==================== instr_fetch_sequencer_flat
instr_fetch_sequencer_flat, cell outlines without signal wires:
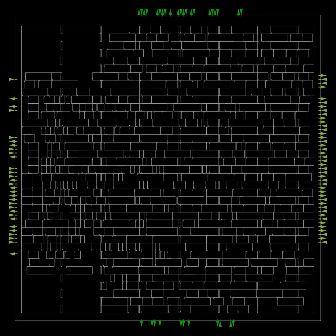
instr_fetch_sequencer_flat, M1 wires:
Drawn at 6 px/um. Supply wires on this layer in grey. Cells faint in the background.
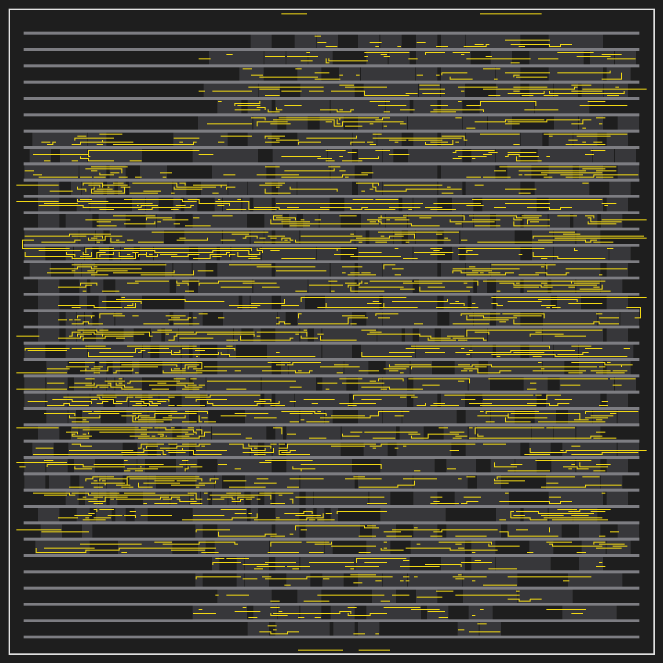
## config.mk

```make
export PLATFORM = sky130hd
export DESIGN_NAME = instr_fetch_sequencer_flat
export DESIGN_NICKNAME = d
export VERILOG_FILES = /design/src/rtl/tsp_fetch_pkg.sv /design/src/rtl/instr_fetch_sequencer_if.sv /design/src/rtl/fetch_skid_fifo.sv /design/src/rtl/instr_fetch_sequencer.sv /design/src/flat_wrapper.sv
export SDC_FILE = /design/constraint.sdc
export NUM_CORES = 1
export LEC_CHECK = 0
export CAP_MARGIN = 20
export CORE_MARGIN = 2
export CORE_UTILIZATION = 50
export DETAILED_ROUTE_END_ITERATION = 8
export GPL_TIMING_DRIVEN = 0
export PLACE_DENSITY = 0.83
export SKIP_LAST_GASP = 1
export SLEW_MARGIN = 10
export SYNTH_ARGS = -nofsm -noshare
export SYNTH_HDL_FRONTEND = slang
export SYNTH_SLANG_ARGS = --single-unit
```

## constraint.sdc

```tcl
create_clock -name clk -period 7.78 [get_ports clk]
set_clock_uncertainty 0.2 [all_clocks]
set_input_delay 1.556 -clock clk [delete_from_list [all_inputs] [get_ports clk]]
set_output_delay 1.556 -clock clk [all_outputs]
set_load 0.01 [all_outputs]
```

## src/rtl/tsp_fetch_pkg.sv

```systemverilog
// Shared types and constants for the instruction fetch sequencer.
package tsp_fetch_pkg;

  localparam int FETCH_FIFO_DEPTH  = 2;
  localparam int FETCH_INSTR_WIDTH = 32;
  localparam int FETCH_PC_WIDTH    = 10;

  typedef enum logic [1:0] {
    IDLE,
    FETCH,
    DRAIN,
    DONE
  } fetch_state_t;

  typedef struct packed {
    logic [FETCH_INSTR_WIDTH-1:0] instr;
    logic [FETCH_PC_WIDTH-1:0]    pc;
  } fetch_entry_t;

endpackage

```

## src/rtl/instr_fetch_sequencer_if.sv

```systemverilog
// Instruction-memory read port plus decoder valid/ready stream.
interface instr_fetch_sequencer_if #(
  parameter int INSTR_WIDTH          = 32,
  parameter int INSTR_MEM_ADDR_WIDTH = 10
);
  logic [INSTR_MEM_ADDR_WIDTH-1:0] mem_addr;
  logic [INSTR_WIDTH-1:0]          mem_instr;
  logic                            mem_instr_valid;
  logic [INSTR_WIDTH-1:0]          dec_instr;
  logic [INSTR_MEM_ADDR_WIDTH-1:0] dec_pc;
  logic                            dec_valid;
  logic                            dec_ready;

  modport master (
    output mem_addr,
    input  mem_instr,
    input  mem_instr_valid,
    output dec_instr,
    output dec_pc,
    output dec_valid,
    input  dec_ready
  );

  modport slave (
    input  mem_addr,
    output mem_instr,
    output mem_instr_valid,
    input  dec_instr,
    input  dec_pc,
    input  dec_valid,
    output dec_ready
  );
endinterface

```

## src/rtl/fetch_skid_fifo.sv

```systemverilog
// Two-entry skid FIFO holding fetched {instr, pc} pairs; flush has priority over push/pop.
module fetch_skid_fifo
  import tsp_fetch_pkg::*;
#(
  parameter type entry_t = fetch_entry_t
) (
  input  logic       clk,
  input  logic       rst,
  input  logic       flush,
  input  logic       push,
  input  logic       pop,
  input  entry_t     push_data,
  output entry_t     head,
  output logic       head_valid,
  output logic [1:0] count
);

  entry_t mem [FETCH_FIFO_DEPTH];
  logic   rd_ptr;
  logic   wr_ptr;

  always_ff @(posedge clk or posedge rst) begin
    if (rst) begin
      for (int i = 0; i < FETCH_FIFO_DEPTH; i++) mem[i] <= '0;
      rd_ptr <= 1'b0;
      wr_ptr <= 1'b0;
      count  <= 2'd0;
    end else if (flush) begin
      rd_ptr <= 1'b0;
      wr_ptr <= 1'b0;
      count  <= 2'd0;
    end else begin
      if (push) begin
        mem[wr_ptr] <= push_data;
        wr_ptr      <= ~wr_ptr;
      end
      if (pop) rd_ptr <= ~rd_ptr;
      count <= count + 2'(push) - 2'(pop);
    end
  end

  assign head       = mem[rd_ptr];
  assign head_valid = (count != 2'd0);

  // Push into a full FIFO is only legal when the head leaves in the same cycle.
  always @(posedge clk) begin
    if (!rst && !flush) begin
      assert (!(push && !pop && count == 2'd2));
      assert (!(pop && count == 2'd0));
    end
  end

endmodule

```

## src/rtl/instr_fetch_sequencer.sv

```systemverilog
// PC sequencer for a 1-cycle-latency instruction memory, streaming words to decode.
// Define FETCH_PERF_CNT_EN to add the pop/stall performance counters.
//
//   state | meaning
//   IDLE  | waiting for start
//   FETCH | issuing fetches while skid FIFO has room
//   DRAIN | end seen, waiting for FIFO to empty
//   DONE  | one-cycle done pulse
module instr_fetch_sequencer
  import tsp_fetch_pkg::*;
#(
  parameter int INSTR_WIDTH          = 32,
  parameter int INSTR_MEM_ADDR_WIDTH = 10,
  parameter int FIFO_DEPTH           = FETCH_FIFO_DEPTH
) (
  input  logic                            clk,
  input  logic                            rst,
  input  logic                            start,
  input  logic [INSTR_MEM_ADDR_WIDTH-1:0] start_addr,
  input  logic                            abort,
  output logic                            busy,
  output logic                            done,
  output logic                            err_overflow,
`ifdef FETCH_PERF_CNT_EN
  output logic [31:0]                     perf_instr_cnt,
  output logic [31:0]                     perf_stall_cnt,
`endif
  instr_fetch_sequencer_if.master         bus
);

  localparam int AW = INSTR_MEM_ADDR_WIDTH;
  localparam logic [AW-1:0] PC_TOP = '1;

  typedef struct packed {
    logic [INSTR_WIDTH-1:0] instr;
    logic [AW-1:0]          pc;
  } entry_t;

  generate
    if (FIFO_DEPTH != 2) begin : g_bad_depth
      $error("instr_fetch_sequencer: FIFO_DEPTH must be 2");
    end
  endgenerate

  fetch_state_t  state;
  logic [AW-1:0] pc;
  logic [AW-1:0] issued_pc;
  logic          inflight;
  logic          at_top;
  logic [1:0]    count;
  logic          head_valid;
  entry_t        head;
  entry_t        push_entry;
  logic          pop;
  logic          push;
  logic          issue;
  logic          ret_valid;
  logic          ret_end;
  logic          start_ok;

  assign pop       = head_valid & bus.dec_ready;
  assign start_ok  = (state == IDLE) & start & ~abort;
  assign ret_valid = (state == FETCH) & inflight & bus.mem_instr_valid;
  assign ret_end   = (state == FETCH) & inflight & ~bus.mem_instr_valid;
  assign push      = ret_valid & ~abort;

  // Room check counts the word in flight, which lands in the FIFO this cycle.
  assign issue = (state == FETCH) & ~abort & ~ret_end & ~at_top &
                 ((3'(count) + 3'(inflight) - 3'(pop)) < 3'd2);

  assign push_entry.instr = bus.mem_instr;
  assign push_entry.pc    = issued_pc;

  always_ff @(posedge clk or posedge rst) begin
    if (rst) begin
      state        <= IDLE;
      pc           <= '0;
      issued_pc    <= '0;
      inflight     <= 1'b0;
      at_top       <= 1'b0;
      busy         <= 1'b0;
      done         <= 1'b0;
      err_overflow <= 1'b0;
    end else if (abort) begin
      state    <= IDLE;
      inflight <= 1'b0;
      at_top   <= 1'b0;
      busy     <= 1'b0;
      done     <= 1'b0;
    end else begin
      done     <= 1'b0;
      inflight <= issue;
      if (issue) begin
        issued_pc <= pc;
        if (pc == PC_TOP) at_top <= 1'b1;
        else              pc     <= pc + AW'(1);
      end
      case (state)
        IDLE: begin
          if (start) begin
            pc           <= start_addr;
            err_overflow <= 1'b0;
            at_top       <= 1'b0;
            busy         <= 1'b1;
            state        <= FETCH;
          end
        end
        FETCH: begin
          if (ret_end) begin
            state <= DRAIN;
          end else if (ret_valid && at_top) begin
            err_overflow <= 1'b1;
            state        <= DRAIN;
          end
        end
        DRAIN: begin
          if (count == 2'd0 && !inflight) begin
            done  <= 1'b1;
            state <= DONE;
          end
        end
        DONE: begin
          busy  <= 1'b0;
          state <= IDLE;
        end
        default: state <= IDLE;
      endcase
    end
  end

  fetch_skid_fifo #(
    .entry_t (entry_t)
  ) u_fifo (
    .clk        (clk),
    .rst        (rst),
    .flush      (abort),
    .push       (push),
    .pop        (pop),
    .push_data  (push_entry),
    .head       (head),
    .head_valid (head_valid),
    .count      (count)
  );

  assign bus.mem_addr  = pc;
  assign bus.dec_instr = head.instr;
  assign bus.dec_pc    = head.pc;
  assign bus.dec_valid = head_valid;

`ifdef FETCH_PERF_CNT_EN
  always_ff @(posedge clk or posedge rst) begin
    if (rst) begin
      perf_instr_cnt <= '0;
      perf_stall_cnt <= '0;
    end else if (start_ok) begin
      perf_instr_cnt <= '0;
      perf_stall_cnt <= '0;
    end else begin
      if (pop && perf_instr_cnt != '1) perf_instr_cnt <= perf_instr_cnt + 32'd1;
      if (head_valid && !bus.dec_ready && perf_stall_cnt != '1)
        perf_stall_cnt <= perf_stall_cnt + 32'd1;
    end
  end
`endif

endmodule

```

## src/flat_wrapper.sv

```systemverilog
// flat-port wrapper written by rule: the top's interface ports become plain ports
module instr_fetch_sequencer_flat import tsp_fetch_pkg::*;
#(
  parameter int INSTR_WIDTH          = 32,
  parameter int INSTR_MEM_ADDR_WIDTH = 10,
  parameter int FIFO_DEPTH           = FETCH_FIFO_DEPTH
)
  (clk, rst, start, start_addr, abort, busy, done, err_overflow, bus_mem_addr, bus_mem_instr, bus_mem_instr_valid, bus_dec_instr, bus_dec_pc, bus_dec_valid, bus_dec_ready);
  instr_fetch_sequencer_if #(.INSTR_WIDTH(INSTR_WIDTH), .INSTR_MEM_ADDR_WIDTH(INSTR_MEM_ADDR_WIDTH)) bus_i ();
  input  logic clk;
  input  logic rst;
  input  logic start;
  input  logic [INSTR_MEM_ADDR_WIDTH-1:0] start_addr;
  input  logic abort;
  output logic busy;
  output logic done;
  output logic err_overflow;
  output wire logic [$bits(bus_i.mem_addr)-1:0] bus_mem_addr;
  input wire logic [$bits(bus_i.mem_instr)-1:0] bus_mem_instr;
  input wire logic [$bits(bus_i.mem_instr_valid)-1:0] bus_mem_instr_valid;
  output wire logic [$bits(bus_i.dec_instr)-1:0] bus_dec_instr;
  output wire logic [$bits(bus_i.dec_pc)-1:0] bus_dec_pc;
  output wire logic [$bits(bus_i.dec_valid)-1:0] bus_dec_valid;
  input wire logic [$bits(bus_i.dec_ready)-1:0] bus_dec_ready;
  assign bus_mem_addr = bus_i.mem_addr;
  assign bus_i.mem_instr = bus_mem_instr;
  assign bus_i.mem_instr_valid = bus_mem_instr_valid;
  assign bus_dec_instr = bus_i.dec_instr;
  assign bus_dec_pc = bus_i.dec_pc;
  assign bus_dec_valid = bus_i.dec_valid;
  assign bus_i.dec_ready = bus_dec_ready;
  instr_fetch_sequencer #(.INSTR_WIDTH(INSTR_WIDTH), .INSTR_MEM_ADDR_WIDTH(INSTR_MEM_ADDR_WIDTH), .FIFO_DEPTH(FIFO_DEPTH)) u_core (.clk(clk), .rst(rst), .start(start), .start_addr(start_addr), .abort(abort), .busy(busy), .done(done), .err_overflow(err_overflow), .bus(bus_i));
endmodule
```

==> results_slide.txt <==
Physical Implementation Snapshot

STA
  • Unrepaired setup endpoints after global routing: no
  • Maximum frequency from static timing analysis: 0.229 GHz
  • Smallest hold slack: 298 ps
  • Worst Slack Setup Final: 3420 ps

Yosys
  • Library cell with the largest summed area after synthesis: sky130_fd_sc_hd__dfrtp_1
  • Post-Synth Adder-Cell Area: 2.25%
  • Top logic cell family in the synthesized netlist: multiplexers
  • Share of synthesized cell area in and-or and or-and compound cells: 4.58%
  • Ys flop type: sky130_fd_sc_hd__dfrtp_1

Worst setup path
  • CP Capture Point: bus_dec_instr[15]
  • Cell with the largest stage delay on the worst path: sky130_fd_sc_hd__buf_1

Finish
  • Number of flip-flops under the largest register name: 84
  • Antenna diode count: 0
  • Inverters, non-clock: 10

Power and ir drop
  • Share of power burned in the clock network: 34.3%
  • Logic gate share of total power: 30.1%
  • Tot Pwr: 0.00238 W
  • Top power group: sequential cells

GRT
  • Total Routing Usage GR: 21.4%
  • Most utilized layer in the global route result: met2
  • Maximum number of pins on one net before global-route repair: 62

Floorplanning
  • Standard cell core area: 0.0103 mm2
  • Total die size: 0.0115 mm2

Clock tree
  • Clock buffers created by TritonCTS: 17
  • Clock tree from TritonCTS: done
  • Post-cts sizing count: 0

Drt
  • Met2 wire length: 5610 um

Run status
  • Result of the run: finished, final reports clean

Placement
  • Area after detailed placement: 0.00656 mm2
Notes on 'cell outlines without signal wires' of instr_fetch_sequencer_flat above:
Seq/total area: 40.0%
Tapcell Cnt: 136
final-layout fill cell count: 709
Flop Count: 115

Notes on 'M1 wires' of instr_fetch_sequencer_flat above:
nets with wire on the layer: 523
main direction: horizontal
share of all routed wire: 46%
total vias in the final route: 3767
M1 GR Usage: 28.4%
Post-Route WL: 11800 um


==================== mem_port_arbiter
==> src/rtl/raisin64_mem_pkg.sv <==
// rtl/raisin64_mem_pkg.sv - shared types and constants for the memory port arbiter
package raisin64_mem_pkg;

  typedef enum logic [1:0] {
    ST_IDLE   = 2'd0,
    ST_FETCH  = 2'd1,
    ST_DREAD  = 2'd2,
    ST_DWRITE = 2'd3
  } arb_state_t;

  localparam logic [1:0] W64 = 2'd0;
  localparam logic [1:0] W32 = 2'd1;
  localparam logic [1:0] W16 = 2'd2;
  localparam logic [1:0] W8  = 2'd3;

  localparam int TIMEOUT_DEFAULT = 255;

endpackage

==> src/rtl/mem_timeout_counter.sv <==
// rtl/mem_timeout_counter.sv - saturating per-transaction timeout counter
// tc is held once the count reaches TIMEOUT_CYCLES; a TIMEOUT_CYCLES of 0 never fires.
module mem_timeout_counter #(
  parameter int TIMEOUT_CYCLES = 255
) (
  input  logic clk,
  input  logic rst_n,
  input  logic clear,
  input  logic enable,
  output logic tc
);

  localparam int CNT_W = (TIMEOUT_CYCLES < 2) ? 1 : $clog2(TIMEOUT_CYCLES + 1);

  logic [CNT_W-1:0] count;

  always_ff @(posedge clk or negedge rst_n) begin
    if (!rst_n) begin
      count <= '0;
    end else if (clear) begin
      count <= '0;
    end else if (enable && !tc) begin
      count <= count + CNT_W'(1);
    end
  end

  assign tc = (TIMEOUT_CYCLES != 0) && (count == CNT_W'(TIMEOUT_CYCLES));

endmodule

==> src/rtl/mem_port_arbiter.sv <==
// rtl/mem_port_arbiter.sv - merges fetch and load/store ports onto one memory bus
// Data has fixed priority over fetch; a timeout completes a hung transaction with zero data.
module mem_port_arbiter
  import raisin64_mem_pkg::*;
#(
  parameter int ADDR_W         = 64,
  parameter int DATA_W         = 64,
  parameter int TIMEOUT_CYCLES = TIMEOUT_DEFAULT
) (
  input  logic              clk,
  input  logic              rst_n,
  input  logic [ADDR_W-1:0] imem_addr,
  input  logic              imem_addr_valid,
  output logic [DATA_W-1:0] imem_data,
  output logic              imem_data_valid,
  input  logic [ADDR_W-1:0] dmem_addr,
  input  logic [DATA_W-1:0] dmem_dout,
  input  logic [1:0]        dmem_write_width,
  input  logic              dmem_rstrobe,
  input  logic              dmem_wstrobe,
  output logic [DATA_W-1:0] dmem_din,
  output logic              dmem_cycle_complete,
  output logic [ADDR_W-1:0] mem_addr,
  output logic [DATA_W-1:0] mem_dout,
  output logic [1:0]        mem_write_width,
  output logic              mem_addr_valid,
  output logic              mem_dout_write,
  input  logic [DATA_W-1:0] mem_din,
  input  logic              mem_din_ready,
  output logic              bus_error
);

  arb_state_t        state;
  logic              i_pend, d_pend, d_we_q;
  logic [ADDR_W-1:0] i_addr_q, d_addr_q;
  logic [DATA_W-1:0] d_data_q;
  logic [1:0]        d_width_q;

  logic              busy, done, tc, d_req, i_req, d_we;
  logic [ADDR_W-1:0] i_addr_n, d_addr_n;
  logic [DATA_W-1:0] d_data_n, rdata;
  logic [1:0]        d_width_n;

  // Idle arbitration sees this cycle's strobes as well as latched requests.
  assign d_req     = d_pend | dmem_rstrobe | dmem_wstrobe;
  assign i_req     = i_pend | imem_addr_valid;
  assign d_we      = d_pend ? d_we_q    : dmem_wstrobe;
  assign d_addr_n  = d_pend ? d_addr_q  : dmem_addr;
  assign d_data_n  = d_pend ? d_data_q  : dmem_dout;
  assign d_width_n = d_pend ? d_width_q : dmem_write_width;
  assign i_addr_n  = i_pend ? i_addr_q  : imem_addr;

  assign busy  = (state != ST_IDLE);
  assign done  = busy && (mem_din_ready || tc);
  assign rdata = mem_din_ready ? mem_din : '0;

  mem_timeout_counter #(.TIMEOUT_CYCLES(TIMEOUT_CYCLES)) u_timeout (
    .clk    (clk),
    .rst_n  (rst_n),
    .clear  (!busy),
    .enable (busy && !mem_din_ready),
    .tc     (tc)
  );

  always_ff @(posedge clk or negedge rst_n) begin
    if (!rst_n) begin
      state               <= ST_IDLE;
      i_pend              <= 1'b0;
      d_pend              <= 1'b0;
      d_we_q              <= 1'b0;
      i_addr_q            <= '0;
      d_addr_q            <= '0;
      d_data_q            <= '0;
      d_width_q           <= W64;
      imem_data           <= '0;
      imem_data_valid     <= 1'b0;
      dmem_din            <= '0;
      dmem_cycle_complete <= 1'b0;
      mem_addr            <= '0;
      mem_dout            <= '0;
      mem_write_width     <= W64;
      mem_addr_valid      <= 1'b0;
      mem_dout_write      <= 1'b0;
      bus_error           <= 1'b0;
    end else begin
      imem_data_valid     <= 1'b0;
      dmem_cycle_complete <= 1'b0;
      bus_error           <= 1'b0;

      if (imem_addr_valid && !i_pend) begin
        i_pend   <= 1'b1;
        i_addr_q <= imem_addr;
      end
      if ((dmem_rstrobe || dmem_wstrobe) && !d_pend) begin
        d_pend    <= 1'b1;
        d_we_q    <= dmem_wstrobe;
        d_addr_q  <= dmem_addr;
        d_data_q  <= dmem_dout;
        d_width_q <= dmem_write_width;
      end

      case (state)
        ST_IDLE: begin
          if (d_req) begin
            state           <= d_we ? ST_DWRITE : ST_DREAD;
            mem_addr        <= d_addr_n;
            mem_dout        <= d_we ? d_data_n : '0;
            mem_write_width <= d_we ? d_width_n : W64;
            mem_dout_write  <= d_we;
            mem_addr_valid  <= 1'b1;
          end else if (i_req) begin
            state           <= ST_FETCH;
            mem_addr        <= i_addr_n;
            mem_dout        <= '0;
            mem_write_width <= W64;
            mem_dout_write  <= 1'b0;
            mem_addr_valid  <= 1'b1;
          end
        end
        default: begin
          if (done) begin
            state          <= ST_IDLE;
            mem_addr_valid <= 1'b0;
            mem_dout_write <= 1'b0;
            bus_error      <= !mem_din_ready;
            if (state == ST_FETCH) begin
              i_pend          <= 1'b0;
              imem_data       <= rdata;
              imem_data_valid <= 1'b1;
            end else begin
              d_pend              <= 1'b0;
              dmem_cycle_complete <= 1'b1;
              if (state == ST_DREAD) dmem_din <= rdata;
            end
          end
        end
      endcase
    end
  end

endmodule

==> config.mk <==
export PLATFORM = sky130hd
export DESIGN_NAME = mem_port_arbiter
export DESIGN_NICKNAME = d
export VERILOG_FILES = /design/src/rtl/raisin64_mem_pkg.sv /design/src/rtl/mem_timeout_counter.sv /design/src/rtl/mem_port_arbiter.sv
export SDC_FILE = /design/constraint.sdc
export NUM_CORES = 1
export LEC_CHECK = 0
export CAP_MARGIN = 20
export CORE_MARGIN = 8
export CORE_UTILIZATION = 54
export CTS_BUF_LIST = sky130_fd_sc_hd__clkbuf_8
export DETAILED_ROUTE_END_ITERATION = 8
export PLACE_DENSITY = 0.9
export SKIP_CTS_REPAIR_TIMING = 1
export SYNTH_ARGS = -nofsm -noshare
export SYNTH_HDL_FRONTEND = slang
export SYNTH_HIERARCHICAL = 1
export SYNTH_SLANG_ARGS = --single-unit
==> constraint.sdc <==
create_clock -name clk -period 3.65 [get_ports clk]
set_clock_uncertainty 0.2 [all_clocks]
set_input_delay 0.365 -clock clk [delete_from_list [all_inputs] [get_ports clk]]
set_output_delay 0.365 -clock clk [all_outputs]
set_load 0.1 [all_outputs]
mem_port_arbiter, cell outlines without signal wires:
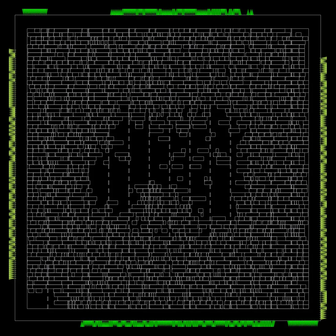
Tapcell Cnt: 468
Seq/total area: 43.5%
number of cells in the finished layout apart from fillers: 2681

==> results_slide.txt <==
Physical Implementation Snapshot

Yosys
  • Asr flop ratio synth: 100%
  • Mean instance size in the synthesized netlist: 12.1 um2

Clock tree
  • Clk pin slew, worst setup/hold paths: 60 ps
  • Clock tree from TritonCTS: done
  • Clock buffers created by TritonCTS: 77

GRT
  • Met3 Usage GRT: 8.82%
  • Most utilized layer in the global route result: met2
  • M1 GR Usage: 33.6%
  • Number of global-route vias before repair: 17161
  • Initial antenna violation count: 15

Floorplanning
  • Standard cell core area: 0.0364 mm2
  • Die outline width: 208 um
  • Floorplan row count: 70

Hold path
  • Hold endpoint: dmem_din[15]
  • Worst hold path class: input port to flip-flop

STA
  • Measured slew at the worst slew-check pin: 1150 ps

Placement
  • Placed Cells: 2537
  • Count of input and output buffers: 526

Worst setup path
  • Crit Path Max Fanout: 81
  • CP Capture Point: dmem_din[20]
  • Delay of the slowest cell on the worst path: 480 ps
  • Worst setup path category: flip-flop to flip-flop
  • Reg-to-reg slack, setup: 820 ps

Finish
  • Inverters, non-clock: 4
  • Area of combinational cells with multiple inputs: 0.00750 mm2

Run status
  • Result of the run: finished, final reports clean

==================== mem_arbiter
`config.mk`:
```
export PLATFORM = sky130hd
export DESIGN_NAME = mem_arbiter
export DESIGN_NICKNAME = d
export VERILOG_FILES = /design/src/rtl/mem_arbiter.sv
export SDC_FILE = /design/constraint.sdc
export NUM_CORES = 1
export LEC_CHECK = 0
export CAP_MARGIN = 5
export CORE_ASPECT_RATIO = 1.4
export CORE_UTILIZATION = 45
export CTS_CLUSTER_DIAMETER = 40
export DETAILED_ROUTE_END_ITERATION = 16
export PLACE_DENSITY = 0.84
export SETUP_SLACK_MARGIN = 0.3
export SLEW_MARGIN = 10
export SYNTH_ARGS = -nofsm -noshare
export SYNTH_HDL_FRONTEND = slang
export SYNTH_SLANG_ARGS = --single-unit
```
`constraint.sdc`:
```
create_clock -name clk -period 3.35 [get_ports clk]
set_input_delay 0.67 -clock clk [delete_from_list [all_inputs] [get_ports clk]]
set_output_delay 0.67 -clock clk [all_outputs]
set_load 0.01 [all_outputs]
```
`src/rtl/mem_arbiter.sv`:
```
// Two-port (fetch / data) arbiter that serialises requests onto a single
// multi-cycle memory start/ready handshake and returns the word with a one-cycle ack.
module mem_arbiter #(
  parameter int unsigned ADDR_W = 8,
  parameter int unsigned DATA_W = 16,
  parameter bit          RR_EN  = 1'b0
) (
  input  logic              clk,
  input  logic              reset,
  input  logic              if_req,
  input  logic [ADDR_W-1:0] if_addr,
  output logic [DATA_W-1:0] if_rdata,
  output logic              if_ack,
  input  logic              d_req,
  input  logic              d_rwn,
  input  logic [ADDR_W-1:0] d_addr,
  input  logic [DATA_W-1:0] d_wdata,
  output logic [DATA_W-1:0] d_rdata,
  output logic              d_ack,
  output logic              mem_start,
  output logic              mem_rwn,
  output logic [ADDR_W-1:0] mem_address,
  output logic [DATA_W-1:0] mem_data_in,
  input  logic [DATA_W-1:0] mem_data_out,
  input  logic              mem_ready
);

  typedef enum logic [1:0] {
    IDLE  = 2'd0,
    ISSUE = 2'd1,
    WAIT  = 2'd2,
    DONE  = 2'd3
  } state_t;

  state_t              r_state;
  logic                r_grant_d;
  logic                r_rr_data;
  logic                r_first_wait;
  logic                r_mem_start;
  logic                r_mem_rwn;
  logic [ADDR_W-1:0]   r_mem_address;
  logic [DATA_W-1:0]   r_mem_data_in;
  logic                r_if_ack;
  logic                r_d_ack;
  logic [DATA_W-1:0]   r_if_rdata;
  logic [DATA_W-1:0]   r_d_rdata;

  // Data wins unless round-robin is enabled and the fetch port is favoured.
  logic w_pick_d;
  assign w_pick_d = d_req && (!if_req || !RR_EN || r_rr_data);

  always_ff @(posedge clk or posedge reset) begin
    if (reset) begin
      r_state       <= IDLE;
      r_grant_d     <= 1'b0;
      r_rr_data     <= 1'b1;
      r_first_wait  <= 1'b0;
      r_mem_start   <= 1'b0;
      r_mem_rwn     <= 1'b1;
      r_mem_address <= '0;
      r_mem_data_in <= '0;
      r_if_ack      <= 1'b0;
      r_d_ack       <= 1'b0;
      r_if_rdata    <= '0;
      r_d_rdata     <= '0;
    end else begin
      r_if_ack <= 1'b0;
      r_d_ack  <= 1'b0;
      case (r_state)
        IDLE: begin
          if (if_req || d_req) begin
            r_grant_d   <= w_pick_d;
            r_rr_data   <= !w_pick_d;
            r_mem_start <= 1'b1;
            r_state     <= ISSUE;
            if (w_pick_d) begin
              r_mem_rwn     <= d_rwn;
              r_mem_address <= d_addr;
              r_mem_data_in <= d_wdata;
            end else begin
              r_mem_rwn     <= 1'b1;
              r_mem_address <= if_addr;
            end
          end
        end
        ISSUE: begin
          if (mem_ready) begin
            r_mem_start  <= 1'b0;
            r_first_wait <= 1'b1;
            r_state      <= WAIT;
          end
        end
        WAIT: begin
          // Memory ready is stale on the first WAIT cycle, so it is skipped.
          r_first_wait <= 1'b0;
          if (!r_first_wait && mem_ready) begin
            if (r_grant_d) begin
              r_d_ack <= 1'b1;
              if (r_mem_rwn) r_d_rdata <= mem_data_out;
            end else begin
              r_if_ack   <= 1'b1;
              r_if_rdata <= mem_data_out;
            end
            r_state <= DONE;
          end
        end
        DONE: begin
          r_state <= IDLE;
        end
        default: begin
          r_state <= IDLE;
        end
      endcase
    end
  end

  assign if_rdata    = r_if_rdata;
  assign if_ack      = r_if_ack;
  assign d_rdata     = r_d_rdata;
  assign d_ack       = r_d_ack;
  assign mem_start   = r_mem_start;
  assign mem_rwn     = r_mem_rwn;
  assign mem_address = r_mem_address;
  assign mem_data_in = r_mem_data_in;

endmodule

```
mem_arbiter, M1 wires:
Drawn at 6 px/um. Supply wires on this layer in grey. Cells faint in the background.
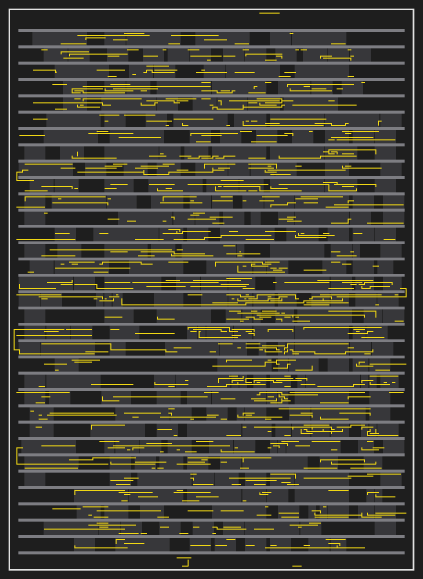
nets with wire on the layer: 299
share of all routed wire: 39%
main direction: horizontal
wire length on this layer: 2360 um
M1 GR Usage: 24.0%
total vias in the final route: 1885
Post-Route WL: 6080 um

==> results_slide.txt <==
Physical Implementation Snapshot

Worst setup path
  • Startpoint class of the critical path: flip-flop
  • Cell with the largest stage delay on the worst path: sky130_fd_sc_hd__dfstp_2
  • Worst setup path category: flip-flop to output port

Yosys
  • Post-Synth Adder-Cell Area: 2.34%
  • Total nets after synthesis: 240
  • XOR Share, Synth: 0%

STA
  • Maximum frequency from static timing analysis: 0.470 GHz
  • Final Max Tran Viols: 0
  • Min cycle time layout: 2130 ps
  • Worst-case clock skew: 5.76 ps

Floorplanning
  • I/O pin count: 114

Hold path
  • Depth of the worst hold-timing path: 2

Power and ir drop
  • Internal power summed over all cells: 0.00264 W

Run status
  • Result of the run: finished, final reports clean

Finish
  • Flop Count: 64
  • Number of cells in the finished layout apart from fillers: 374

Drt
  • Met3 wirelength from detailed routing: 317 um

==================== dec_timer
===== config.mk =====
export PLATFORM = sky130hd
export DESIGN_NAME = dec_timer
export DESIGN_NICKNAME = d
export VERILOG_FILES = /design/src/rtl/dec_timer.sv
export SDC_FILE = /design/constraint.sdc
export NUM_CORES = 1
export LEC_CHECK = 0
export ABC_AREA = 1
export CAP_MARGIN = 20
export CELL_PAD_IN_SITES_DETAIL_PLACEMENT = 2
export CELL_PAD_IN_SITES_GLOBAL_PLACEMENT = 2
export CORE_ASPECT_RATIO = 1.25
export CORE_MARGIN = 5
export CORE_UTILIZATION = 28
export CTS_CLUSTER_SIZE = 8
export DETAILED_ROUTE_END_ITERATION = 12
export PLACE_DENSITY = 0.81
export SKIP_CTS_REPAIR_TIMING = 1
export SLEW_MARGIN = 25
export SYNTH_ARGS = -nofsm -noshare
export SYNTH_HDL_FRONTEND = slang
export SYNTH_SLANG_ARGS = --single-unit

===== constraint.sdc =====
create_clock -name CLK -period 2 [get_ports CLK]
set_input_delay 0.5 -clock CLK [delete_from_list [all_inputs] [get_ports CLK]]
set_output_delay 0.5 -clock CLK [all_outputs]
set_load 0.01 [all_outputs]

===== src/rtl/dec_timer.sv =====
// Loadable, enable-gated down-counter with a registered one-cycle terminal-count
// pulse and optional auto-reload for periodic ticks.
module dec_timer #(
    parameter int WIDTH = 8
) (
    input  logic             CLK,
    input  logic             CLRN,
    input  logic             Ld,
    input  logic [WIDTH-1:0] LdVal,
    input  logic             En,
    input  logic             AutoRld,
    output logic [WIDTH-1:0] Q,
    output logic             Tc,
    output logic             Busy
);

    typedef enum logic {
        IDLE = 1'b0,
        RUN  = 1'b1
    } state_t;

    localparam logic [WIDTH-1:0] ZERO = '0;
    localparam logic [WIDTH-1:0] ONE  = WIDTH'(1);

    state_t           state, state_nxt;
    logic [WIDTH-1:0] q_r, q_nxt;
    logic [WIDTH-1:0] rld_r, rld_nxt;
    logic             tc_r, tc_nxt;

    always_ff @(posedge CLK or negedge CLRN) begin
        if (!CLRN) begin
            state <= IDLE;
            q_r   <= '0;
            rld_r <= '0;
            tc_r  <= 1'b0;
        end else begin
            state <= state_nxt;
            q_r   <= q_nxt;
            rld_r <= rld_nxt;
            tc_r  <= tc_nxt;
        end
    end

    always_comb begin
        state_nxt = state;
        q_nxt     = q_r;
        rld_nxt   = rld_r;
        tc_nxt    = 1'b0;
        if (Ld) begin
            rld_nxt   = LdVal;
            q_nxt     = LdVal;
            state_nxt = (LdVal != ZERO) ? RUN : IDLE;
        end else if (state == RUN && En) begin
            if (q_r > ONE) begin
                q_nxt = q_r - ONE;
            end else if (q_r == ONE) begin
                // Terminal cycle: AutoRld is only looked at here.
                tc_nxt = 1'b1;
                if (AutoRld) begin
                    q_nxt = rld_r;
                end else begin
                    q_nxt     = ZERO;
                    state_nxt = IDLE;
                end
            end else begin
                // RUN with a zero count cannot be reached; fall back to IDLE
                // rather than decrementing past zero.
                state_nxt = IDLE;
            end
        end
    end

    assign Q    = q_r;
    assign Tc   = tc_r;
    assign Busy = (state == RUN);

endmodule


dec_timer, M1 wires:
Drawn at 6 px/um. Supply wires on this layer in grey. Cells faint in the background.
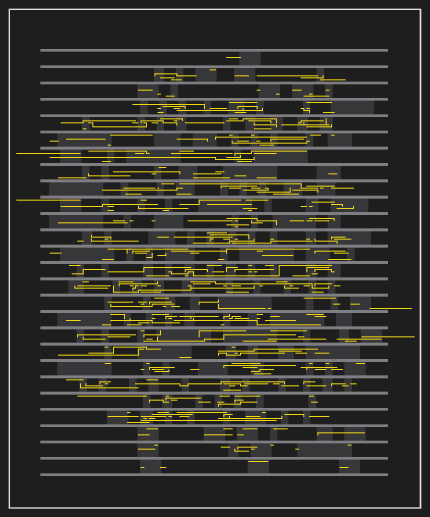
nets with wire on the layer: 183
share of all routed wire: 41%
wire length on this layer: 1510 um
longest straight run: 27.6 um
main direction: horizontal

dec_timer, sizing map:
Drawn at 4 px/um.
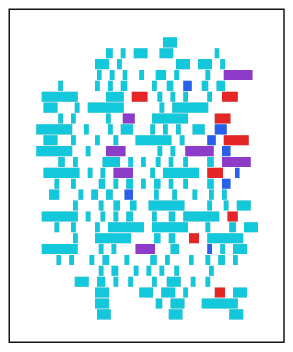
| colour | size | cells | share |
|---|---|---|---|
| cyan | x1 and smaller | 165 | 88% |
| blue | x2 | 8 | 4.3% |
| purple | x6 and larger | 7 | 3.7% |
| red | x3 and x4 | 8 | 4.3% |
Layout Area Growth over Synthesis: 28.2%
Non-Clock Buffer Count: 25
Worst Slack Setup Final: 173 ps
Post-Layout Inst Area: 0.00153 mm2

==> results_slide.txt <==
Physical Implementation Snapshot

Run status
  • Result of the run: finished, final reports clean

Floorplanning
  • Floorplan row count: 26
  • Initial Util: 29.0%

STA
  • Setup_tns: 0 ps
  • Worst-case clock skew: 5.30 ps
  • Smallest hold slack: 461 ps

Power and ir drop
  • Top power group: combinational cells
  • Combinational logic power: 0.000875 W
  • Logic gate share of total power: 51.9%

Drt
  • Met3 wirelength from detailed routing: 55 um
  • Uppermost signal routing layer after detailed routing: met4
  • TritonRoute pass-1 iters: 4

Placement
  • Worst-case setup slack after placement: 176 ps
  • Placed Cells: 241

GRT
  • Total Routing Usage GR: 14.4%
  • Wire length of the first global-routing pass: 6200 um
  • Met3 Usage GRT: 1.22%
  • Initial antenna violation count: 0

Worst setup path
  • Cell family with the largest share of critical-path delay: buffers and inverters
  • Reg-to-reg slack, setup: 290 ps
  • Reg2Reg Depth: 9
  • Reg-to-reg critical path startpoint: Q[0]
  • Reg-to-reg endpoint: Q[3]

Finish
  • Ratio of cells with drive above 1 in the final layout: 12.2%

Yosys
  • Post-synth area from yosys stat: 0.00119 mm2
  • Library cell with the largest summed area after synthesis: sky130_fd_sc_hd__dfrtp_1

Clock tree
  • Late-Pin Clk Latency: 250 ps
  • Clk pin slew, worst setup/hold paths: 60 ps

==================== uart_rx_param_flat
uart_rx_param_flat, sizing map:
Drawn at 6 px/um.
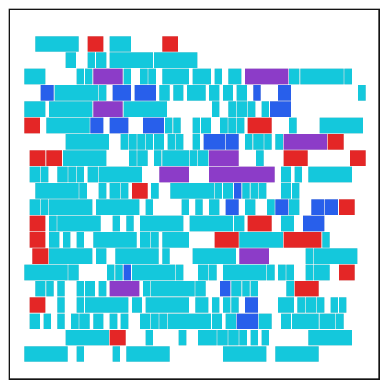
<file path="src/rtl/uart_rx_param_if.sv">
// Received-word channel of uart_rx_param: data/valid/ready plus the one-cycle
// error pulses and the receiver FSM state for observation.
interface uart_rx_param_if #(
  parameter int DATA_BITS = 8
) ();
  logic [DATA_BITS-1:0] rxData;
  logic                 rxValid;
  logic                 rxReady;
  logic                 frameError;
  logic                 parityError;
  logic                 overrunError;
  logic [2:0]           rxState;

  // Handshake: a word transfers on every clock where rxValid && rxReady are
  // both high; rxData is held stable while rxValid=1 and the word is unread.
  modport master (
    output rxData, rxValid, frameError, parityError, overrunError, rxState,
    input  rxReady
  );
  modport slave (
    input  rxData, rxValid, frameError, parityError, overrunError, rxState,
    output rxReady
  );
endinterface

</file>
<file path="src/rtl/uart_rx_param.sv">
// Parametrised oversampling UART receiver with false-start rejection, framing
// and overrun detection; optional parity check enabled by UART_RX_PARITY_EN.
module uart_rx_param #(
  parameter int DIVISOR    = 52,
  parameter int OVERSAMPLE = 16,
  parameter int DATA_BITS  = 8,
  parameter int STOP_BITS  = 1,
  parameter int PARITY_ODD = 0
) (
  input  logic             clock,
  input  logic             reset,
  input  logic             uartRxPin,
  uart_rx_param_if.master  rx_if
);
  localparam int DIV_W  = (DIVISOR > 1) ? $clog2(DIVISOR) : 1;
  localparam int TCNT_W = $clog2(OVERSAMPLE);

  localparam logic [2:0] S_IDLE   = 3'd0;
  localparam logic [2:0] S_START  = 3'd1;
  localparam logic [2:0] S_DATA   = 3'd2;
`ifdef UART_RX_PARITY_EN
  localparam logic [2:0] S_PARITY = 3'd3;
`endif
  localparam logic [2:0] S_STOP   = 3'd4;
  localparam logic [2:0] S_BREAK  = 3'd5;

  logic                 sync1_q, sync2_q;
  logic [2:0]           state_q, state_d;
  logic [DIV_W-1:0]     div_q, div_d;
  logic [TCNT_W-1:0]    tcnt_q, tcnt_d;
  logic [3:0]           bit_q, bit_d;
  logic [DATA_BITS-1:0] shift_q, shift_d;
  logic [DATA_BITS-1:0] data_q, data_d;
  logic                 valid_q, valid_d;
  logic                 deliver_q, deliver_d;
  logic                 ferr_q, ferr_d;
  logic                 oerr_q, oerr_d;
  logic                 tick, sample_pt, rx_s;
`ifdef UART_RX_PARITY_EN
  logic                 par_bad_q, par_bad_d;
  logic                 perr_q, perr_d;
`endif

  assign rx_s = sync2_q;
  assign tick = (div_q == DIV_W'(DIVISOR - 1));
  // The start bit is checked at its middle; after that every full bit period.
  assign sample_pt = tick && ((state_q == S_START) ? (tcnt_q == TCNT_W'(OVERSAMPLE/2 - 1))
                                                   : (tcnt_q == TCNT_W'(OVERSAMPLE - 1)));

  always_comb begin
    state_d   = state_q;
    bit_d     = bit_q;
    shift_d   = shift_q;
    data_d    = data_q;
    valid_d   = valid_q;
    deliver_d = 1'b0;
    ferr_d    = 1'b0;
    oerr_d    = 1'b0;
`ifdef UART_RX_PARITY_EN
    par_bad_d = par_bad_q;
    perr_d    = 1'b0;
`endif
    if (state_q == S_IDLE) begin
      div_d  = '0;
      tcnt_d = '0;
    end else begin
      div_d  = tick ? '0 : div_q + 1'b1;
      tcnt_d = tick ? tcnt_q + 1'b1 : tcnt_q;
    end
    if (sample_pt) tcnt_d = '0;

    case (state_q)
      S_IDLE: begin
        bit_d = '0;
`ifdef UART_RX_PARITY_EN
        par_bad_d = 1'b0;
`endif
        if (!rx_s) state_d = S_START;
      end
      S_START: if (sample_pt) begin
        state_d = rx_s ? S_IDLE : S_DATA;
        bit_d   = '0;
      end
      S_DATA: if (sample_pt) begin
        shift_d = {rx_s, shift_q[DATA_BITS-1:1]};
        if (bit_q == 4'(DATA_BITS - 1)) begin
          bit_d = '0;
`ifdef UART_RX_PARITY_EN
          state_d = S_PARITY;
`else
          state_d = S_STOP;
`endif
        end else begin
          bit_d = bit_q + 1'b1;
        end
      end
`ifdef UART_RX_PARITY_EN
      S_PARITY: if (sample_pt) begin
        par_bad_d = (rx_s != ((^shift_q) ^ PARITY_ODD[0]));
        state_d   = S_STOP;
      end
`endif
      S_STOP: if (sample_pt) begin
        if (!rx_s) begin
          ferr_d  = 1'b1;
          state_d = S_BREAK;
        end else if (bit_q == 4'(STOP_BITS - 1)) begin
`ifdef UART_RX_PARITY_EN
          if (par_bad_q) perr_d = 1'b1;
          else deliver_d = 1'b1;
`else
          deliver_d = 1'b1;
`endif
          state_d = S_IDLE;
        end else begin
          bit_d = bit_q + 1'b1;
        end
      end
      S_BREAK: if (rx_s) state_d = S_IDLE;
      default: state_d = S_IDLE;
    endcase

    // A pop in the same cycle as a delivery frees the slot, so no overrun.
    if (valid_q && rx_if.rxReady) valid_d = 1'b0;
    if (deliver_q) begin
      if (!valid_q || rx_if.rxReady) begin
        data_d  = shift_q;
        valid_d = 1'b1;
      end else begin
        oerr_d = 1'b1;
      end
    end
  end

  always_ff @(posedge clock) begin
    if (reset) begin
      sync1_q   <= 1'b1;
      sync2_q   <= 1'b1;
      state_q   <= S_IDLE;
      div_q     <= '0;
      tcnt_q    <= '0;
      bit_q     <= '0;
      shift_q   <= '0;
      data_q    <= '0;
      valid_q   <= 1'b0;
      deliver_q <= 1'b0;
      ferr_q    <= 1'b0;
      oerr_q    <= 1'b0;
`ifdef UART_RX_PARITY_EN
      par_bad_q <= 1'b0;
      perr_q    <= 1'b0;
`endif
    end else begin
      sync1_q   <= uartRxPin;
      sync2_q   <= sync1_q;
      state_q   <= state_d;
      div_q     <= div_d;
      tcnt_q    <= tcnt_d;
      bit_q     <= bit_d;
      shift_q   <= shift_d;
      data_q    <= data_d;
      valid_q   <= valid_d;
      deliver_q <= deliver_d;
      ferr_q    <= ferr_d;
      oerr_q    <= oerr_d;
`ifdef UART_RX_PARITY_EN
      par_bad_q <= par_bad_d;
      perr_q    <= perr_d;
`endif
    end
  end

  assign rx_if.rxData       = data_q;
  assign rx_if.rxValid      = valid_q;
  assign rx_if.frameError   = ferr_q;
  assign rx_if.overrunError = oerr_q;
  assign rx_if.rxState      = state_q;
`ifdef UART_RX_PARITY_EN
  assign rx_if.parityError  = perr_q;
`else
  assign rx_if.parityError  = 1'b0;
  wire unused_parity_cfg = ^PARITY_ODD;
`endif
endmodule
</file>
<file path="src/flat_wrapper.sv">
// flat-port wrapper written by rule: the top's interface ports become plain ports
module uart_rx_param_flat 
#(
  parameter int DIVISOR    = 52,
  parameter int OVERSAMPLE = 16,
  parameter int DATA_BITS  = 8,
  parameter int STOP_BITS  = 1,
  parameter int PARITY_ODD = 0
)
  (clock, reset, uartRxPin, rx_if_rxData, rx_if_rxValid, rx_if_frameError, rx_if_parityError, rx_if_overrunError, rx_if_rxState, rx_if_rxReady);
  uart_rx_param_if #(.DATA_BITS(DATA_BITS)) rx_if_i ();
  input  logic clock;
  input  logic reset;
  input  logic uartRxPin;
  output wire logic [$bits(rx_if_i.rxData)-1:0] rx_if_rxData;
  output wire logic [$bits(rx_if_i.rxValid)-1:0] rx_if_rxValid;
  output wire logic [$bits(rx_if_i.frameError)-1:0] rx_if_frameError;
  output wire logic [$bits(rx_if_i.parityError)-1:0] rx_if_parityError;
  output wire logic [$bits(rx_if_i.overrunError)-1:0] rx_if_overrunError;
  output wire logic [$bits(rx_if_i.rxState)-1:0] rx_if_rxState;
  input wire logic [$bits(rx_if_i.rxReady)-1:0] rx_if_rxReady;
  assign rx_if_rxData = rx_if_i.rxData;
  assign rx_if_rxValid = rx_if_i.rxValid;
  assign rx_if_frameError = rx_if_i.frameError;
  assign rx_if_parityError = rx_if_i.parityError;
  assign rx_if_overrunError = rx_if_i.overrunError;
  assign rx_if_rxState = rx_if_i.rxState;
  assign rx_if_i.rxReady = rx_if_rxReady;
  uart_rx_param #(.DIVISOR(DIVISOR), .OVERSAMPLE(OVERSAMPLE), .DATA_BITS(DATA_BITS), .STOP_BITS(STOP_BITS), .PARITY_ODD(PARITY_ODD)) u_core (.clock(clock), .reset(reset), .uartRxPin(uartRxPin), .rx_if(rx_if_i));
endmodule
</file>
<file path="config.mk">
export PLATFORM = sky130hd
export DESIGN_NAME = uart_rx_param_flat
export DESIGN_NICKNAME = d
export VERILOG_FILES = /design/src/rtl/uart_rx_param_if.sv /design/src/rtl/uart_rx_param.sv /design/src/flat_wrapper.sv
export SDC_FILE = /design/constraint.sdc
export NUM_CORES = 1
export LEC_CHECK = 0
export ABC_AREA = 1
export CORE_MARGIN = 2
export CORE_UTILIZATION = 55
export CTS_BUF_LIST = sky130_fd_sc_hd__clkbuf_8
export DETAILED_ROUTE_END_ITERATION = 8
export PLACE_DENSITY = 0.78
export SYNTH_ARGS = -nofsm -noshare
export SYNTH_HDL_FRONTEND = slang
export SYNTH_SLANG_ARGS = --single-unit
</file>
<file path="constraint.sdc">
create_clock -name clock -period 3.4 [get_ports clock]
set_clock_uncertainty 0.1 [all_clocks]
set_input_delay 1.02 -clock clock [delete_from_list [all_inputs] [get_ports clock]]
set_output_delay 1.02 -clock clock [all_outputs]
set_load 0.1 [all_outputs]
</file>
==> results_slide.txt <==
Physical Implementation Snapshot

Yosys
  • Number of standard cells after synthesis: 233
  • Total nets after synthesis: 241

GRT
  • Initial antenna violation count: 0
  • M1 GR Usage: 27.4%
  • Global-route track usage on met2: 33.1%

Worst setup path
  • Worst-path cell chain: buf_4
  • Reg2Reg Depth: 8
  • Worst setup path category: flip-flop to output port

Power and ir drop
  • Max IR drop VDD: 0.308 mV
  • Tot Pwr: 0.00135 W

Finish
  • Storage element area: 781 um2
  • Final-layout fill cell count: 285
  • Ratio of cells with drive above 1 in the final layout: 20.0%

Hold path
  • Hold endpoint: u_core.rx_s
  • Depth of the worst hold-timing path: 1

Drt
  • Post-Route M1 WL: 1730 um
  • TritonRoute pass-1 iters: 5

Floorplanning
  • Standard cell core area: 0.00310 mm2
  • Initial Util: 58.4%

Run status
  • Result of the run: finished, final reports clean

Clock tree
  • Num Clock Sinks: 39
About 'sizing map' of uart_rx_param_flat:
| colour | size | cells | share |
|---|---|---|---|
| red | x3 and x4 | 21 | 8.2% |
| purple | x6 and larger | 9 | 3.5% |
| cyan | x1 and smaller | 204 | 80% |
| blue | x2 | 21 | 8.2% |
Post-Layout Inst Area: 0.00209 mm2
Layout Area Growth over Synthesis: 15.4%
Non-Clock Buffer Count: 18
Worst Slack Setup Final: 1070 ps


==================== motor_step_pulse_generator
[src/rtl/motor_step_pulse_generator.sv]
`default_nettype none
// +----------------------------------------------------------------------------+
// | motor_step_pulse_generator                                                 |
// | Relative move command -> Bresenham-interleaved X/Y step pulse trains.      |
// | Revision: 1.0                                                              |
// +----------------------------------------------------------------------------+
module motor_step_pulse_generator #(
    parameter int DELTA_BITS         = 12,
    parameter int PULSE_NUM_X_FACTOR = 4,
    parameter int PULSE_NUM_Y_FACTOR = 4,
    parameter int SETTLE_TICKS       = 4,
    parameter int HIGH_TICKS         = 2,
    parameter int LOW_TICKS          = 2
) (
    input  logic                         clk,
    input  logic                         reset,
    input  logic                         clk_en,
    input  logic                         cmd_valid,
    output logic                         cmd_ready,
    input  logic signed [DELTA_BITS-1:0] cmd_dx,
    input  logic signed [DELTA_BITS-1:0] cmd_dy,
    input  logic                         cmd_draw,
    output logic                         out_x,
    output logic                         out_y,
    output logic                         dir_x,
    output logic                         dir_y,
    output logic                         should_draw,
    output logic                         busy,
    output logic                         done
);

    localparam int c_PBITS = DELTA_BITS + 8;
    localparam int c_TMAX  = (SETTLE_TICKS > HIGH_TICKS) ?
                             ((SETTLE_TICKS > LOW_TICKS) ? SETTLE_TICKS : LOW_TICKS) :
                             ((HIGH_TICKS > LOW_TICKS) ? HIGH_TICKS : LOW_TICKS);
    localparam int c_CBITS = (c_TMAX > 1) ? $clog2(c_TMAX) : 1;

    typedef enum logic [1:0] {
        S_IDLE   = 2'd0,
        S_SETTLE = 2'd1,
        S_HIGH   = 2'd2,
        S_LOW    = 2'd3
    } state_t;

    state_t             state_q, state_d;
    logic [c_CBITS-1:0] cnt_q, cnt_d;
    logic [c_PBITS-1:0] rem_q, rem_d;
    logic [c_PBITS-1:0] nmaj_q, nmaj_d;
    logic [c_PBITS-1:0] nmin_q, nmin_d;
    logic [c_PBITS:0]   e_q, e_d;
    logic               major_x_q, major_x_d;
    logic               out_x_q, out_x_d;
    logic               out_y_q, out_y_d;
    logic               dir_x_q, dir_x_d;
    logic               dir_y_q, dir_y_d;
    logic               draw_q, draw_d;
    logic               busy_q, busy_d;
    logic               done_q, done_d;
    logic               ready_q, ready_d;

    logic [DELTA_BITS-1:0] w_abs_dx, w_abs_dy;
    logic [c_PBITS-1:0]    w_nx, w_ny;
    logic [c_PBITS:0]      w_e_sum, w_e_next;
    logic                  w_minor_hit;
    logic                  w_start;

    // |-2^(DELTA_BITS-1)| still fits because the result is treated as unsigned.
    assign w_abs_dx = cmd_dx[DELTA_BITS-1] ? (DELTA_BITS'(0) - cmd_dx) : cmd_dx;
    assign w_abs_dy = cmd_dy[DELTA_BITS-1] ? (DELTA_BITS'(0) - cmd_dy) : cmd_dy;
    assign w_nx     = c_PBITS'(w_abs_dx) * c_PBITS'(PULSE_NUM_X_FACTOR);
    assign w_ny     = c_PBITS'(w_abs_dy) * c_PBITS'(PULSE_NUM_Y_FACTOR);

    assign w_e_sum     = e_q + {1'b0, nmin_q};
    assign w_minor_hit = (w_e_sum >= {1'b0, nmaj_q});
    assign w_e_next    = w_minor_hit ? (w_e_sum - {1'b0, nmaj_q}) : w_e_sum;

    always_comb begin
        state_d   = state_q;
        cnt_d     = cnt_q;
        rem_d     = rem_q;
        nmaj_d    = nmaj_q;
        nmin_d    = nmin_q;
        e_d       = e_q;
        major_x_d = major_x_q;
        out_x_d   = out_x_q;
        out_y_d   = out_y_q;
        dir_x_d   = dir_x_q;
        dir_y_d   = dir_y_q;
        draw_d    = draw_q;
        done_d    = 1'b0;
        w_start   = 1'b0;

        case (state_q)
            S_IDLE: begin
                if (cmd_valid && ready_q) begin
                    dir_x_d = ~cmd_dx[DELTA_BITS-1];
                    dir_y_d = ~cmd_dy[DELTA_BITS-1];
                    draw_d  = cmd_draw;
                    if (w_nx >= w_ny) begin
                        major_x_d = 1'b1;
                        nmaj_d    = w_nx;
                        nmin_d    = w_ny;
                    end else begin
                        major_x_d = 1'b0;
                        nmaj_d    = w_ny;
                        nmin_d    = w_nx;
                    end
                    rem_d   = nmaj_d;
                    e_d     = {1'b0, nmaj_d >> 1};
                    cnt_d   = '0;
                    state_d = S_SETTLE;
                end
            end
            S_SETTLE: begin
                if (clk_en) begin
                    if (cnt_q == c_CBITS'(SETTLE_TICKS - 1)) begin
                        cnt_d = '0;
                        if (rem_q == '0) begin
                            state_d = S_IDLE;
                            done_d  = 1'b1;
                        end else begin
                            w_start = 1'b1;
                            state_d = S_HIGH;
                        end
                    end else begin
                        cnt_d = cnt_q + c_CBITS'(1);
                    end
                end
            end
            S_HIGH: begin
                if (clk_en) begin
                    if (cnt_q == c_CBITS'(HIGH_TICKS - 1)) begin
                        cnt_d   = '0;
                        out_x_d = 1'b0;
                        out_y_d = 1'b0;
                        state_d = S_LOW;
                    end else begin
                        cnt_d = cnt_q + c_CBITS'(1);
                    end
                end
            end
            S_LOW: begin
                if (clk_en) begin
                    if (cnt_q == c_CBITS'(LOW_TICKS - 1)) begin
                        cnt_d = '0;
                        if (rem_q != '0) begin
                            w_start = 1'b1;
                            state_d = S_HIGH;
                        end else begin
                            state_d = S_IDLE;
                            done_d  = 1'b1;
                        end
                    end else begin
                        cnt_d = cnt_q + c_CBITS'(1);
                    end
                end
            end
            default: state_d = S_IDLE;
        endcase

        // The major axis always steps; the minor axis steps when the error overflows.
        if (w_start) begin
            out_x_d = major_x_q ? 1'b1 : w_minor_hit;
            out_y_d = major_x_q ? w_minor_hit : 1'b1;
            e_d     = w_e_next;
            rem_d   = rem_q - c_PBITS'(1);
        end

        busy_d  = (state_d != S_IDLE);
        ready_d = (state_d == S_IDLE);
    end

    always_ff @(posedge clk or posedge reset) begin
        if (reset) begin
            state_q   <= S_IDLE;
            cnt_q     <= '0;
            rem_q     <= '0;
            nmaj_q    <= '0;
            nmin_q    <= '0;
            e_q       <= '0;
            major_x_q <= 1'b0;
            out_x_q   <= 1'b0;
            out_y_q   <= 1'b0;
            dir_x_q   <= 1'b0;
            dir_y_q   <= 1'b0;
            draw_q    <= 1'b0;
            busy_q    <= 1'b0;
            done_q    <= 1'b0;
            ready_q   <= 1'b0;
        end else begin
            state_q   <= state_d;
            cnt_q     <= cnt_d;
            rem_q     <= rem_d;
            nmaj_q    <= nmaj_d;
            nmin_q    <= nmin_d;
            e_q       <= e_d;
            major_x_q <= major_x_d;
            out_x_q   <= out_x_d;
            out_y_q   <= out_y_d;
            dir_x_q   <= dir_x_d;
            dir_y_q   <= dir_y_d;
            draw_q    <= draw_d;
            busy_q    <= busy_d;
            done_q    <= done_d;
            ready_q   <= ready_d;
        end
    end

    assign cmd_ready   = ready_q;
    assign out_x       = out_x_q;
    assign out_y       = out_y_q;
    assign dir_x       = dir_x_q;
    assign dir_y       = dir_y_q;
    assign should_draw = draw_q;
    assign busy        = busy_q;
    assign done        = done_q;

endmodule
`default_nettype wire
[config.mk]
export PLATFORM = sky130hd
export DESIGN_NAME = motor_step_pulse_generator
export DESIGN_NICKNAME = d
export VERILOG_FILES = /design/src/rtl/motor_step_pulse_generator.sv
export SDC_FILE = /design/constraint.sdc
export NUM_CORES = 1
export LEC_CHECK = 0
export ABC_CLOCK_PERIOD_IN_PS = 5900
export CORE_MARGIN = 2
export CORE_UTILIZATION = 40
export CTS_CLUSTER_DIAMETER = 40
export CTS_CLUSTER_SIZE = 10
export DETAILED_ROUTE_END_ITERATION = 16
export SLEW_MARGIN = 20
export SYNTH_ARGS = -nofsm -noshare
export SYNTH_HDL_FRONTEND = slang
export SYNTH_SLANG_ARGS = --single-unit
[constraint.sdc]
create_clock -name clk -period 5.9 [get_ports clk]
set_input_delay 0.885 -clock clk [delete_from_list [all_inputs] [get_ports clk]]
set_output_delay 0.885 -clock clk [all_outputs]
set_load 0.1 [all_outputs]
==> results_slide.txt <==
Physical Implementation Snapshot

STA
  • Maximum frequency from static timing analysis: 0.209 GHz

GRT
  • Global-route track usage on met2: 31.1%

Finish
  • Most frequent cells in the layout: sky130_fd_sc_hd__dfrtp_1, sky130_fd_sc_hd__nand2_1, sky130_fd_sc_hd__o21ai_0
  • Registers with the most flip-flops: e_q: 20 flops, rem_q: 20 flops
  • Largest contributor to cell area by class: multi-input combinational cells

Yosys
  • Ys flop type: sky130_fd_sc_hd__dfrtp_1
  • Asr flop ratio synth: 100%
  • Total nets after synthesis: 759

Placement
  • Total half-perimeter wirelength after legalization and detailed placement: 11300 um
  • Count of input and output buffers: 36

Hold path
  • Hold endpoint: rem_q[7]

Run status
  • Result of the run: finished, final reports clean

Drt
  • Number of antenna-violating nets in the routed design: 0

Job
  • Total number of warnings across the stage logs: 29

Worst setup path
  • Buf/Inv on CP: 1

Clock tree
  • Total of hold buffers inserted after clock tree synthesis: 0
motor_step_pulse_generator, sizing map:
Drawn at 3 px/um.
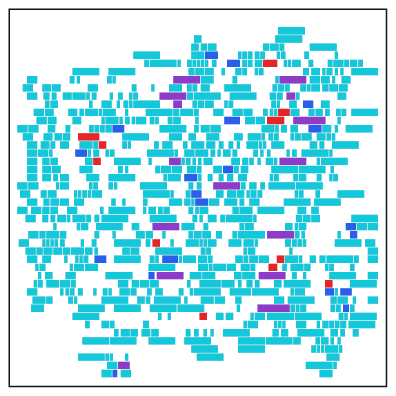
| colour | size | cells | share |
|---|---|---|---|
| cyan | x1 and smaller | 669 | 94% |
| blue | x2 | 20 | 2.8% |
| purple | x6 and larger | 15 | 2.1% |
| red | x3 and x4 | 11 | 1.5% |

motor_step_pulse_generator, cell outlines without signal wires:
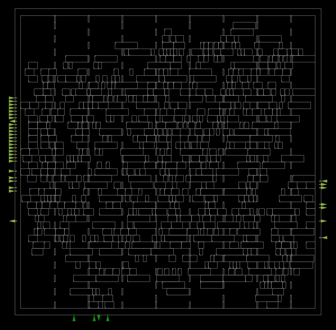
Seq/total area: 28.6%
Tapcell Cnt: 184
floorplan row count: 44
final-layout fill cell count: 1419
Flop Count: 77

motor_step_pulse_generator, cell density map:
Drawn at 3 px/um. 13 x 13 tiles, from dark blue (low) to red (high), 0 to 100% covered.
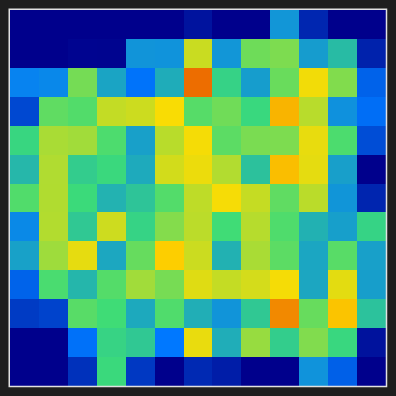
fullest tile: 88%
emptiest ninth of the die: north-west
mean over tiles: 42%
nearly empty tiles: 14%
tiles over 75% full: 3.6%
final cell utilization of the core: 46.8%
standard cell core area: 0.0144 mm2
Initial Util: 40.8%


==================== sha256_msg_padder
sha256_msg_padder, cell density map:
Drawn at 4 px/um. 8 x 10 tiles, from dark blue (low) to red (high), 0 to 100% covered.
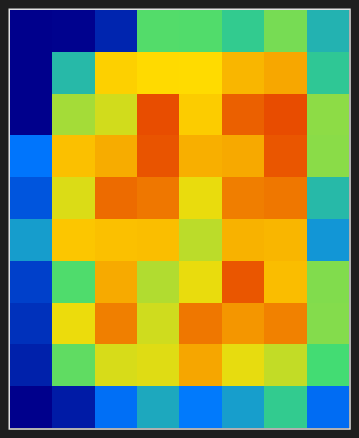
sha256_msg_padder, cell outlines without signal wires:
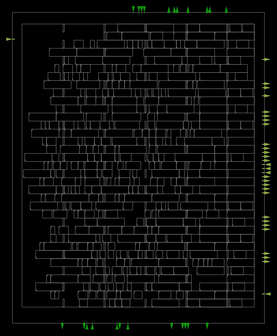
==> src/rtl/sha256_msg_padder.sv <==
// sha256_msg_padder: byte stream to padded 512-bit SHA-256 blocks as 16 big-endian 32-bit words.
// Optional: define SHA256_PAD_ZERO_LEN_EN to add in_empty, which starts a zero-length message.
module sha256_msg_padder #(
   parameter int CNT_W = 32
) (
   input  logic        clk,
   input  logic        rst_n,
   input  logic        in_valid,
   output logic        in_ready,
   input  logic [7:0]  in_data,
   input  logic        in_last,
`ifdef SHA256_PAD_ZERO_LEN_EN
   input  logic        in_empty,
`endif
   output logic        word_valid,
   input  logic        word_ready,
   output logic [31:0] word_data,
   output logic [3:0]  word_idx,
   output logic        msg_last,
   output logic        busy
);
   localparam logic [2:0] S_IDLE     = 3'd0;
   localparam logic [2:0] S_DATA     = 3'd1;
   localparam logic [2:0] S_PAD_ONE  = 3'd2;
   localparam logic [2:0] S_PAD_ZERO = 3'd3;
   localparam logic [2:0] S_PAD_LEN  = 3'd4;
   localparam logic [2:0] S_DRAIN    = 3'd5;

   logic [2:0]       state_q, state_d;
   logic [5:0]       ptr_q, ptr_d, ptr_n;
   logic [CNT_W-1:0] cnt_q, cnt_d;
   logic [23:0]      asm_q, asm_d;
   logic [31:0]      word_q, word_d;
   logic [3:0]       idx_q, idx_d;
   logic             vld_q, vld_d, last_q, last_d, busy_q, busy_d, fin_q, fin_d, en_q;
   logic             can_adv, acc, gen, adv, load, done, fin_now, empty_go;
   logic [63:0]      len;
   logic [5:0]       len_sh;
   logic [7:0]       byte_v;

`ifdef SHA256_PAD_ZERO_LEN_EN
   assign empty_go = en_q && state_q == S_IDLE && in_empty && !in_valid;
`else
   assign empty_go = 1'b0;
`endif

   // A byte may advance unless it would complete a word while the output register is still occupied
   assign can_adv  = !vld_q || word_ready || ptr_q[1:0] != 2'd3;
   assign in_ready = en_q && (state_q == S_IDLE || state_q == S_DATA) && can_adv;
   assign acc      = in_valid && in_ready;
   assign gen      = (state_q == S_PAD_ONE || state_q == S_PAD_ZERO || state_q == S_PAD_LEN) && can_adv;
   assign adv      = acc || gen;
   assign ptr_n    = ptr_q + 6'd1;
   assign load     = adv && ptr_q[1:0] == 2'd3;
   assign done     = state_q == S_DRAIN && vld_q && word_ready && idx_q == 4'd15;
   assign len      = 64'(cnt_q) << 3;
   assign len_sh   = {~ptr_q[2:0], 3'b000};
   assign byte_v   = acc ? in_data : state_q == S_PAD_ONE ? 8'h80 : state_q == S_PAD_LEN ? len[len_sh +: 8] : 8'h00;
   // The 0x80 placed before byte 56 means this very block is the final one
   assign fin_now  = gen && state_q == S_PAD_ONE && ptr_q < 6'd56;

   // Next-state and datapath update
   always_comb begin
      state_d = acc ? (in_last ? S_PAD_ONE : S_DATA) :
                empty_go ? S_PAD_ONE :
                gen && state_q == S_PAD_ONE ? (ptr_n == 6'd56 ? S_PAD_LEN : S_PAD_ZERO) :
                gen && state_q == S_PAD_ZERO && ptr_n == 6'd56 ? S_PAD_LEN :
                gen && state_q == S_PAD_LEN && ptr_q == 6'd63 ? S_DRAIN :
                done ? S_IDLE : state_q;
      ptr_d   = adv ? ptr_n : ptr_q;
      cnt_d   = done ? '0 : acc ? cnt_q + 1'b1 : cnt_q;
      asm_d   = adv ? {asm_q[15:0], byte_v} : asm_q;
      word_d  = load ? {asm_q, byte_v} : word_q;
      idx_d   = load ? ptr_q[5:2] : idx_q;
      last_d  = load ? (fin_q || fin_now) : last_q;
      vld_d   = load || (vld_q && !word_ready);
      fin_d   = done ? 1'b0 : (fin_now || (gen && state_q != S_PAD_LEN && ptr_q == 6'd63)) ? 1'b1 : fin_q;
      busy_d  = done ? 1'b0 : (acc || empty_go) ? 1'b1 : busy_q;
   end

   // State registers; reset discards any message in flight
   always_ff @(posedge clk or negedge rst_n) begin
      if (!rst_n) begin
         state_q <= S_IDLE;
         ptr_q   <= '0;
         cnt_q   <= '0;
         asm_q   <= '0;
         word_q  <= '0;
         idx_q   <= '0;
         vld_q   <= 1'b0;
         last_q  <= 1'b0;
         fin_q   <= 1'b0;
         busy_q  <= 1'b0;
         en_q    <= 1'b0;
      end else begin
         state_q <= state_d;
         ptr_q   <= ptr_d;
         cnt_q   <= cnt_d;
         asm_q   <= asm_d;
         word_q  <= word_d;
         idx_q   <= idx_d;
         vld_q   <= vld_d;
         last_q  <= last_d;
         fin_q   <= fin_d;
         busy_q  <= busy_d;
         en_q    <= 1'b1;
      end
   end

   assign word_valid = vld_q;
   assign word_data  = word_q;
   assign word_idx   = idx_q;
   assign msg_last   = last_q;
   assign busy       = busy_q;
endmodule

==> config.mk <==
export PLATFORM = sky130hd
export DESIGN_NAME = sha256_msg_padder
export DESIGN_NICKNAME = d
export VERILOG_FILES = /design/src/rtl/sha256_msg_padder.sv
export SDC_FILE = /design/constraint.sdc
export NUM_CORES = 1
export LEC_CHECK = 0
export ABC_AREA = 0
export CORE_ASPECT_RATIO = 1.25
export CORE_MARGIN = 3
export CORE_UTILIZATION = 65
export DETAILED_ROUTE_END_ITERATION = 8
export DONT_BUFFER_PORTS = 1
export GPL_ROUTABILITY_DRIVEN = 0
export PLACE_DENSITY = 0.81
export SYNTH_ARGS = -nofsm -noshare
export SYNTH_HDL_FRONTEND = slang
export SYNTH_SLANG_ARGS = --single-unit
export TNS_END_PERCENT = 5
==> constraint.sdc <==
create_clock -name clk -period 5.9 [get_ports clk]
set_input_delay 1.18 -clock clk [delete_from_list [all_inputs] [get_ports clk]]
set_output_delay 1.18 -clock clk [all_outputs]
set_load 0.02 [all_outputs]
==> results_slide.txt <==
Physical Implementation Snapshot

Run status
  • Result of the run: finished, final reports clean

Finish
  • Post-Layout Inst Area: 0.00528 mm2
  • Final-layout fill cell count: 515
  • Post-layout net count: 445
  • Non-Clock Buffer Count: 2
  • Antenna diode count: 0

Drt
  • Drt wl/cell: 19.1 um
  • Post-Route WL: 10100 um
  • Drt drc: 0
  • Total vias in the final route: 3379

Yosys
  • Total nets after synthesis: 455
  • Post-Synth Adder-Cell Area: 0.743%
  • Yosys top cell area share: 52.5%
  • Number of standard cells after synthesis: 439
  • Share of synthesized area occupied by flip-flops and latches: 52.5%
  • Most frequent cell after synthesis: sky130_fd_sc_hd__dfrtp_1
  • Top area cells in the synthesized netlist: sky130_fd_sc_hd__dfrtp_1, sky130_fd_sc_hd__mux2_2, sky130_fd_sc_hd__xor2_1
  • Library cell with the largest summed area after synthesis: sky130_fd_sc_hd__dfrtp_1

Worst setup path
  • Startpoint class of the critical path: flip-flop
  • Reg-to-reg critical path startpoint: ptr_q[0]
  • CP Capture Point: in_ready
  • Worst-path cell chain: ha_1 > and3b_1 > nor4b_1

Power and ir drop
  • Logic gate share of total power: 25.9%
  • Combinational logic power: 0.000605 W
  • Pwr per Cell Area: 443 mW/mm2

STA
  • Final Max Tran Viols: 0

Clock tree
  • Clk pin slew, worst setup/hold paths: 100 ps
  • Post-cts sizing count: 0
  • Max Root-Sink Buffers: 2
## Picture notes: 'cell density map' of sha256_msg_padder
nearly empty tiles: 6.2%
mean over tiles: 58%
emptiest ninth of the die: north-west
fullest tile: 91%
Initial Util: 67.8%
final cell utilization of the core: 70.9%

## Picture notes: 'cell outlines without signal wires' of sha256_msg_padder
Seq/total area: 50.2%
standard cell core area: 0.00744 mm2
number of cells in the finished layout apart from fillers: 526
floorplan row count: 35
Flop Count: 106


==================== counter_4bit
counter_4bit, cell density map:
Drawn at 8 px/um. 8 x 9 tiles, from dark blue (low) to red (high), 0 to 100% covered.
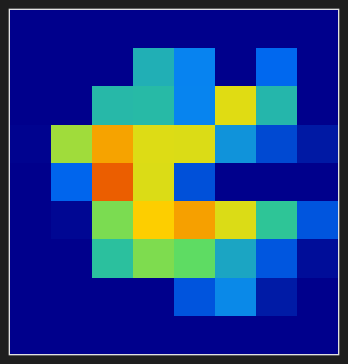
==> src/rtl/counter_pkg.sv <==
// Shared constants and helpers for the free-running binary counter.
// Gray-code output is enabled with COUNTER_4BIT_GRAY_EN.
package counter_pkg;

    localparam int DEFAULT_WIDTH = 4;
    localparam int MAX_WIDTH     = 16;

    function automatic logic [MAX_WIDTH-1:0] bin2gray(
        input logic [MAX_WIDTH-1:0] value
    );
        return value ^ (value >> 1);
    endfunction

    // All-ones value for a counter of width w.
    function automatic logic [MAX_WIDTH-1:0] max_value(input int w);
        return MAX_WIDTH'((1 << w) - 1);
    endfunction

endpackage

==> src/rtl/counter_4bit_incr.sv <==
// Combinational next-state unit: increment modulo 2^WIDTH and flag the wrap.
// The Gray path it feeds is present only with COUNTER_4BIT_GRAY_EN.
module counter_4bit_incr
    import counter_pkg::*;
#(
    parameter int WIDTH = DEFAULT_WIDTH
) (
    input  logic [WIDTH-1:0] count,
    output logic [WIDTH-1:0] next_count,
    output logic             wrap
);

    assign wrap       = (count == WIDTH'(max_value(WIDTH)));
    assign next_count = count + WIDTH'(1);

endmodule

==> src/rtl/counter_4bit.sv <==
// Free-running up-counter with terminal-count and overflow flags.
// COUNTER_4BIT_GRAY_EN adds a registered Gray-coded copy of count.
module counter_4bit
    import counter_pkg::*;
#(
    parameter int WIDTH = DEFAULT_WIDTH
) (
    input  logic             clk,
    input  logic             rst,
    output logic [WIDTH-1:0] count,
    output logic             tc,
    output logic             ovf
`ifdef COUNTER_4BIT_GRAY_EN
   ,output logic [WIDTH-1:0] count_gray
`endif
);

    logic [WIDTH-1:0] next_count;
    logic             wrap;

    counter_4bit_incr #(
        .WIDTH (WIDTH)
    ) u_incr (
        .count      (count),
        .next_count (next_count),
        .wrap       (wrap)
    );

    // rst is active-low and asynchronous; ovf lands with count == 0.
    always_ff @(posedge clk or negedge rst) begin
        if (!rst) begin
            count <= '0;
            ovf   <= 1'b0;
        end else begin
            count <= next_count;
            ovf   <= wrap;
        end
    end

    assign tc = (count == WIDTH'(max_value(WIDTH)));

`ifdef COUNTER_4BIT_GRAY_EN
    always_ff @(posedge clk or negedge rst) begin
        if (!rst) begin
            count_gray <= '0;
        end else begin
            count_gray <= WIDTH'(bin2gray(MAX_WIDTH'(next_count)));
        end
    end
`endif

endmodule

==> config.mk <==
export PLATFORM = sky130hd
export DESIGN_NAME = counter_4bit
export DESIGN_NICKNAME = d
export VERILOG_FILES = /design/src/rtl/counter_pkg.sv /design/src/rtl/counter_4bit_incr.sv /design/src/rtl/counter_4bit.sv
export SDC_FILE = /design/constraint.sdc
export NUM_CORES = 1
export LEC_CHECK = 0
export ABC_AREA = 1
export CORE_AREA = 2 2 39 41
export DETAILED_ROUTE_END_ITERATION = 12
export DIE_AREA = 0 0 41 43
export PLACE_DENSITY = 0.33
export SYNTH_ARGS = -nofsm -noshare
export SYNTH_HDL_FRONTEND = slang
export SYNTH_HIERARCHICAL = 1
export SYNTH_SLANG_ARGS = --single-unit
==> constraint.sdc <==
create_clock -name clk -period 0.9 [get_ports clk]
set_input_delay 0.09 -clock clk [delete_from_list [all_inputs] [get_ports clk]]
set_output_delay 0.09 -clock clk [all_outputs]
set_load 0.01 [all_outputs]
==> results_slide.txt <==
Physical Implementation Snapshot

Run status
  • Result of the run: finished with violations
  • Failing checks: setup timing

Placement
  • Total half-perimeter wirelength after legalization and detailed placement: 357 um
  • Worst-case setup slack after placement: -266 ps
  • Placed Cells: 47

Yosys
  • Mapped cell area: 191 um2
  • Post-synth cell types: 8
  • Top area cells in the synthesized netlist: sky130_fd_sc_hd__dfrtp_1, sky130_fd_sc_hd__nand2_1, sky130_fd_sc_hd__ha_1
  • Number of standard cells after synthesis: 18

Clock tree
  • Late-Pin Clk Latency: 240 ps
  • Clock tree from TritonCTS: done
  • CTS H-tree depth: 1

Worst setup path
  • CP startpoint: count[0]
  • Kind of end point of the critical path: flip-flop
  • Most common cell type on the critical path: sky130_fd_sc_hd__buf_6
  • Crit Path Max Fanout: 3

STA
  • Final number of setup-violating endpoints: 6
  • Worst Slack Setup Final: -132 ps
  • Final period util: 115%
  • Unrepaired setup endpoints after global routing: yes

Finish
  • Most frequent cells in the layout: sky130_fd_sc_hd__buf_4, sky130_fd_sc_hd__nand2_1, sky130_fd_sc_hd__buf_2
  • Number of cells in the finished layout apart from fillers: 54
  • Number of clock-tree buffers in the layout: 4
  • Storage element area: 128 um2

Drt
  • Drt wl/cell: 8.52 um
  • Met2 wire length: 229 um

Power and ir drop
  • Part of the total power dissipated in sequential elements: 46.0%

Job
  • Total number of warnings across the stage logs: 28

GRT
  • M1 GR Usage: 6.82%
Notes on 'cell density map' of counter_4bit above:
densest ninth of the die: centre
nearly empty tiles: 53%
mean over tiles: 20%
tiles over 75% full: 5.6%
fullest tile: 89%
Initial Util: 13.8%
standard cell core area: 0.00138 mm2


==================== counter_cmd_sequencer
counter_cmd_sequencer, I/O nets highlighted:
Drawn at 4 px/um.
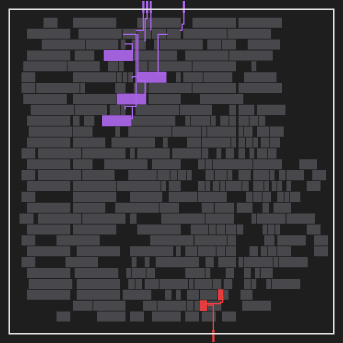
### src/rtl/counter_pkg.sv
// Shared opcodes, sequencer state and command payload for the Counter command path.
package counter_pkg;

    localparam int unsigned OP_W       = 3;
    localparam int unsigned CMD_DATA_W = 4;
    localparam int unsigned CMD_DUR_W  = 8;

    localparam logic [OP_W-1:0] OP_NOP  = 3'd0;
    localparam logic [OP_W-1:0] OP_LOAD = 3'd1;
    localparam logic [OP_W-1:0] OP_HOLD = 3'd2;
    localparam logic [OP_W-1:0] OP_UP   = 3'd3;
    localparam logic [OP_W-1:0] OP_DOWN = 3'd4;

    typedef enum logic [0:0] {
        IDLE = 1'b0,
        HOLD = 1'b1
    } seq_state_e;

    typedef struct packed {
        logic [OP_W-1:0]       opcode;
        logic [CMD_DATA_W-1:0] data;
        logic [CMD_DUR_W-1:0]  dur;
    } cmd_t;

    // Opcodes the Counter does not define are issued as a harmless hold.
    function automatic logic [OP_W-1:0] filter_op(input logic [OP_W-1:0] op);
        return (op > OP_DOWN) ? OP_HOLD : op;
    endfunction

endpackage

### src/rtl/counter_cmd_sequencer_cmd_fifo.sv
// Synchronous command FIFO with registered occupancy; clear flushes all entries.
module cmd_fifo
    import counter_pkg::*;
#(
    parameter int unsigned DEPTH = 4,
    parameter type entry_t = cmd_t
) (
    input  logic   clk,
    input  logic   reset_sync,
    input  logic   clear,
    input  logic   push,
    input  entry_t wdata,
    input  logic   pop,
    output entry_t rdata,
    output logic   full,
    output logic   empty
);

    localparam int unsigned PTR_W = (DEPTH > 1) ? $clog2(DEPTH) : 1;
    localparam int unsigned CNT_W = $clog2(DEPTH + 1);

    entry_t            mem [DEPTH];
    logic [PTR_W-1:0]  wr_ptr;
    logic [PTR_W-1:0]  rd_ptr;
    logic [CNT_W-1:0]  count;
    logic              do_push;
    logic              do_pop;

    assign full    = (count == CNT_W'(DEPTH));
    assign empty   = (count == '0);
    assign do_push = push && !full && !clear;
    assign do_pop  = pop && !empty && !clear;
    assign rdata   = mem[rd_ptr];

    // Pointers and occupancy
    always_ff @(posedge clk) begin
        if (!reset_sync || clear) begin
            wr_ptr <= '0;
            rd_ptr <= '0;
            count  <= '0;
        end else begin
            if (do_push) wr_ptr <= wr_ptr + PTR_W'(1);
            if (do_pop)  rd_ptr <= rd_ptr + PTR_W'(1);
            if (do_push && !do_pop)
                count <= count + CNT_W'(1);
            else if (!do_push && do_pop)
                count <= count - CNT_W'(1);
        end
    end

    always_ff @(posedge clk) begin
        if (do_push) mem[wr_ptr] <= wdata;
    end

endmodule

### src/rtl/counter_cmd_sequencer.sv
// Buffers timed commands and replays each onto the Counter opcode/data inputs
// for a fixed number of cycles, or until the Counter raises y.
module counter_cmd_sequencer
    import counter_pkg::*;
#(
    parameter int unsigned WIDTH = CMD_DATA_W,
    parameter int unsigned DUR_W = CMD_DUR_W,
    parameter int unsigned DEPTH = 4
) (
    input  logic             clk,
    input  logic             reset_sync,
    input  logic             abort,
    input  logic             in_valid,
    output logic             in_ready,
    input  logic [2:0]       in_opcode,
    input  logic [WIDTH-1:0] in_data,
    input  logic [DUR_W-1:0] in_dur,
    input  logic             y,
    output logic [2:0]       opcode,
    output logic [WIDTH-1:0] data,
    output logic             busy,
    output logic             done
);

    cmd_t             push_cmd;
    cmd_t             head;
    logic             full;
    logic             empty;
    logic             pop_c;
    logic             finish_c;

    seq_state_e       state, state_d;
    logic [2:0]       opcode_d;
    logic [WIDTH-1:0] data_d;
    logic             busy_d;
    logic             done_d;
    logic [DUR_W-1:0] timer, timer_d;

    assign push_cmd = '{opcode: in_opcode, data: in_data, dur: in_dur};
    assign in_ready = !full;

    cmd_fifo #(
        .DEPTH   (DEPTH),
        .entry_t (cmd_t)
    ) u_fifo (
        .clk        (clk),
        .reset_sync (reset_sync),
        .clear      (abort),
        .push       (in_valid && !full && !abort),
        .wdata      (push_cmd),
        .pop        (pop_c),
        .rdata      (head),
        .full       (full),
        .empty      (empty)
    );

    // A timer of 0 marks a wait-for-y command; timed commands end when it reaches 1.
    always_comb begin
        state_d  = state;
        opcode_d = opcode;
        data_d   = data;
        busy_d   = busy;
        done_d   = 1'b0;
        timer_d  = timer;
        pop_c    = 1'b0;
        finish_c = 1'b0;

        case (state)
            IDLE: begin
                opcode_d = OP_HOLD;
                busy_d   = 1'b0;
                if (!empty) begin
                    pop_c    = 1'b1;
                    opcode_d = filter_op(head.opcode);
                    data_d   = head.data;
                    timer_d  = head.dur;
                    busy_d   = 1'b1;
                    state_d  = HOLD;
                end
            end
            HOLD: begin
                finish_c = (timer == '0) ? y : (timer == DUR_W'(1));
                if (finish_c) begin
                    done_d = 1'b1;
                    if (!empty) begin
                        pop_c    = 1'b1;
                        opcode_d = filter_op(head.opcode);
                        data_d   = head.data;
                        timer_d  = head.dur;
                    end else begin
                        opcode_d = OP_HOLD;
                        busy_d   = 1'b0;
                        state_d  = IDLE;
                    end
                end else if (timer != '0) begin
                    timer_d = timer - DUR_W'(1);
                end
            end
            default: state_d = IDLE;
        endcase

        if (abort) begin
            state_d  = IDLE;
            opcode_d = OP_HOLD;
            busy_d   = 1'b0;
            done_d   = 1'b0;
            pop_c    = 1'b0;
        end
    end

    always_ff @(posedge clk) begin
        if (!reset_sync) begin
            state  <= IDLE;
            opcode <= OP_HOLD;
            data   <= '0;
            busy   <= 1'b0;
            done   <= 1'b0;
            timer  <= '0;
        end else begin
            state  <= state_d;
            opcode <= opcode_d;
            data   <= data_d;
            busy   <= busy_d;
            done   <= done_d;
            timer  <= timer_d;
        end
    end

endmodule

### config.mk
export PLATFORM = sky130hd
export DESIGN_NAME = counter_cmd_sequencer
export DESIGN_NICKNAME = d
export VERILOG_FILES = /design/src/rtl/counter_pkg.sv /design/src/rtl/counter_cmd_sequencer_cmd_fifo.sv /design/src/rtl/counter_cmd_sequencer.sv
export SDC_FILE = /design/constraint.sdc
export NUM_CORES = 1
export LEC_CHECK = 0
export CORE_UTILIZATION = 57
export CTS_CLUSTER_DIAMETER = 200
export DETAILED_ROUTE_END_ITERATION = 16
export GPL_ROUTABILITY_DRIVEN = 0
export HOLD_SLACK_MARGIN = 0.03
export PLACE_DENSITY = 0.83
export SYNTH_ARGS = -nofsm -noshare
export SYNTH_HDL_FRONTEND = slang
export SYNTH_SLANG_ARGS = --single-unit
### constraint.sdc
create_clock -name clk -period 3.3 [get_ports clk]
set_clock_uncertainty 0.05 [all_clocks]
set_input_delay 0.33 -clock clk [delete_from_list [all_inputs] [get_ports clk]]
set_output_delay 0.33 -clock clk [all_outputs]
set_load 0.05 [all_outputs]
==> results_slide.txt <==
Physical Implementation Snapshot

Run status
  • Result of the run: finished, final reports clean

Drt
  • TritonRoute pass-1 iters: 4
  • Total vias in the final route: 2091
  • Routed vias/inst: 5.82
  • Number of antenna-violating nets in the routed design: 0

Power and ir drop
  • Switching power: 0.000632 W
  • Combinational logic power: 0.000381 W

Placement
  • Total half-perimeter wirelength after legalization and detailed placement: 4160 um

STA
  • Number of hold violations in the final report: 0
  • Measured slew at the worst slew-check pin: 840 ps

Finish
  • Post-Layout Inst Area: 0.00414 mm2
  • Ratio of cells with drive above 1 in the final layout: 13.4%
  • Fraction of standard cell area in multi-input logic: 27.4%

Worst setup path
  • Worst-path cell chain: or4_4 > o41a_1 > or3_1 > ha_1 > inv_1 > fa_1 > xor2_1 > or3_1 > a21oi_1
  • Kind of end point of the critical path: flip-flop
  • CP startpoint: timer[7]

Yosys
  • Synthesis warning total: 0
  • Library cell with the largest summed area after synthesis: sky130_fd_sc_hd__edfxtp_1
  • Mean instance size in the synthesized netlist: 14.7 um2

Hold path
  • Hold endpoint: data[1]

Clock tree
  • Post-cts sizing count: 0
Notes on 'I/O nets highlighted' of counter_cmd_sequencer above:
| colour | port | direction | edge | end cells | buffers | wire |
|---|---|---|---|---|---|---|
| red | in_valid | input | south | 2 | 1 | 14.5 um |
| purple | data | output | north | 4 | 4 | 90.5 um |
I/O pin count: 30
count of input and output buffers: 29


==================== cpu_sequencer
cpu_sequencer, I/O nets highlighted:
Drawn at 2 px/um.
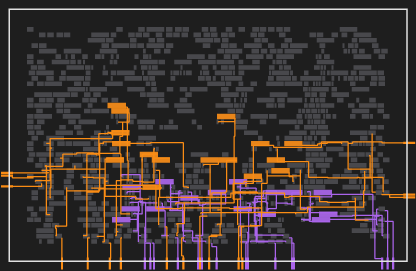
cpu_sequencer, sizing map:
Drawn at 2 px/um.
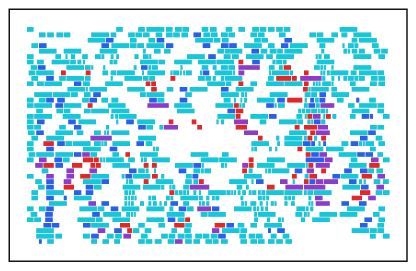
cpu_sequencer, M1 wires:
Drawn at 3 px/um. Supply wires on this layer in grey. Cells faint in the background.
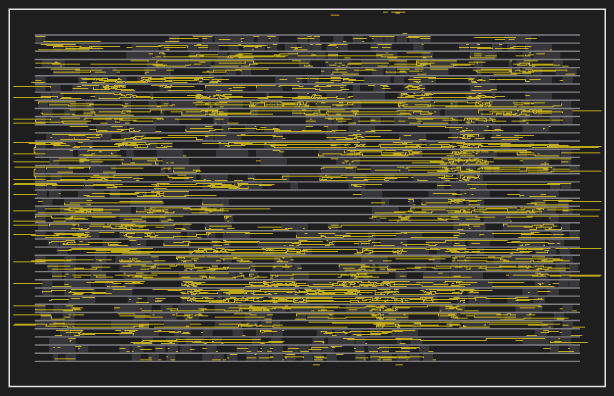
==> src/rtl/cpu_sequencer.sv <==
// rtl/cpu_sequencer.sv - multi-cycle Hack CPU sequencer with req/ack instruction and data ports
module cpu_sequencer #(
    parameter int                  DATA_WIDTH = 16,
    parameter int                  PC_WIDTH   = 15,
    parameter logic [PC_WIDTH-1:0] RESET_PC   = '0
) (
    input  logic                  i_clk,
    input  logic                  i_rst_n,
    output logic                  o_imem_req,
    output logic [PC_WIDTH-1:0]   o_imem_addr,
    input  logic                  i_imem_ack,
    input  logic [DATA_WIDTH-1:0] i_imem_data,
    output logic                  o_dmem_req,
    output logic                  o_dmem_we,
    output logic [DATA_WIDTH-1:0] o_dmem_addr,
    output logic [DATA_WIDTH-1:0] o_dmem_wdata,
    input  logic                  i_dmem_ack,
    input  logic [DATA_WIDTH-1:0] i_dmem_rdata,
    output logic [DATA_WIDTH-1:0] o_alu_x,
    output logic [DATA_WIDTH-1:0] o_alu_y,
    output logic [5:0]            o_alu_comp,
    input  logic [DATA_WIDTH-1:0] i_alu_o,
    input  logic                  i_alu_zr,
    input  logic                  i_alu_ng,
    output logic [PC_WIDTH-1:0]   o_pc,
    output logic [DATA_WIDTH-1:0] o_a_reg,
    output logic [DATA_WIDTH-1:0] o_d_reg,
    output logic                  o_trap,
    output logic [31:0]           o_instret
);

    typedef enum logic [2:0] {BOOT, FETCH, MREAD, EXEC, MWRITE, TRAP} state_t;

    state_t                state;
    logic [PC_WIDTH-1:0]   pc;
    logic [DATA_WIDTH-1:0] a, d, ir, m_lat, wdata, waddr;
    logic [31:0]           instret;
    logic                  jump;
    logic [PC_WIDTH-1:0]   pc_inc;

    assign jump   = (ir[2] & i_alu_ng) | (ir[1] & i_alu_zr) | (ir[0] & ~i_alu_ng & ~i_alu_zr);
    assign pc_inc = pc + PC_WIDTH'(1);

    // Requests are decoded straight from the state register so reset drops them asynchronously.
    assign o_imem_req   = (state == FETCH);
    assign o_imem_addr  = pc;
    assign o_dmem_req   = (state == MREAD) || (state == MWRITE);
    assign o_dmem_we    = (state == MWRITE);
    assign o_dmem_addr  = (state == MWRITE) ? waddr : a;
    assign o_dmem_wdata = wdata;
    assign o_alu_x      = d;
    assign o_alu_y      = ir[12] ? m_lat : a;
    assign o_alu_comp   = ir[11:6];
    assign o_pc         = pc;
    assign o_a_reg      = a;
    assign o_d_reg      = d;
    assign o_trap       = (state == TRAP);
    assign o_instret    = instret;

    always_ff @(posedge i_clk or negedge i_rst_n) begin
        if (!i_rst_n) begin
            state   <= BOOT;
            pc      <= RESET_PC;
            a       <= '0;
            d       <= '0;
            ir      <= '0;
            m_lat   <= '0;
            wdata   <= '0;
            waddr   <= '0;
            instret <= '0;
        end else begin
            case (state)
                BOOT: state <= FETCH;
                FETCH: if (i_imem_ack) begin
                    ir <= i_imem_data;
                    if (!i_imem_data[15])
                        state <= EXEC;
                    else if (i_imem_data[15:13] == 3'b111)
                        state <= i_imem_data[12] ? MREAD : EXEC;
                    else
                        state <= TRAP;
                end
                MREAD: if (i_dmem_ack) begin
                    m_lat <= i_dmem_rdata;
                    state <= EXEC;
                end
                EXEC: begin
                    if (!ir[15]) begin
                        a       <= ir;
                        pc      <= pc_inc;
                        state   <= FETCH;
                        instret <= instret + 32'd1;
                    end else begin
                        if (ir[5]) a <= i_alu_o;
                        if (ir[4]) d <= i_alu_o;
                        if (ir[3]) begin
                            wdata <= i_alu_o;
                            waddr <= a;
                        end
                        // Jump target uses A as it was before this cycle's write.
                        pc <= jump ? a[PC_WIDTH-1:0] : pc_inc;
                        if (ir[3]) begin
                            state <= MWRITE;
                        end else begin
                            state   <= FETCH;
                            instret <= instret + 32'd1;
                        end
                    end
                end
                MWRITE: if (i_dmem_ack) begin
                    state   <= FETCH;
                    instret <= instret + 32'd1;
                end
                TRAP:    state <= TRAP;
                default: state <= TRAP;
            endcase
        end
    end

endmodule

==> config.mk <==
export PLATFORM = sky130hd
export DESIGN_NAME = cpu_sequencer
export DESIGN_NICKNAME = d
export VERILOG_FILES = /design/src/rtl/cpu_sequencer.sv
export SDC_FILE = /design/constraint.sdc
export NUM_CORES = 1
export LEC_CHECK = 0
export CORE_ASPECT_RATIO = 0.6
export CORE_MARGIN = 8
export CORE_UTILIZATION = 35
export CTS_BUF_LIST = sky130_fd_sc_hd__clkbuf_4
export CTS_CLUSTER_SIZE = 24
export DETAILED_ROUTE_END_ITERATION = 8
export PLACE_DENSITY_LB_ADDON = 0.05
export RECOVER_POWER = 25
export SLEW_MARGIN = 20
export SYNTH_ARGS = -nofsm -noshare
export SYNTH_HDL_FRONTEND = slang
export SYNTH_SLANG_ARGS = --single-unit
==> constraint.sdc <==
create_clock -name i_clk -period 2.4 [get_ports i_clk]
set_input_delay 0.48 -clock i_clk [delete_from_list [all_inputs] [get_ports i_clk]]
set_output_delay 0.48 -clock i_clk [all_outputs]
set_load 0.01 [all_outputs]
==> results_slide.txt <==
Physical Implementation Snapshot

Drt
  • DRC marker count from the first detailed-route iteration: 364
  • Met2 wire length: 9700 um
  • Post-Route M1 WL: 10700 um

Yosys
  • Post-Synth Adder-Cell Area: 0.359%

Run status
  • Result of the run: finished with violations
  • Failing checks: setup timing

Finish
  • Fraction of standard cell area in multi-input logic: 29.5%
  • Layout Area Growth over Synthesis: 44.9%

GRT
  • Initial antenna violation count: 1

STA
  • Final number of setup-violating endpoints: 14
  • Maximum frequency from static timing analysis: 0.398 GHz
  • Worst slew margin relative to its limit: 27.3%
  • Worst Slack Setup Final: -112 ps

Clock tree
  • Clock root buffer: sky130_fd_sc_hd__clkbuf_4

Floorplanning
  • Die outline width: 198 um
Notes on 'I/O nets highlighted' of cpu_sequencer above:
| colour | port | direction | edge | end cells | buffers | wire |
|---|---|---|---|---|---|---|
| orange | o_a_reg | output | 10 south, 3 west, 3 east | 16 | 17 | 1960 um |
| purple | o_pc | output | south | 15 | 15 | 981 um |
count of input and output buffers: 221
I/O pin count: 222

Notes on 'sizing map' of cpu_sequencer above:
| colour | size | cells | share |
|---|---|---|---|
| purple | x6 and larger | 43 | 5.1% |
| cyan | x1 and smaller | 621 | 74% |
| red | x3 and x4 | 67 | 8.0% |
| blue | x2 | 108 | 13% |
Post-Layout Inst Area: 0.0101 mm2
Worst Slack Setup Final: -112 ps

Notes on 'M1 wires' of cpu_sequencer above:
longest straight run: 81.4 um
share of all routed wire: 48%
nets with wire on the layer: 791
M1 GR Usage: 24.9%
total vias in the final route: 5472
Post-Route WL: 22600 um


==================== seq_shift_add_multiplier
[src/rtl/seq_shift_add_multiplier.sv]
`timescale 1ns/1ps
`default_nettype none
// +--------------------------------------------------------------------------+
// | seq_shift_add_multiplier: iterative shift-add multiplier, one multiplier  |
// | bit per clock, unsigned or two's-complement per operation.               |
// | Revision: 1.0                                                            |
// +--------------------------------------------------------------------------+
module seq_shift_add_multiplier #(
   parameter int WIDTH = 10
) (
   input  logic               clk,
   input  logic               rst,
   input  logic               in_valid,
   output logic               in_ready,
   input  logic [WIDTH-1:0]   a,
   input  logic [WIDTH-1:0]   b,
   input  logic               signed_mode,
   output logic               out_valid,
   input  logic               out_ready,
   output logic [2*WIDTH-1:0] product,
   output logic               busy
);

   localparam int            C_CW   = (WIDTH > 1) ? $clog2(WIDTH) : 1;
   localparam logic [C_CW-1:0] C_LAST = C_CW'(WIDTH - 1);

   localparam logic [1:0] S_IDLE = 2'd0;
   localparam logic [1:0] S_BUSY = 2'd1;
   localparam logic [1:0] S_DONE = 2'd2;

   logic [1:0]         r_state;
   logic [2*WIDTH-1:0] r_mcand;
   logic [2*WIDTH-1:0] r_acc;
   logic [WIDTH-1:0]   r_mplier;
   logic [C_CW-1:0]    r_count;
   logic               r_neg;

   logic [WIDTH-1:0]   w_mag_a;
   logic [WIDTH-1:0]   w_mag_b;
   logic [2*WIDTH-1:0] w_sum;

   // Magnitudes are unsigned WIDTH-bit, so -2^(WIDTH-1) maps to 2^(WIDTH-1) cleanly.
   assign w_mag_a = (signed_mode && a[WIDTH-1]) ? (~a + 1'b1) : a;
   assign w_mag_b = (signed_mode && b[WIDTH-1]) ? (~b + 1'b1) : b;

   // Multiplicand shifts left and multiplier shifts right instead of indexing by counter.
   assign w_sum = r_acc + (r_mplier[0] ? r_mcand : '0);

   assign in_ready  = (r_state == S_IDLE);
   assign busy      = (r_state == S_BUSY);
   assign out_valid = (r_state == S_DONE);

   always_ff @(posedge clk or posedge rst) begin
      if (rst) begin
         r_state  <= S_IDLE;
         r_mcand  <= '0;
         r_acc    <= '0;
         r_mplier <= '0;
         r_count  <= '0;
         r_neg    <= 1'b0;
         product  <= '0;
      end else begin
         case (r_state)
            S_IDLE: begin
               if (in_valid) begin
                  r_mcand  <= {{WIDTH{1'b0}}, w_mag_a};
                  r_mplier <= w_mag_b;
                  r_neg    <= signed_mode & (a[WIDTH-1] ^ b[WIDTH-1]);
                  r_acc    <= '0;
                  r_count  <= '0;
                  r_state  <= S_BUSY;
               end
            end
            S_BUSY: begin
               r_acc    <= w_sum;
               r_mcand  <= r_mcand << 1;
               r_mplier <= r_mplier >> 1;
               r_count  <= r_count + 1'b1;
               if (r_count == C_LAST) begin
                  // Negating a zero magnitude stays zero modulo 2^(2*WIDTH).
                  product <= r_neg ? (~w_sum + 1'b1) : w_sum;
                  r_state <= S_DONE;
               end
            end
            S_DONE: begin
               if (out_ready) begin
                  r_state <= S_IDLE;
               end
            end
            default: begin
               r_state <= S_IDLE;
            end
         endcase
      end
   end

endmodule
`default_nettype wire

[config.mk]
export PLATFORM = sky130hd
export DESIGN_NAME = seq_shift_add_multiplier
export DESIGN_NICKNAME = d
export VERILOG_FILES = /design/src/rtl/seq_shift_add_multiplier.sv
export SDC_FILE = /design/constraint.sdc
export NUM_CORES = 1
export LEC_CHECK = 0
export ABC_AREA = 0
export CAP_MARGIN = 5
export CORE_MARGIN = 8
export CORE_UTILIZATION = 52
export CTS_CLUSTER_DIAMETER = 50
export DETAILED_ROUTE_END_ITERATION = 16
export PLACE_DENSITY_LB_ADDON = 0.12
export SYNTH_ARGS = -nofsm -noshare
export SYNTH_HDL_FRONTEND = slang
export SYNTH_SLANG_ARGS = --single-unit
[constraint.sdc]
create_clock -name clk -period 3.6 [get_ports clk]
set_input_delay 0.54 -clock clk [delete_from_list [all_inputs] [get_ports clk]]
set_output_delay 0.54 -clock clk [all_outputs]
set_load 0.05 [all_outputs]
seq_shift_add_multiplier, I/O nets highlighted:
Drawn at 3 px/um.
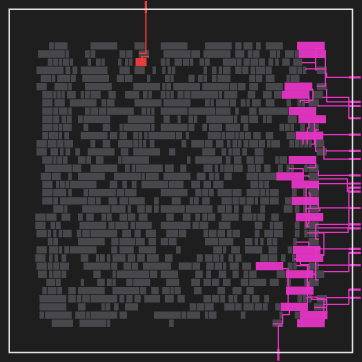
| colour | port | direction | edge | end cells | buffers | wire |
|---|---|---|---|---|---|---|
| red | in_valid | input | north | 2 | 1 | 21.8 um |
| magenta | product | output | 19 east, 1 south | 20 | 20 | 521 um |

==> results_slide.txt <==
Physical Implementation Snapshot

Finish
  • Layout Area Growth over Synthesis: 26.8%
  • Largest contributor to cell area by class: multi-input combinational cells
  • Post-Layout Inst Area: 0.00633 mm2

STA
  • Setup_tns: 0 ps
  • Worst Slack Setup Final: 146 ps
  • Worst slew margin relative to its limit: 16.8%

GRT
  • Number of global-route vias before repair: 4476
  • Total Routing Usage GR: 20.4%

Yosys
  • Ys flop type: sky130_fd_sc_hd__dfrtp_1
  • Multiplexer share of the synthesized area: 0.602%

Worst setup path
  • Required arrival time at the worst endpoint: 3830 ps
  • Reg-to-reg critical path startpoint: r_mplier[0]
  • Most common cell type on the critical path: sky130_fd_sc_hd__xnor2_1
  • Buf/Inv on CP: 0

Clock tree
  • Clock tree from TritonCTS: done

Run status
  • Result of the run: finished, final reports clean

Power and ir drop
  • Pwr per Cell Area: 960 mW/mm2
  • Fraction of power spent switching nets: 47.5%
seq_shift_add_multiplier, cell outlines without signal wires:
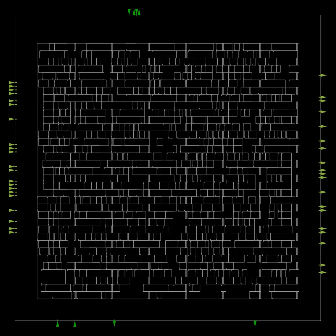
final-layout fill cell count: 815
Seq/total area: 30.5%
Flop Count: 77


==================== alu_share_arbiter
**config.mk**
```make
export PLATFORM = sky130hd
export DESIGN_NAME = alu_share_arbiter
export DESIGN_NICKNAME = d
export VERILOG_FILES = /design/src/rtl/alu_share_arbiter.sv
export SDC_FILE = /design/constraint.sdc
export NUM_CORES = 1
export LEC_CHECK = 0
export CAP_MARGIN = 20
export CORE_ASPECT_RATIO = 0.8
export CORE_MARGIN = 2
export CORE_UTILIZATION = 40
export CTS_BUF_LIST = sky130_fd_sc_hd__clkbuf_4 sky130_fd_sc_hd__clkbuf_8
export CTS_CLUSTER_DIAMETER = 150
export DETAILED_ROUTE_END_ITERATION = 8
export PLACE_DENSITY = 0.88
export RECOVER_POWER = 100
export SLEW_MARGIN = 20
export SYNTH_ARGS = -nofsm -noshare
export SYNTH_HDL_FRONTEND = slang
export SYNTH_SLANG_ARGS = --single-unit
```
**constraint.sdc**
```tcl
create_clock -name clk -period 4.6 [get_ports clk]
set_input_delay 0.92 -clock clk [delete_from_list [all_inputs] [get_ports clk]]
set_output_delay 0.92 -clock clk [all_outputs]
set_load 0.05 [all_outputs]
```
**src/rtl/alu_share_arbiter.sv**
```systemverilog
// Round-robin arbiter sharing one combinational ALU between two requesters.
// Optional macro ALU_ARB_ILLEGAL_OP_EN flags opcodes above 4'b1001 via res_err and zeroes res_data.
module alu_share_arbiter #(
  parameter int DATA_WIDTH    = 32,
  parameter int OPCODE_LENGTH = 4
) (
  input  logic                     clk,
  input  logic                     reset,

  input  logic                     req0_valid,
  output logic                     req0_ready,
  input  logic [DATA_WIDTH-1:0]    req0_srca,
  input  logic [DATA_WIDTH-1:0]    req0_srcb,
  input  logic [OPCODE_LENGTH-1:0] req0_op,

  input  logic                     req1_valid,
  output logic                     req1_ready,
  input  logic [DATA_WIDTH-1:0]    req1_srca,
  input  logic [DATA_WIDTH-1:0]    req1_srcb,
  input  logic [OPCODE_LENGTH-1:0] req1_op,

  output logic [DATA_WIDTH-1:0]    alu_srca,
  output logic [DATA_WIDTH-1:0]    alu_srcb,
  output logic [OPCODE_LENGTH-1:0] alu_op,
  input  logic [DATA_WIDTH-1:0]    alu_result,

  output logic                     res_valid,
  input  logic                     res_ready,
  output logic                     res_id,
  output logic [DATA_WIDTH-1:0]    res_data,
  output logic                     res_err
);

  localparam logic [1:0] IDLE = 2'd0;
  localparam logic [1:0] EXEC = 2'd1;
  localparam logic [1:0] RESP = 2'd2;

  logic [1:0]               state_q, state_d;
  logic                     lastGrant_q;
  logic [DATA_WIDTH-1:0]    srcA_q, srcB_q;
  logic [OPCODE_LENGTH-1:0] op_q;
  logic                     id_q;

  logic                     resValid_q;
  logic                     resId_q;
  logic [DATA_WIDTH-1:0]    resData_q;

  logic                     grantValid;
  logic                     grantId;
  logic                     accept;
  logic                     resTaken;

  // On contention the requester that did not win last time is preferred.
  always_comb begin
    grantValid = 1'b0;
    grantId    = 1'b0;
    if (state_q == IDLE) begin
      if (req0_valid && req1_valid) begin
        grantValid = 1'b1;
        grantId    = ~lastGrant_q;
      end else if (req0_valid) begin
        grantValid = 1'b1;
        grantId    = 1'b0;
      end else if (req1_valid) begin
        grantValid = 1'b1;
        grantId    = 1'b1;
      end
    end
  end

  assign req0_ready = grantValid & ~grantId;
  assign req1_ready = grantValid &  grantId;
  assign accept     = grantValid;
  assign resTaken   = (state_q == RESP) & res_ready;

  always_comb begin
    state_d = state_q;
    case (state_q)
      IDLE:    if (accept) state_d = EXEC;
      EXEC:    state_d = RESP;
      RESP:    if (res_ready) state_d = IDLE;
      default: state_d = IDLE;
    endcase
  end

  always_ff @(posedge clk or posedge reset) begin
    if (reset) begin
      state_q <= IDLE;
    end else begin
      state_q <= state_d;
    end
  end

  always_ff @(posedge clk or posedge reset) begin
    if (reset) begin
      srcA_q      <= '0;
      srcB_q      <= '0;
      op_q        <= '0;
      id_q        <= 1'b0;
      lastGrant_q <= 1'b1;
    end else if (accept) begin
      srcA_q      <= grantId ? req1_srca : req0_srca;
      srcB_q      <= grantId ? req1_srcb : req0_srcb;
      op_q        <= grantId ? req1_op   : req0_op;
      id_q        <= grantId;
      lastGrant_q <= grantId;
    end
  end

  // Latched operands feed the ALU continuously; only the EXEC cycle matters.
  assign alu_srca = srcA_q;
  assign alu_srcb = srcB_q;
  assign alu_op   = op_q;

`ifdef ALU_ARB_ILLEGAL_OP_EN
  localparam logic [OPCODE_LENGTH-1:0] LAST_LEGAL_OP = OPCODE_LENGTH'(9);

  logic opIllegal;
  logic resErr_q;

  assign opIllegal = (op_q > LAST_LEGAL_OP);

  always_ff @(posedge clk or posedge reset) begin
    if (reset) begin
      resValid_q <= 1'b0;
      resId_q    <= 1'b0;
      resData_q  <= '0;
      resErr_q   <= 1'b0;
    end else if (state_q == EXEC) begin
      resValid_q <= 1'b1;
      resId_q    <= id_q;
      resData_q  <= opIllegal ? '0 : alu_result;
      resErr_q   <= opIllegal;
    end else if (resTaken) begin
      resValid_q <= 1'b0;
    end
  end

  assign res_err = resErr_q;
`else
  always_ff @(posedge clk or posedge reset) begin
    if (reset) begin
      resValid_q <= 1'b0;
      resId_q    <= 1'b0;
      resData_q  <= '0;
    end else if (state_q == EXEC) begin
      resValid_q <= 1'b1;
      resId_q    <= id_q;
      resData_q  <= alu_result;
    end else if (resTaken) begin
      resValid_q <= 1'b0;
    end
  end

  assign res_err = 1'b0;
`endif

  assign res_valid = resValid_q;
  assign res_id    = resId_q;
  assign res_data  = resData_q;

endmodule

```
alu_share_arbiter, sizing map:
Drawn at 3 px/um.
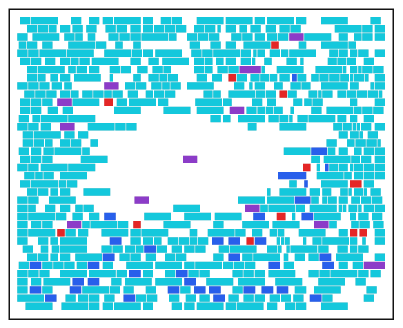
| colour | size | cells | share |
|---|---|---|---|
| blue | x2 | 38 | 5.9% |
| purple | x6 and larger | 12 | 1.9% |
| cyan | x1 and smaller | 583 | 90% |
| red | x3 and x4 | 12 | 1.9% |

==> results_slide.txt <==
Physical Implementation Snapshot

STA
  • Worst Slack Setup Final: 852 ps
  • Final Max Tran Viols: 123
  • Worst slew margin relative to its limit: -26.0%
  • Unrepaired setup endpoints after global routing: no
  • Smallest hold slack: 486 ps

Power and ir drop
  • Top power group: combinational cells
  • Part of the total power dissipated in sequential elements: 27.1%

Finish
  • Largest contributor to cell area by class: buffers
  • Final-layout fill cell count: 858
  • Flop Count: 106

Run status
  • Failing checks: capacitance limit, slew limit
  • Result of the run: finished with violations

Yosys
  • Top area cells in the synthesized netlist: sky130_fd_sc_hd__dfrtp_1, sky130_fd_sc_hd__o21a_1, sky130_fd_sc_hd__a221o_1

Worst setup path
  • CP startpoint: req1_valid

Drt
  • Post-Route M1 WL: 6030 um

Job
  • Count of maximum capacitance violations: 2

GRT
  • M1 GR Usage: 26.5%
alu_share_arbiter, I/O nets highlighted:
Drawn at 3 px/um.
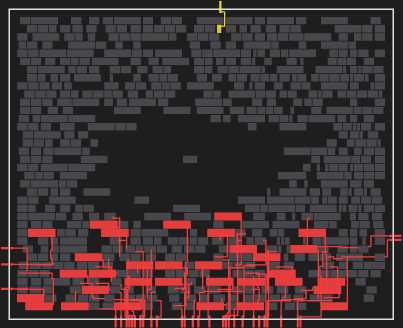
| colour | port | direction | edge | end cells | buffers | wire |
|---|---|---|---|---|---|---|
| yellow | res_err | output | north | 1 | 0 | 7.70 um |
| red | res_data | output | 27 south, 3 west, 2 east | 32 | 32 | 1000 um |
count of input and output buffers: 276
I/O pin count: 278


==================== fft_seq_ctrl
fft_seq_ctrl, M1 wires:
Drawn at 6 px/um. Supply wires on this layer in grey. Cells faint in the background.
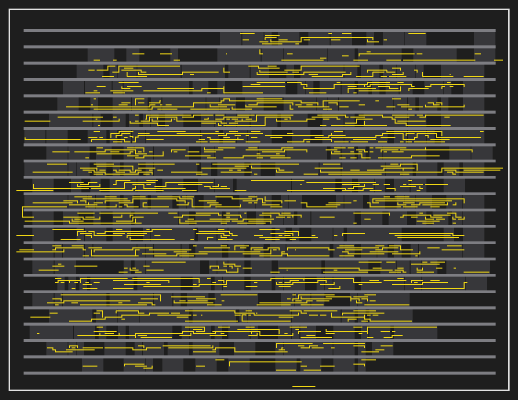
fft_seq_ctrl, I/O nets highlighted:
Drawn at 4 px/um.
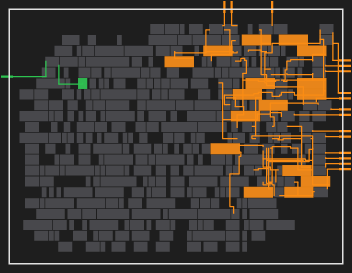
fft_seq_ctrl, cell outlines without signal wires:
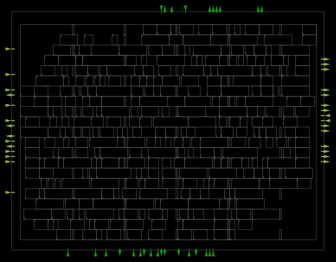
<file path="config.mk">
export PLATFORM = sky130hd
export DESIGN_NAME = fft_seq_ctrl
export DESIGN_NICKNAME = d
export VERILOG_FILES = /design/src/rtl/fft_seq_ctrl_pkg.sv /design/src/rtl/fft_seq_ctrl.sv
export SDC_FILE = /design/constraint.sdc
export NUM_CORES = 1
export LEC_CHECK = 0
export CAP_MARGIN = 20
export CORE_ASPECT_RATIO = 0.75
export CORE_MARGIN = 2
export CORE_UTILIZATION = 55
export CTS_BUF_LIST = sky130_fd_sc_hd__clkbuf_16
export CTS_CLUSTER_DIAMETER = 120
export CTS_CLUSTER_SIZE = 40
export DETAILED_ROUTE_END_ITERATION = 12
export PLACE_DENSITY = 0.86
export SYNTH_ARGS = -nofsm -noshare
export SYNTH_HDL_FRONTEND = slang
export SYNTH_SLANG_ARGS = --single-unit
</file>
<file path="constraint.sdc">
create_clock -name clk -period 5.2 [get_ports clk]
set_input_delay 1.04 -clock clk [delete_from_list [all_inputs] [get_ports clk]]
set_output_delay 1.04 -clock clk [all_outputs]
set_load 0.03 [all_outputs]
</file>
<file path="src/rtl/fft_seq_ctrl_pkg.sv">
// Shared definitions for the FFT stage sequencer.
//   DEF_FFT_SIZE : default maximum transform size
//   seq_state_t  : sequencer state encoding
//   levels_legal : range check for a runtime stage count
package fft_seq_ctrl_pkg;

  localparam int unsigned DEF_FFT_SIZE = 4096;

  typedef enum logic [2:0] {
    ST_IDLE,
    ST_LOAD,
    ST_STAGE,
    ST_DRAIN,
    ST_UNLOAD
  } seq_state_t;

  function automatic logic levels_legal(input int unsigned lv,
                                        input int unsigned lo,
                                        input int unsigned hi);
    return (lv >= lo) && (lv <= hi);
  endfunction

endpackage

</file>
<file path="src/rtl/fft_seq_ctrl.sv">
// FFT frame sequencer: LOAD -> STAGE/STAGE_DRAIN per level -> UNLOAD.
// Ports:
//   clk, reset                 : clock, synchronous active-high reset
//   fft_go, abort              : frame start request / frame abort
//   cfg_levels, cfg_scale_mask,
//   cfg_continuous             : per-frame configuration, latched at start
//   *_busy, fft_data_valid     : sub-block status
//   *_go                       : one-cycle start pulses to sub-blocks
//   fft_level                  : current stage index
//   wmem_id, rmem_id           : ping-pong memory selects
//   axis_rx, axis_tx, scale    : stream mux selects, butterfly divide-by-2
//   fft_busy                   : high whenever not idle
//   frame_done, cfg_err        : one-cycle status pulses
//   frame_count                : completed frame counter (wraps)
module fft_seq_ctrl
  import fft_seq_ctrl_pkg::*;
#(
  parameter  int unsigned FFT_SIZE   = DEF_FFT_SIZE,
  parameter  int unsigned MIN_LEVELS = 3,
  parameter  int unsigned CNT_WIDTH  = 16,
  localparam int unsigned LEVELS     = $clog2(FFT_SIZE),
  localparam int unsigned CFG_W      = $clog2(LEVELS + 1),
  localparam int unsigned LVL_W      = $clog2(LEVELS)
)(
  input  logic                 clk,
  input  logic                 reset,
  input  logic                 fft_go,
  input  logic                 abort,
  input  logic [CFG_W-1:0]     cfg_levels,
  input  logic [LEVELS-1:0]    cfg_scale_mask,
  input  logic                 cfg_continuous,
  input  logic                 axis_bram_slave_busy,
  input  logic                 addr_gen_busy,
  input  logic                 axis_bram_master_busy,
  input  logic                 fft_data_valid,
  output logic                 axis_bram_slave_go,
  output logic                 addr_gen_go,
  output logic                 axis_bram_master_go,
  output logic [LVL_W-1:0]     fft_level,
  output logic                 wmem_id,
  output logic                 rmem_id,
  output logic                 axis_rx,
  output logic                 axis_tx,
  output logic                 scale,
  output logic                 fft_busy,
  output logic                 frame_done,
  output logic                 cfg_err,
  output logic [CNT_WIDTH-1:0] frame_count
);

  seq_state_t            state, state_n;
  logic [LVL_W-1:0]      level_n;
  logic [1:0]            go_age, go_age_n;
  logic [CFG_W-1:0]      lat_levels, lat_levels_n;
  logic [LEVELS-1:0]     lat_mask, lat_mask_n;
  logic                  lat_cont, lat_cont_n;
  logic [CNT_WIDTH-1:0]  count_n;
  logic                  slave_go_n, addr_go_n, master_go_n;
  logic                  done_n, err_n;
  logic                  cfg_ok, busy_ok, more_stages;

  assign cfg_ok      = levels_legal(32'(cfg_levels), MIN_LEVELS, LEVELS);
  // Sub-block busy flags lag their go pulse; only trust them from the
  // second cycle after go onward.
  assign busy_ok     = (go_age == 2'd2);
  assign more_stages = CFG_W'(fft_level) < (lat_levels - CFG_W'(1));

  always_ff @(posedge clk) begin
    if (reset) begin
      state               <= ST_IDLE;
      fft_level           <= '0;
      go_age              <= '0;
      lat_levels          <= '0;
      lat_mask            <= '0;
      lat_cont            <= 1'b0;
      frame_count         <= '0;
      axis_bram_slave_go  <= 1'b0;
      addr_gen_go         <= 1'b0;
      axis_bram_master_go <= 1'b0;
      frame_done          <= 1'b0;
      cfg_err             <= 1'b0;
    end else begin
      state               <= state_n;
      fft_level           <= level_n;
      go_age              <= go_age_n;
      lat_levels          <= lat_levels_n;
      lat_mask            <= lat_mask_n;
      lat_cont            <= lat_cont_n;
      frame_count         <= count_n;
      axis_bram_slave_go  <= slave_go_n;
      addr_gen_go         <= addr_go_n;
      axis_bram_master_go <= master_go_n;
      frame_done          <= done_n;
      cfg_err             <= err_n;
    end
  end

  // Next-state logic. Go pulses and status pulses are registered so they
  // land in the first cycle of the state they belong to.
  always_comb begin
    state_n      = state;
    level_n      = fft_level;
    go_age_n     = busy_ok ? 2'd2 : go_age + 2'd1;
    lat_levels_n = lat_levels;
    lat_mask_n   = lat_mask;
    lat_cont_n   = lat_cont;
    count_n      = frame_count;
    slave_go_n   = 1'b0;
    addr_go_n    = 1'b0;
    master_go_n  = 1'b0;
    done_n       = 1'b0;
    err_n        = 1'b0;

    unique case (state)
      ST_IDLE: begin
        if (fft_go) begin
          if (cfg_ok) begin
            lat_levels_n = cfg_levels;
            lat_mask_n   = cfg_scale_mask;
            lat_cont_n   = cfg_continuous;
            state_n      = ST_LOAD;
            go_age_n     = '0;
            slave_go_n   = 1'b1;
          end else begin
            err_n = 1'b1;
          end
        end
      end
      ST_LOAD: begin
        if (busy_ok && !axis_bram_slave_busy) begin
          state_n   = ST_STAGE;
          level_n   = '0;
          go_age_n  = '0;
          addr_go_n = 1'b1;
        end
      end
      ST_STAGE: begin
        if (busy_ok && !addr_gen_busy) state_n = ST_DRAIN;
      end
      ST_DRAIN: begin
        if (!fft_data_valid) begin
          go_age_n = '0;
          if (more_stages) begin
            state_n   = ST_STAGE;
            level_n   = fft_level + LVL_W'(1);
            addr_go_n = 1'b1;
          end else begin
            state_n     = ST_UNLOAD;
            master_go_n = 1'b1;
          end
        end
      end
      ST_UNLOAD: begin
        if (busy_ok && !axis_bram_master_busy) begin
          done_n  = 1'b1;
          count_n = frame_count + CNT_WIDTH'(1);
          state_n = ST_IDLE;
          if (lat_cont) begin
            if (cfg_ok) begin
              lat_levels_n = cfg_levels;
              lat_mask_n   = cfg_scale_mask;
              lat_cont_n   = cfg_continuous;
              state_n      = ST_LOAD;
              go_age_n     = '0;
              slave_go_n   = 1'b1;
            end else begin
              err_n = 1'b1;
            end
          end
        end
      end
      default: state_n = ST_IDLE;
    endcase

    // Abort overrides any completion evaluated above in the same cycle.
    if (abort && (state != ST_IDLE)) begin
      state_n      = ST_IDLE;
      level_n      = fft_level;
      lat_levels_n = lat_levels;
      lat_mask_n   = lat_mask;
      lat_cont_n   = lat_cont;
      count_n      = frame_count;
      slave_go_n   = 1'b0;
      addr_go_n    = 1'b0;
      master_go_n  = 1'b0;
      done_n       = 1'b0;
      err_n        = 1'b0;
    end
  end

  always_comb begin
    fft_busy = (state != ST_IDLE);
    axis_rx  = (state == ST_LOAD);
    axis_tx  = (state == ST_UNLOAD);
    rmem_id  = 1'b0;
    wmem_id  = 1'b0;
    scale    = 1'b0;
    unique case (state)
      ST_STAGE, ST_DRAIN: begin
        rmem_id = fft_level[0];
        wmem_id = ~fft_level[0];
        scale   = lat_mask[fft_level];
      end
      ST_UNLOAD: rmem_id = lat_levels[0];
      default: ;
    endcase
  end

endmodule
</file>
==> results_slide.txt <==
Physical Implementation Snapshot

Worst setup path
  • Crit Path Max Fanout: 11
  • Reg-to-reg slack, setup: 2800 ps
  • Buf/Inv on CP: 1
  • Startpoint class of the critical path: flip-flop
  • Kind of end point of the critical path: output port

Yosys
  • XOR Share, Synth: 3.40%
  • Most frequent cell after synthesis: sky130_fd_sc_hd__dfxtp_1
  • Share of synthesized cell area in and-or and or-and compound cells: 15.1%
  • Mean instance size in the synthesized netlist: 8.85 um2
  • Post-Synth Adder-Cell Area: 4.37%

Drt
  • Number of antenna-violating nets in the routed design: 0
  • Met3 wirelength from detailed routing: 355 um

Power and ir drop
  • Clock Power: 0.000356 W
  • Fraction of power spent switching nets: 31.9%
  • Combinational logic power: 0.000338 W

Finish
  • Inverters, non-clock: 11
  • Layout Area Growth over Synthesis: 27.7%
  • Most frequent cells in the layout: sky130_fd_sc_hd__clkdlybuf4s50_1, sky130_fd_sc_hd__dfxtp_1, sky130_fd_sc_hd__nand2_1
  • Register with the most flip-flops: frame_count
  • Count of multi-input gates: 218

GRT
  • Number of global-route vias before repair: 2189
  • Met3 Usage GRT: 6.42%
  • Total Routing Usage GR: 23.9%

Floorplanning
  • Die outline width: 83.0 um

STA
  • Final number of setup-violating endpoints: 0

Run status
  • Result of the run: finished, final reports clean

Clock tree
  • Post-cts sizing count: 0

Placement
  • Count of input and output buffers: 55
## Picture notes: 'M1 wires' of fft_seq_ctrl
wire length on this layer: 2710 um
longest straight run: 20.2 um
share of all routed wire: 45%
Post-Route WL: 6040 um
total vias in the final route: 2353
M1 GR Usage: 30.7%

## Picture notes: 'I/O nets highlighted' of fft_seq_ctrl
| colour | port | direction | edge | end cells | buffers | wire |
|---|---|---|---|---|---|---|
| orange | frame_count | output | 13 east, 3 north | 16 | 16 | 609 um |
| green | addr_gen_busy | input | west | 1 | 1 | 23.5 um |

## Picture notes: 'cell outlines without signal wires' of fft_seq_ctrl
floorplan row count: 21
final-layout fill cell count: 331


==================== pwm_channel_gen
pwm_channel_gen, cell density map:
Drawn at 3 px/um. 12 x 12 tiles, from dark blue (low) to red (high), 0 to 100% covered.
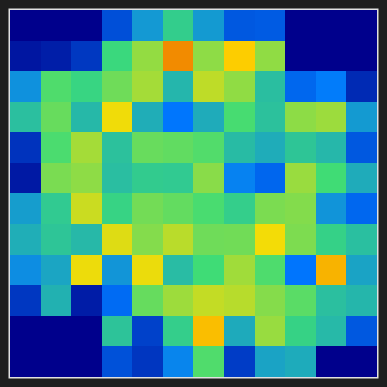
pwm_channel_gen, M1 wires:
Drawn at 4 px/um. Supply wires on this layer in grey. Cells faint in the background.
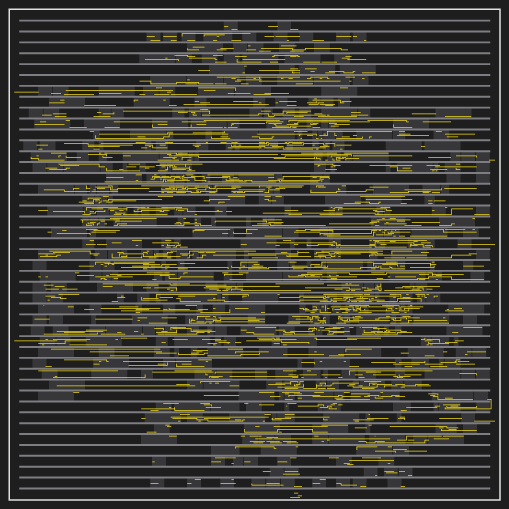
### src/rtl/pwm_channel_gen.sv
// PWM channel: prescaled period counter with boundary-latched shadow
// registers, immediate disable, and a registered status word.
module pwm_channel_gen #(
  parameter int unsigned TOP    = 999,
  parameter int unsigned DUTY_W = 12
) (
  input  logic              clk_clk,
  input  logic              reset_reset,
  input  logic [DUTY_W+1:0] pwm_ctrl_in,
  input  logic [31:0]       pwm_presc_in,
  output logic [DUTY_W+1:0] pwm_status_out,
  output logic              pwm_out,
  output logic              period_pulse
);

  localparam logic ST_IDLE = 1'b0;
  localparam logic [DUTY_W-1:0] TOP_V = DUTY_W'(TOP);

  logic [31:0]       pre_q, pre_d;
  logic [DUTY_W-1:0] cnt_q, cnt_d;
  logic [DUTY_W-1:0] duty_q, duty_d;
  logic [31:0]       presc_q, presc_d;
  logic              en_q, en_d;
  logic              inv_q, inv_d;
  logic              tog_q, tog_d;
  logic              pwm_q, pwm_d;
  logic              pulse_q, pulse_d;

  logic go, step;

  assign go   = pwm_ctrl_in[DUTY_W];
  assign step = (pre_q == presc_q);

  always_comb begin
    pre_d   = pre_q;
    cnt_d   = cnt_q;
    duty_d  = duty_q;
    presc_d = presc_q;
    en_d    = en_q;
    inv_d   = inv_q;
    tog_d   = tog_q;
    pulse_d = 1'b0;
    pwm_d   = (en_q & (cnt_q < duty_q)) ^ inv_q;
    if (en_q == ST_IDLE) begin
      // Shadows follow the CPU so a start uses the freshest values
      pre_d   = '0;
      cnt_d   = '0;
      duty_d  = pwm_ctrl_in[DUTY_W-1:0];
      inv_d   = pwm_ctrl_in[DUTY_W+1];
      presc_d = pwm_presc_in;
      en_d    = go;
    end else if (!go) begin
      en_d  = 1'b0;
      pre_d = '0;
      cnt_d = '0;
    end else if (step) begin
      pre_d = '0;
      if (cnt_q == TOP_V) begin
        cnt_d   = '0;
        duty_d  = pwm_ctrl_in[DUTY_W-1:0];
        inv_d   = pwm_ctrl_in[DUTY_W+1];
        presc_d = pwm_presc_in;
        tog_d   = ~tog_q;
        pulse_d = 1'b1;
      end else begin
        cnt_d = cnt_q + 1'b1;
      end
    end else begin
      pre_d = pre_q + 32'd1;
    end
  end

  always_ff @(posedge clk_clk or posedge reset_reset) begin
    if (reset_reset) begin
      pre_q   <= '0;
      cnt_q   <= '0;
      duty_q  <= '0;
      presc_q <= '0;
      en_q    <= 1'b0;
      inv_q   <= 1'b0;
      tog_q   <= 1'b0;
      pwm_q   <= 1'b0;
      pulse_q <= 1'b0;
    end else begin
      pre_q   <= pre_d;
      cnt_q   <= cnt_d;
      duty_q  <= duty_d;
      presc_q <= presc_d;
      en_q    <= en_d;
      inv_q   <= inv_d;
      tog_q   <= tog_d;
      pwm_q   <= pwm_d;
      pulse_q <= pulse_d;
    end
  end

  assign pwm_out        = pwm_q;
  assign period_pulse   = pulse_q;
  assign pwm_status_out = {tog_q, en_q, duty_q};

endmodule

### config.mk
export PLATFORM = sky130hd
export DESIGN_NAME = pwm_channel_gen
export DESIGN_NICKNAME = d
export VERILOG_FILES = /design/src/rtl/pwm_channel_gen.sv
export SDC_FILE = /design/constraint.sdc
export NUM_CORES = 1
export LEC_CHECK = 0
export ABC_AREA = 0
export CORE_MARGIN = 2
export CORE_UTILIZATION = 35
export CTS_CLUSTER_SIZE = 10
export DETAILED_ROUTE_END_ITERATION = 8
export GPL_TIMING_DRIVEN = 0
export PLACE_DENSITY = 0.54
export SYNTH_ARGS = -nofsm -noshare
export SYNTH_HDL_FRONTEND = slang
export SYNTH_SLANG_ARGS = --single-unit
### constraint.sdc
create_clock -name clk_clk -period 3.16 [get_ports clk_clk]
set_input_delay 0.79 -clock clk_clk [delete_from_list [all_inputs] [get_ports clk_clk]]
set_output_delay 0.79 -clock clk_clk [all_outputs]
set_load 0.005 [all_outputs]
==> results_slide.txt <==
Physical Implementation Snapshot

Finish
  • Most numerous logic cell after layout: sky130_fd_sc_hd__dfrtp_1
  • Most frequent cells in the layout: sky130_fd_sc_hd__dfrtp_1, sky130_fd_sc_hd__clkdlybuf4s50_1, sky130_fd_sc_hd__nor3_1
  • Largest contributor to cell area by class: multi-input combinational cells
  • Fraction of area in clock buffers and inverters: 4.18%

Clock tree
  • Num Clock Sinks: 93
  • Post-CTS Setup Repair Bufs: 0

Run status
  • Result of the run: finished, final reports clean

GRT
  • Global-route track usage on met2: 28.1%

Drt
  • Drt drc: 0
  • Routed vias/inst: 5.13

STA
  • Worst Slack Setup Final: 435 ps
  • Min cycle time layout: 2720 ps

Hold path
  • Depth of the worst hold-timing path: 1

Worst setup path
  • Required arrival time at the worst endpoint: 3370 ps

Yosys
  • Top area cells in the synthesized netlist: sky130_fd_sc_hd__dfrtp_1, sky130_fd_sc_hd__mux2_2, sky130_fd_sc_hd__xor2_1
  • Synthesized-area fraction occupied by and/or/nand/nor cells: 17.4%

Power and ir drop
  • Static Leak: 2.55 nW
  • Seq pwr: 0.00130 W

Floorplanning
  • Floorplan row count: 43
Notes on 'cell density map' of pwm_channel_gen above:
tiles over 75% full: 2.8%
emptiest ninth of the die: south-west
mean over tiles: 39%
fullest tile: 84%
nearly empty tiles: 12%
final cell utilization of the core: 44.1%
standard cell core area: 0.0138 mm2
Initial Util: 35.6%

Notes on 'M1 wires' of pwm_channel_gen above:
nets with wire on the layer: 540
main direction: horizontal
wire length on this layer: 5490 um
longest straight run: 41.4 um
share of all routed wire: 47%



==> notes/layouts.md <==
Pictures saved along the way, in no particular order.

Cell density map.
picture 1
Drawn at 3 px/um. 11 x 11 tiles, from dark blue (low) to red (high), 0 to 100% covered.
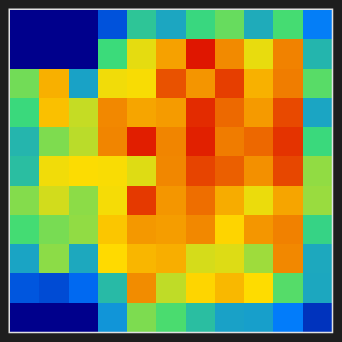
picture 2
Drawn at 2 px/um. 21 x 21 tiles, from dark blue (low) to red (high), 0 to 100% covered.
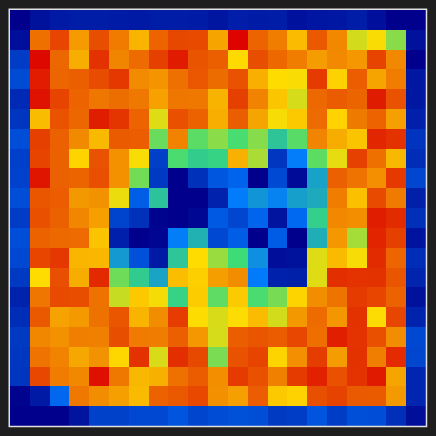
picture 3
Drawn at 4 px/um. 7 x 9 tiles, from dark blue (low) to red (high), 0 to 100% covered.
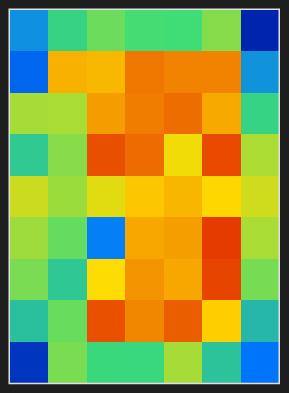
picture 4
Drawn at 3 px/um. 13 x 10 tiles, from dark blue (low) to red (high), 0 to 100% covered.
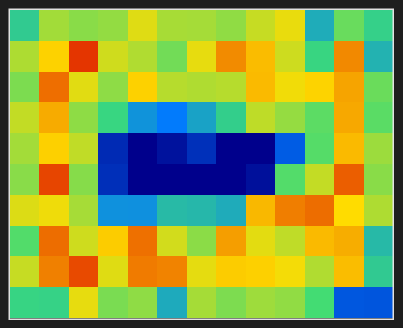
picture 5
Drawn at 4 px/um. 8 x 6 tiles, from dark blue (low) to red (high), 0 to 100% covered.
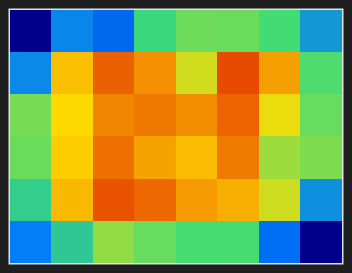
picture 6
Drawn at 4 px/um. 7 x 8 tiles, from dark blue (low) to red (high), 0 to 100% covered.
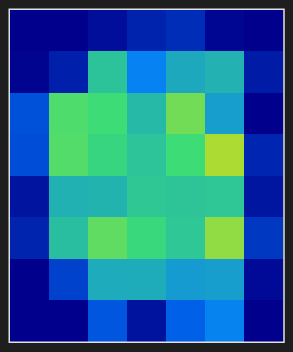
picture 5: fft_seq_ctrl
picture 6: dec_timer
picture 2: mem_port_arbiter
picture 3: mem_arbiter
picture 1: instr_fetch_sequencer_flat
picture 4: alu_share_arbiter


## Gallery

M1 wires.
panel A
Drawn at 12 px/um. Supply wires on this layer in grey. Cells faint in the background.
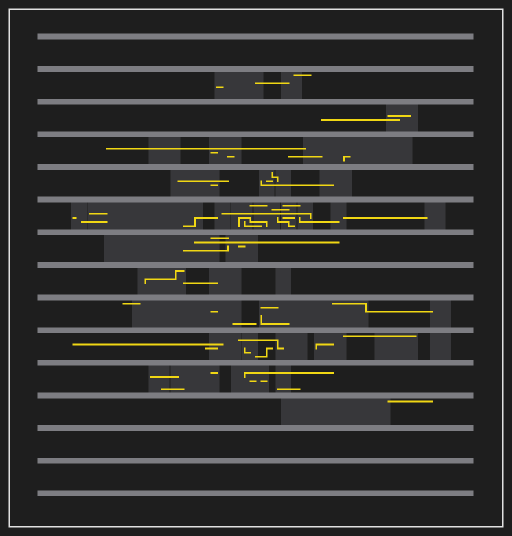
panel B
Drawn at 6 px/um. Supply wires on this layer in grey. Cells faint in the background.
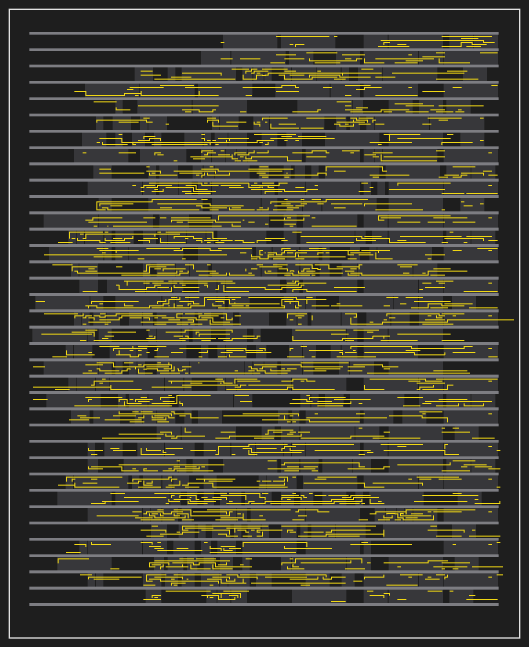
panel C
Drawn at 10 px/um. Supply wires on this layer in grey. Cells faint in the background.
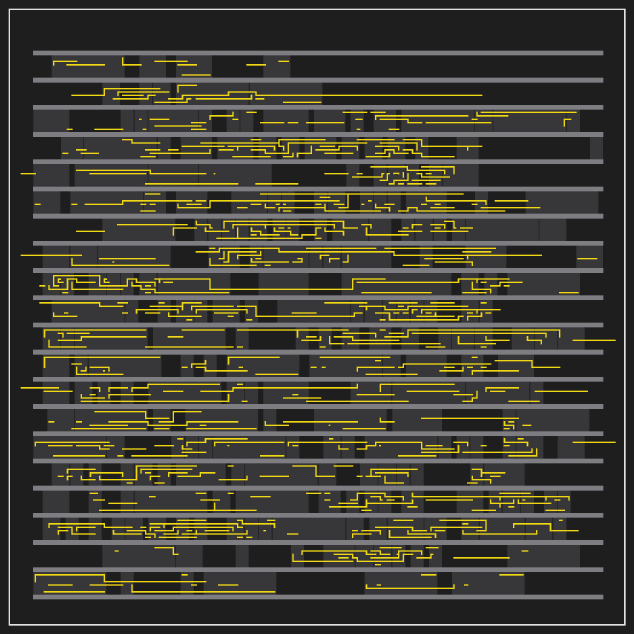
panel D
Drawn at 3 px/um. Supply wires on this layer in grey. Cells faint in the background.
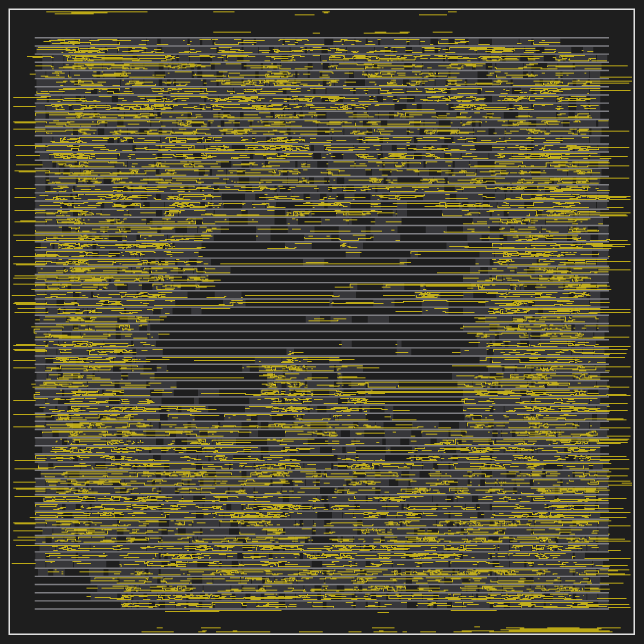
panel E
Drawn at 4 px/um. Supply wires on this layer in grey. Cells faint in the background.
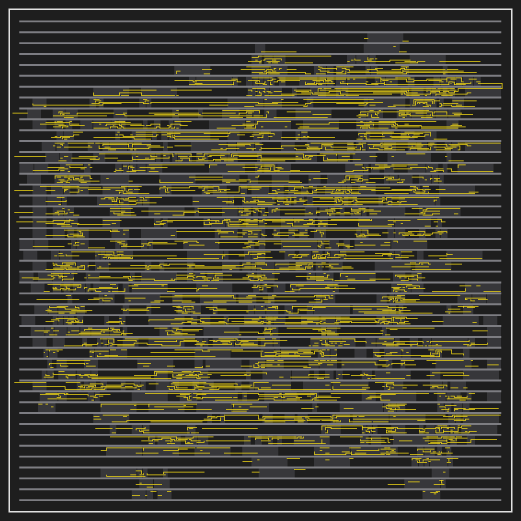
panel F
Drawn at 8 px/um. Supply wires on this layer in grey. Cells faint in the background.
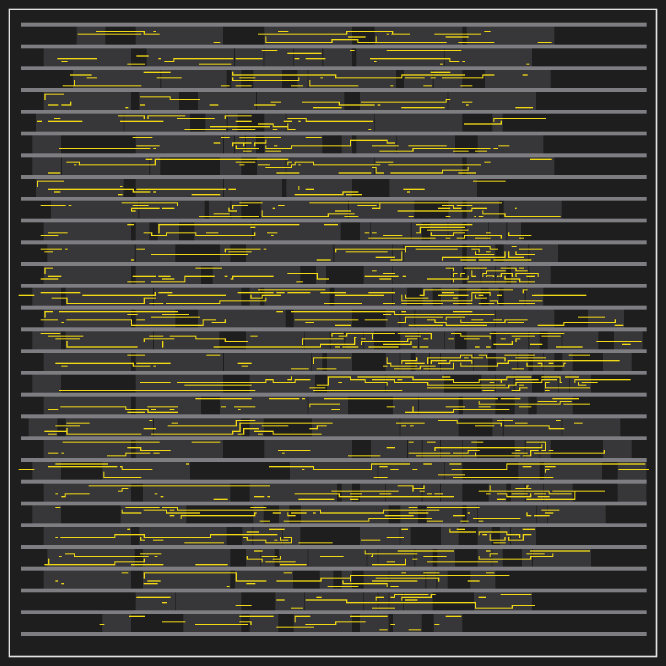
- panel E = motor_step_pulse_generator
- panel F = counter_cmd_sequencer
- panel B = sha256_msg_padder
- panel A = counter_4bit
- panel D = mem_port_arbiter
- panel C = uart_rx_param_flat

Key to panel B:
wire length on this layer: 4130 um
main direction: horizontal

No activity file was given, so power comes from the tool's default toggle rates.
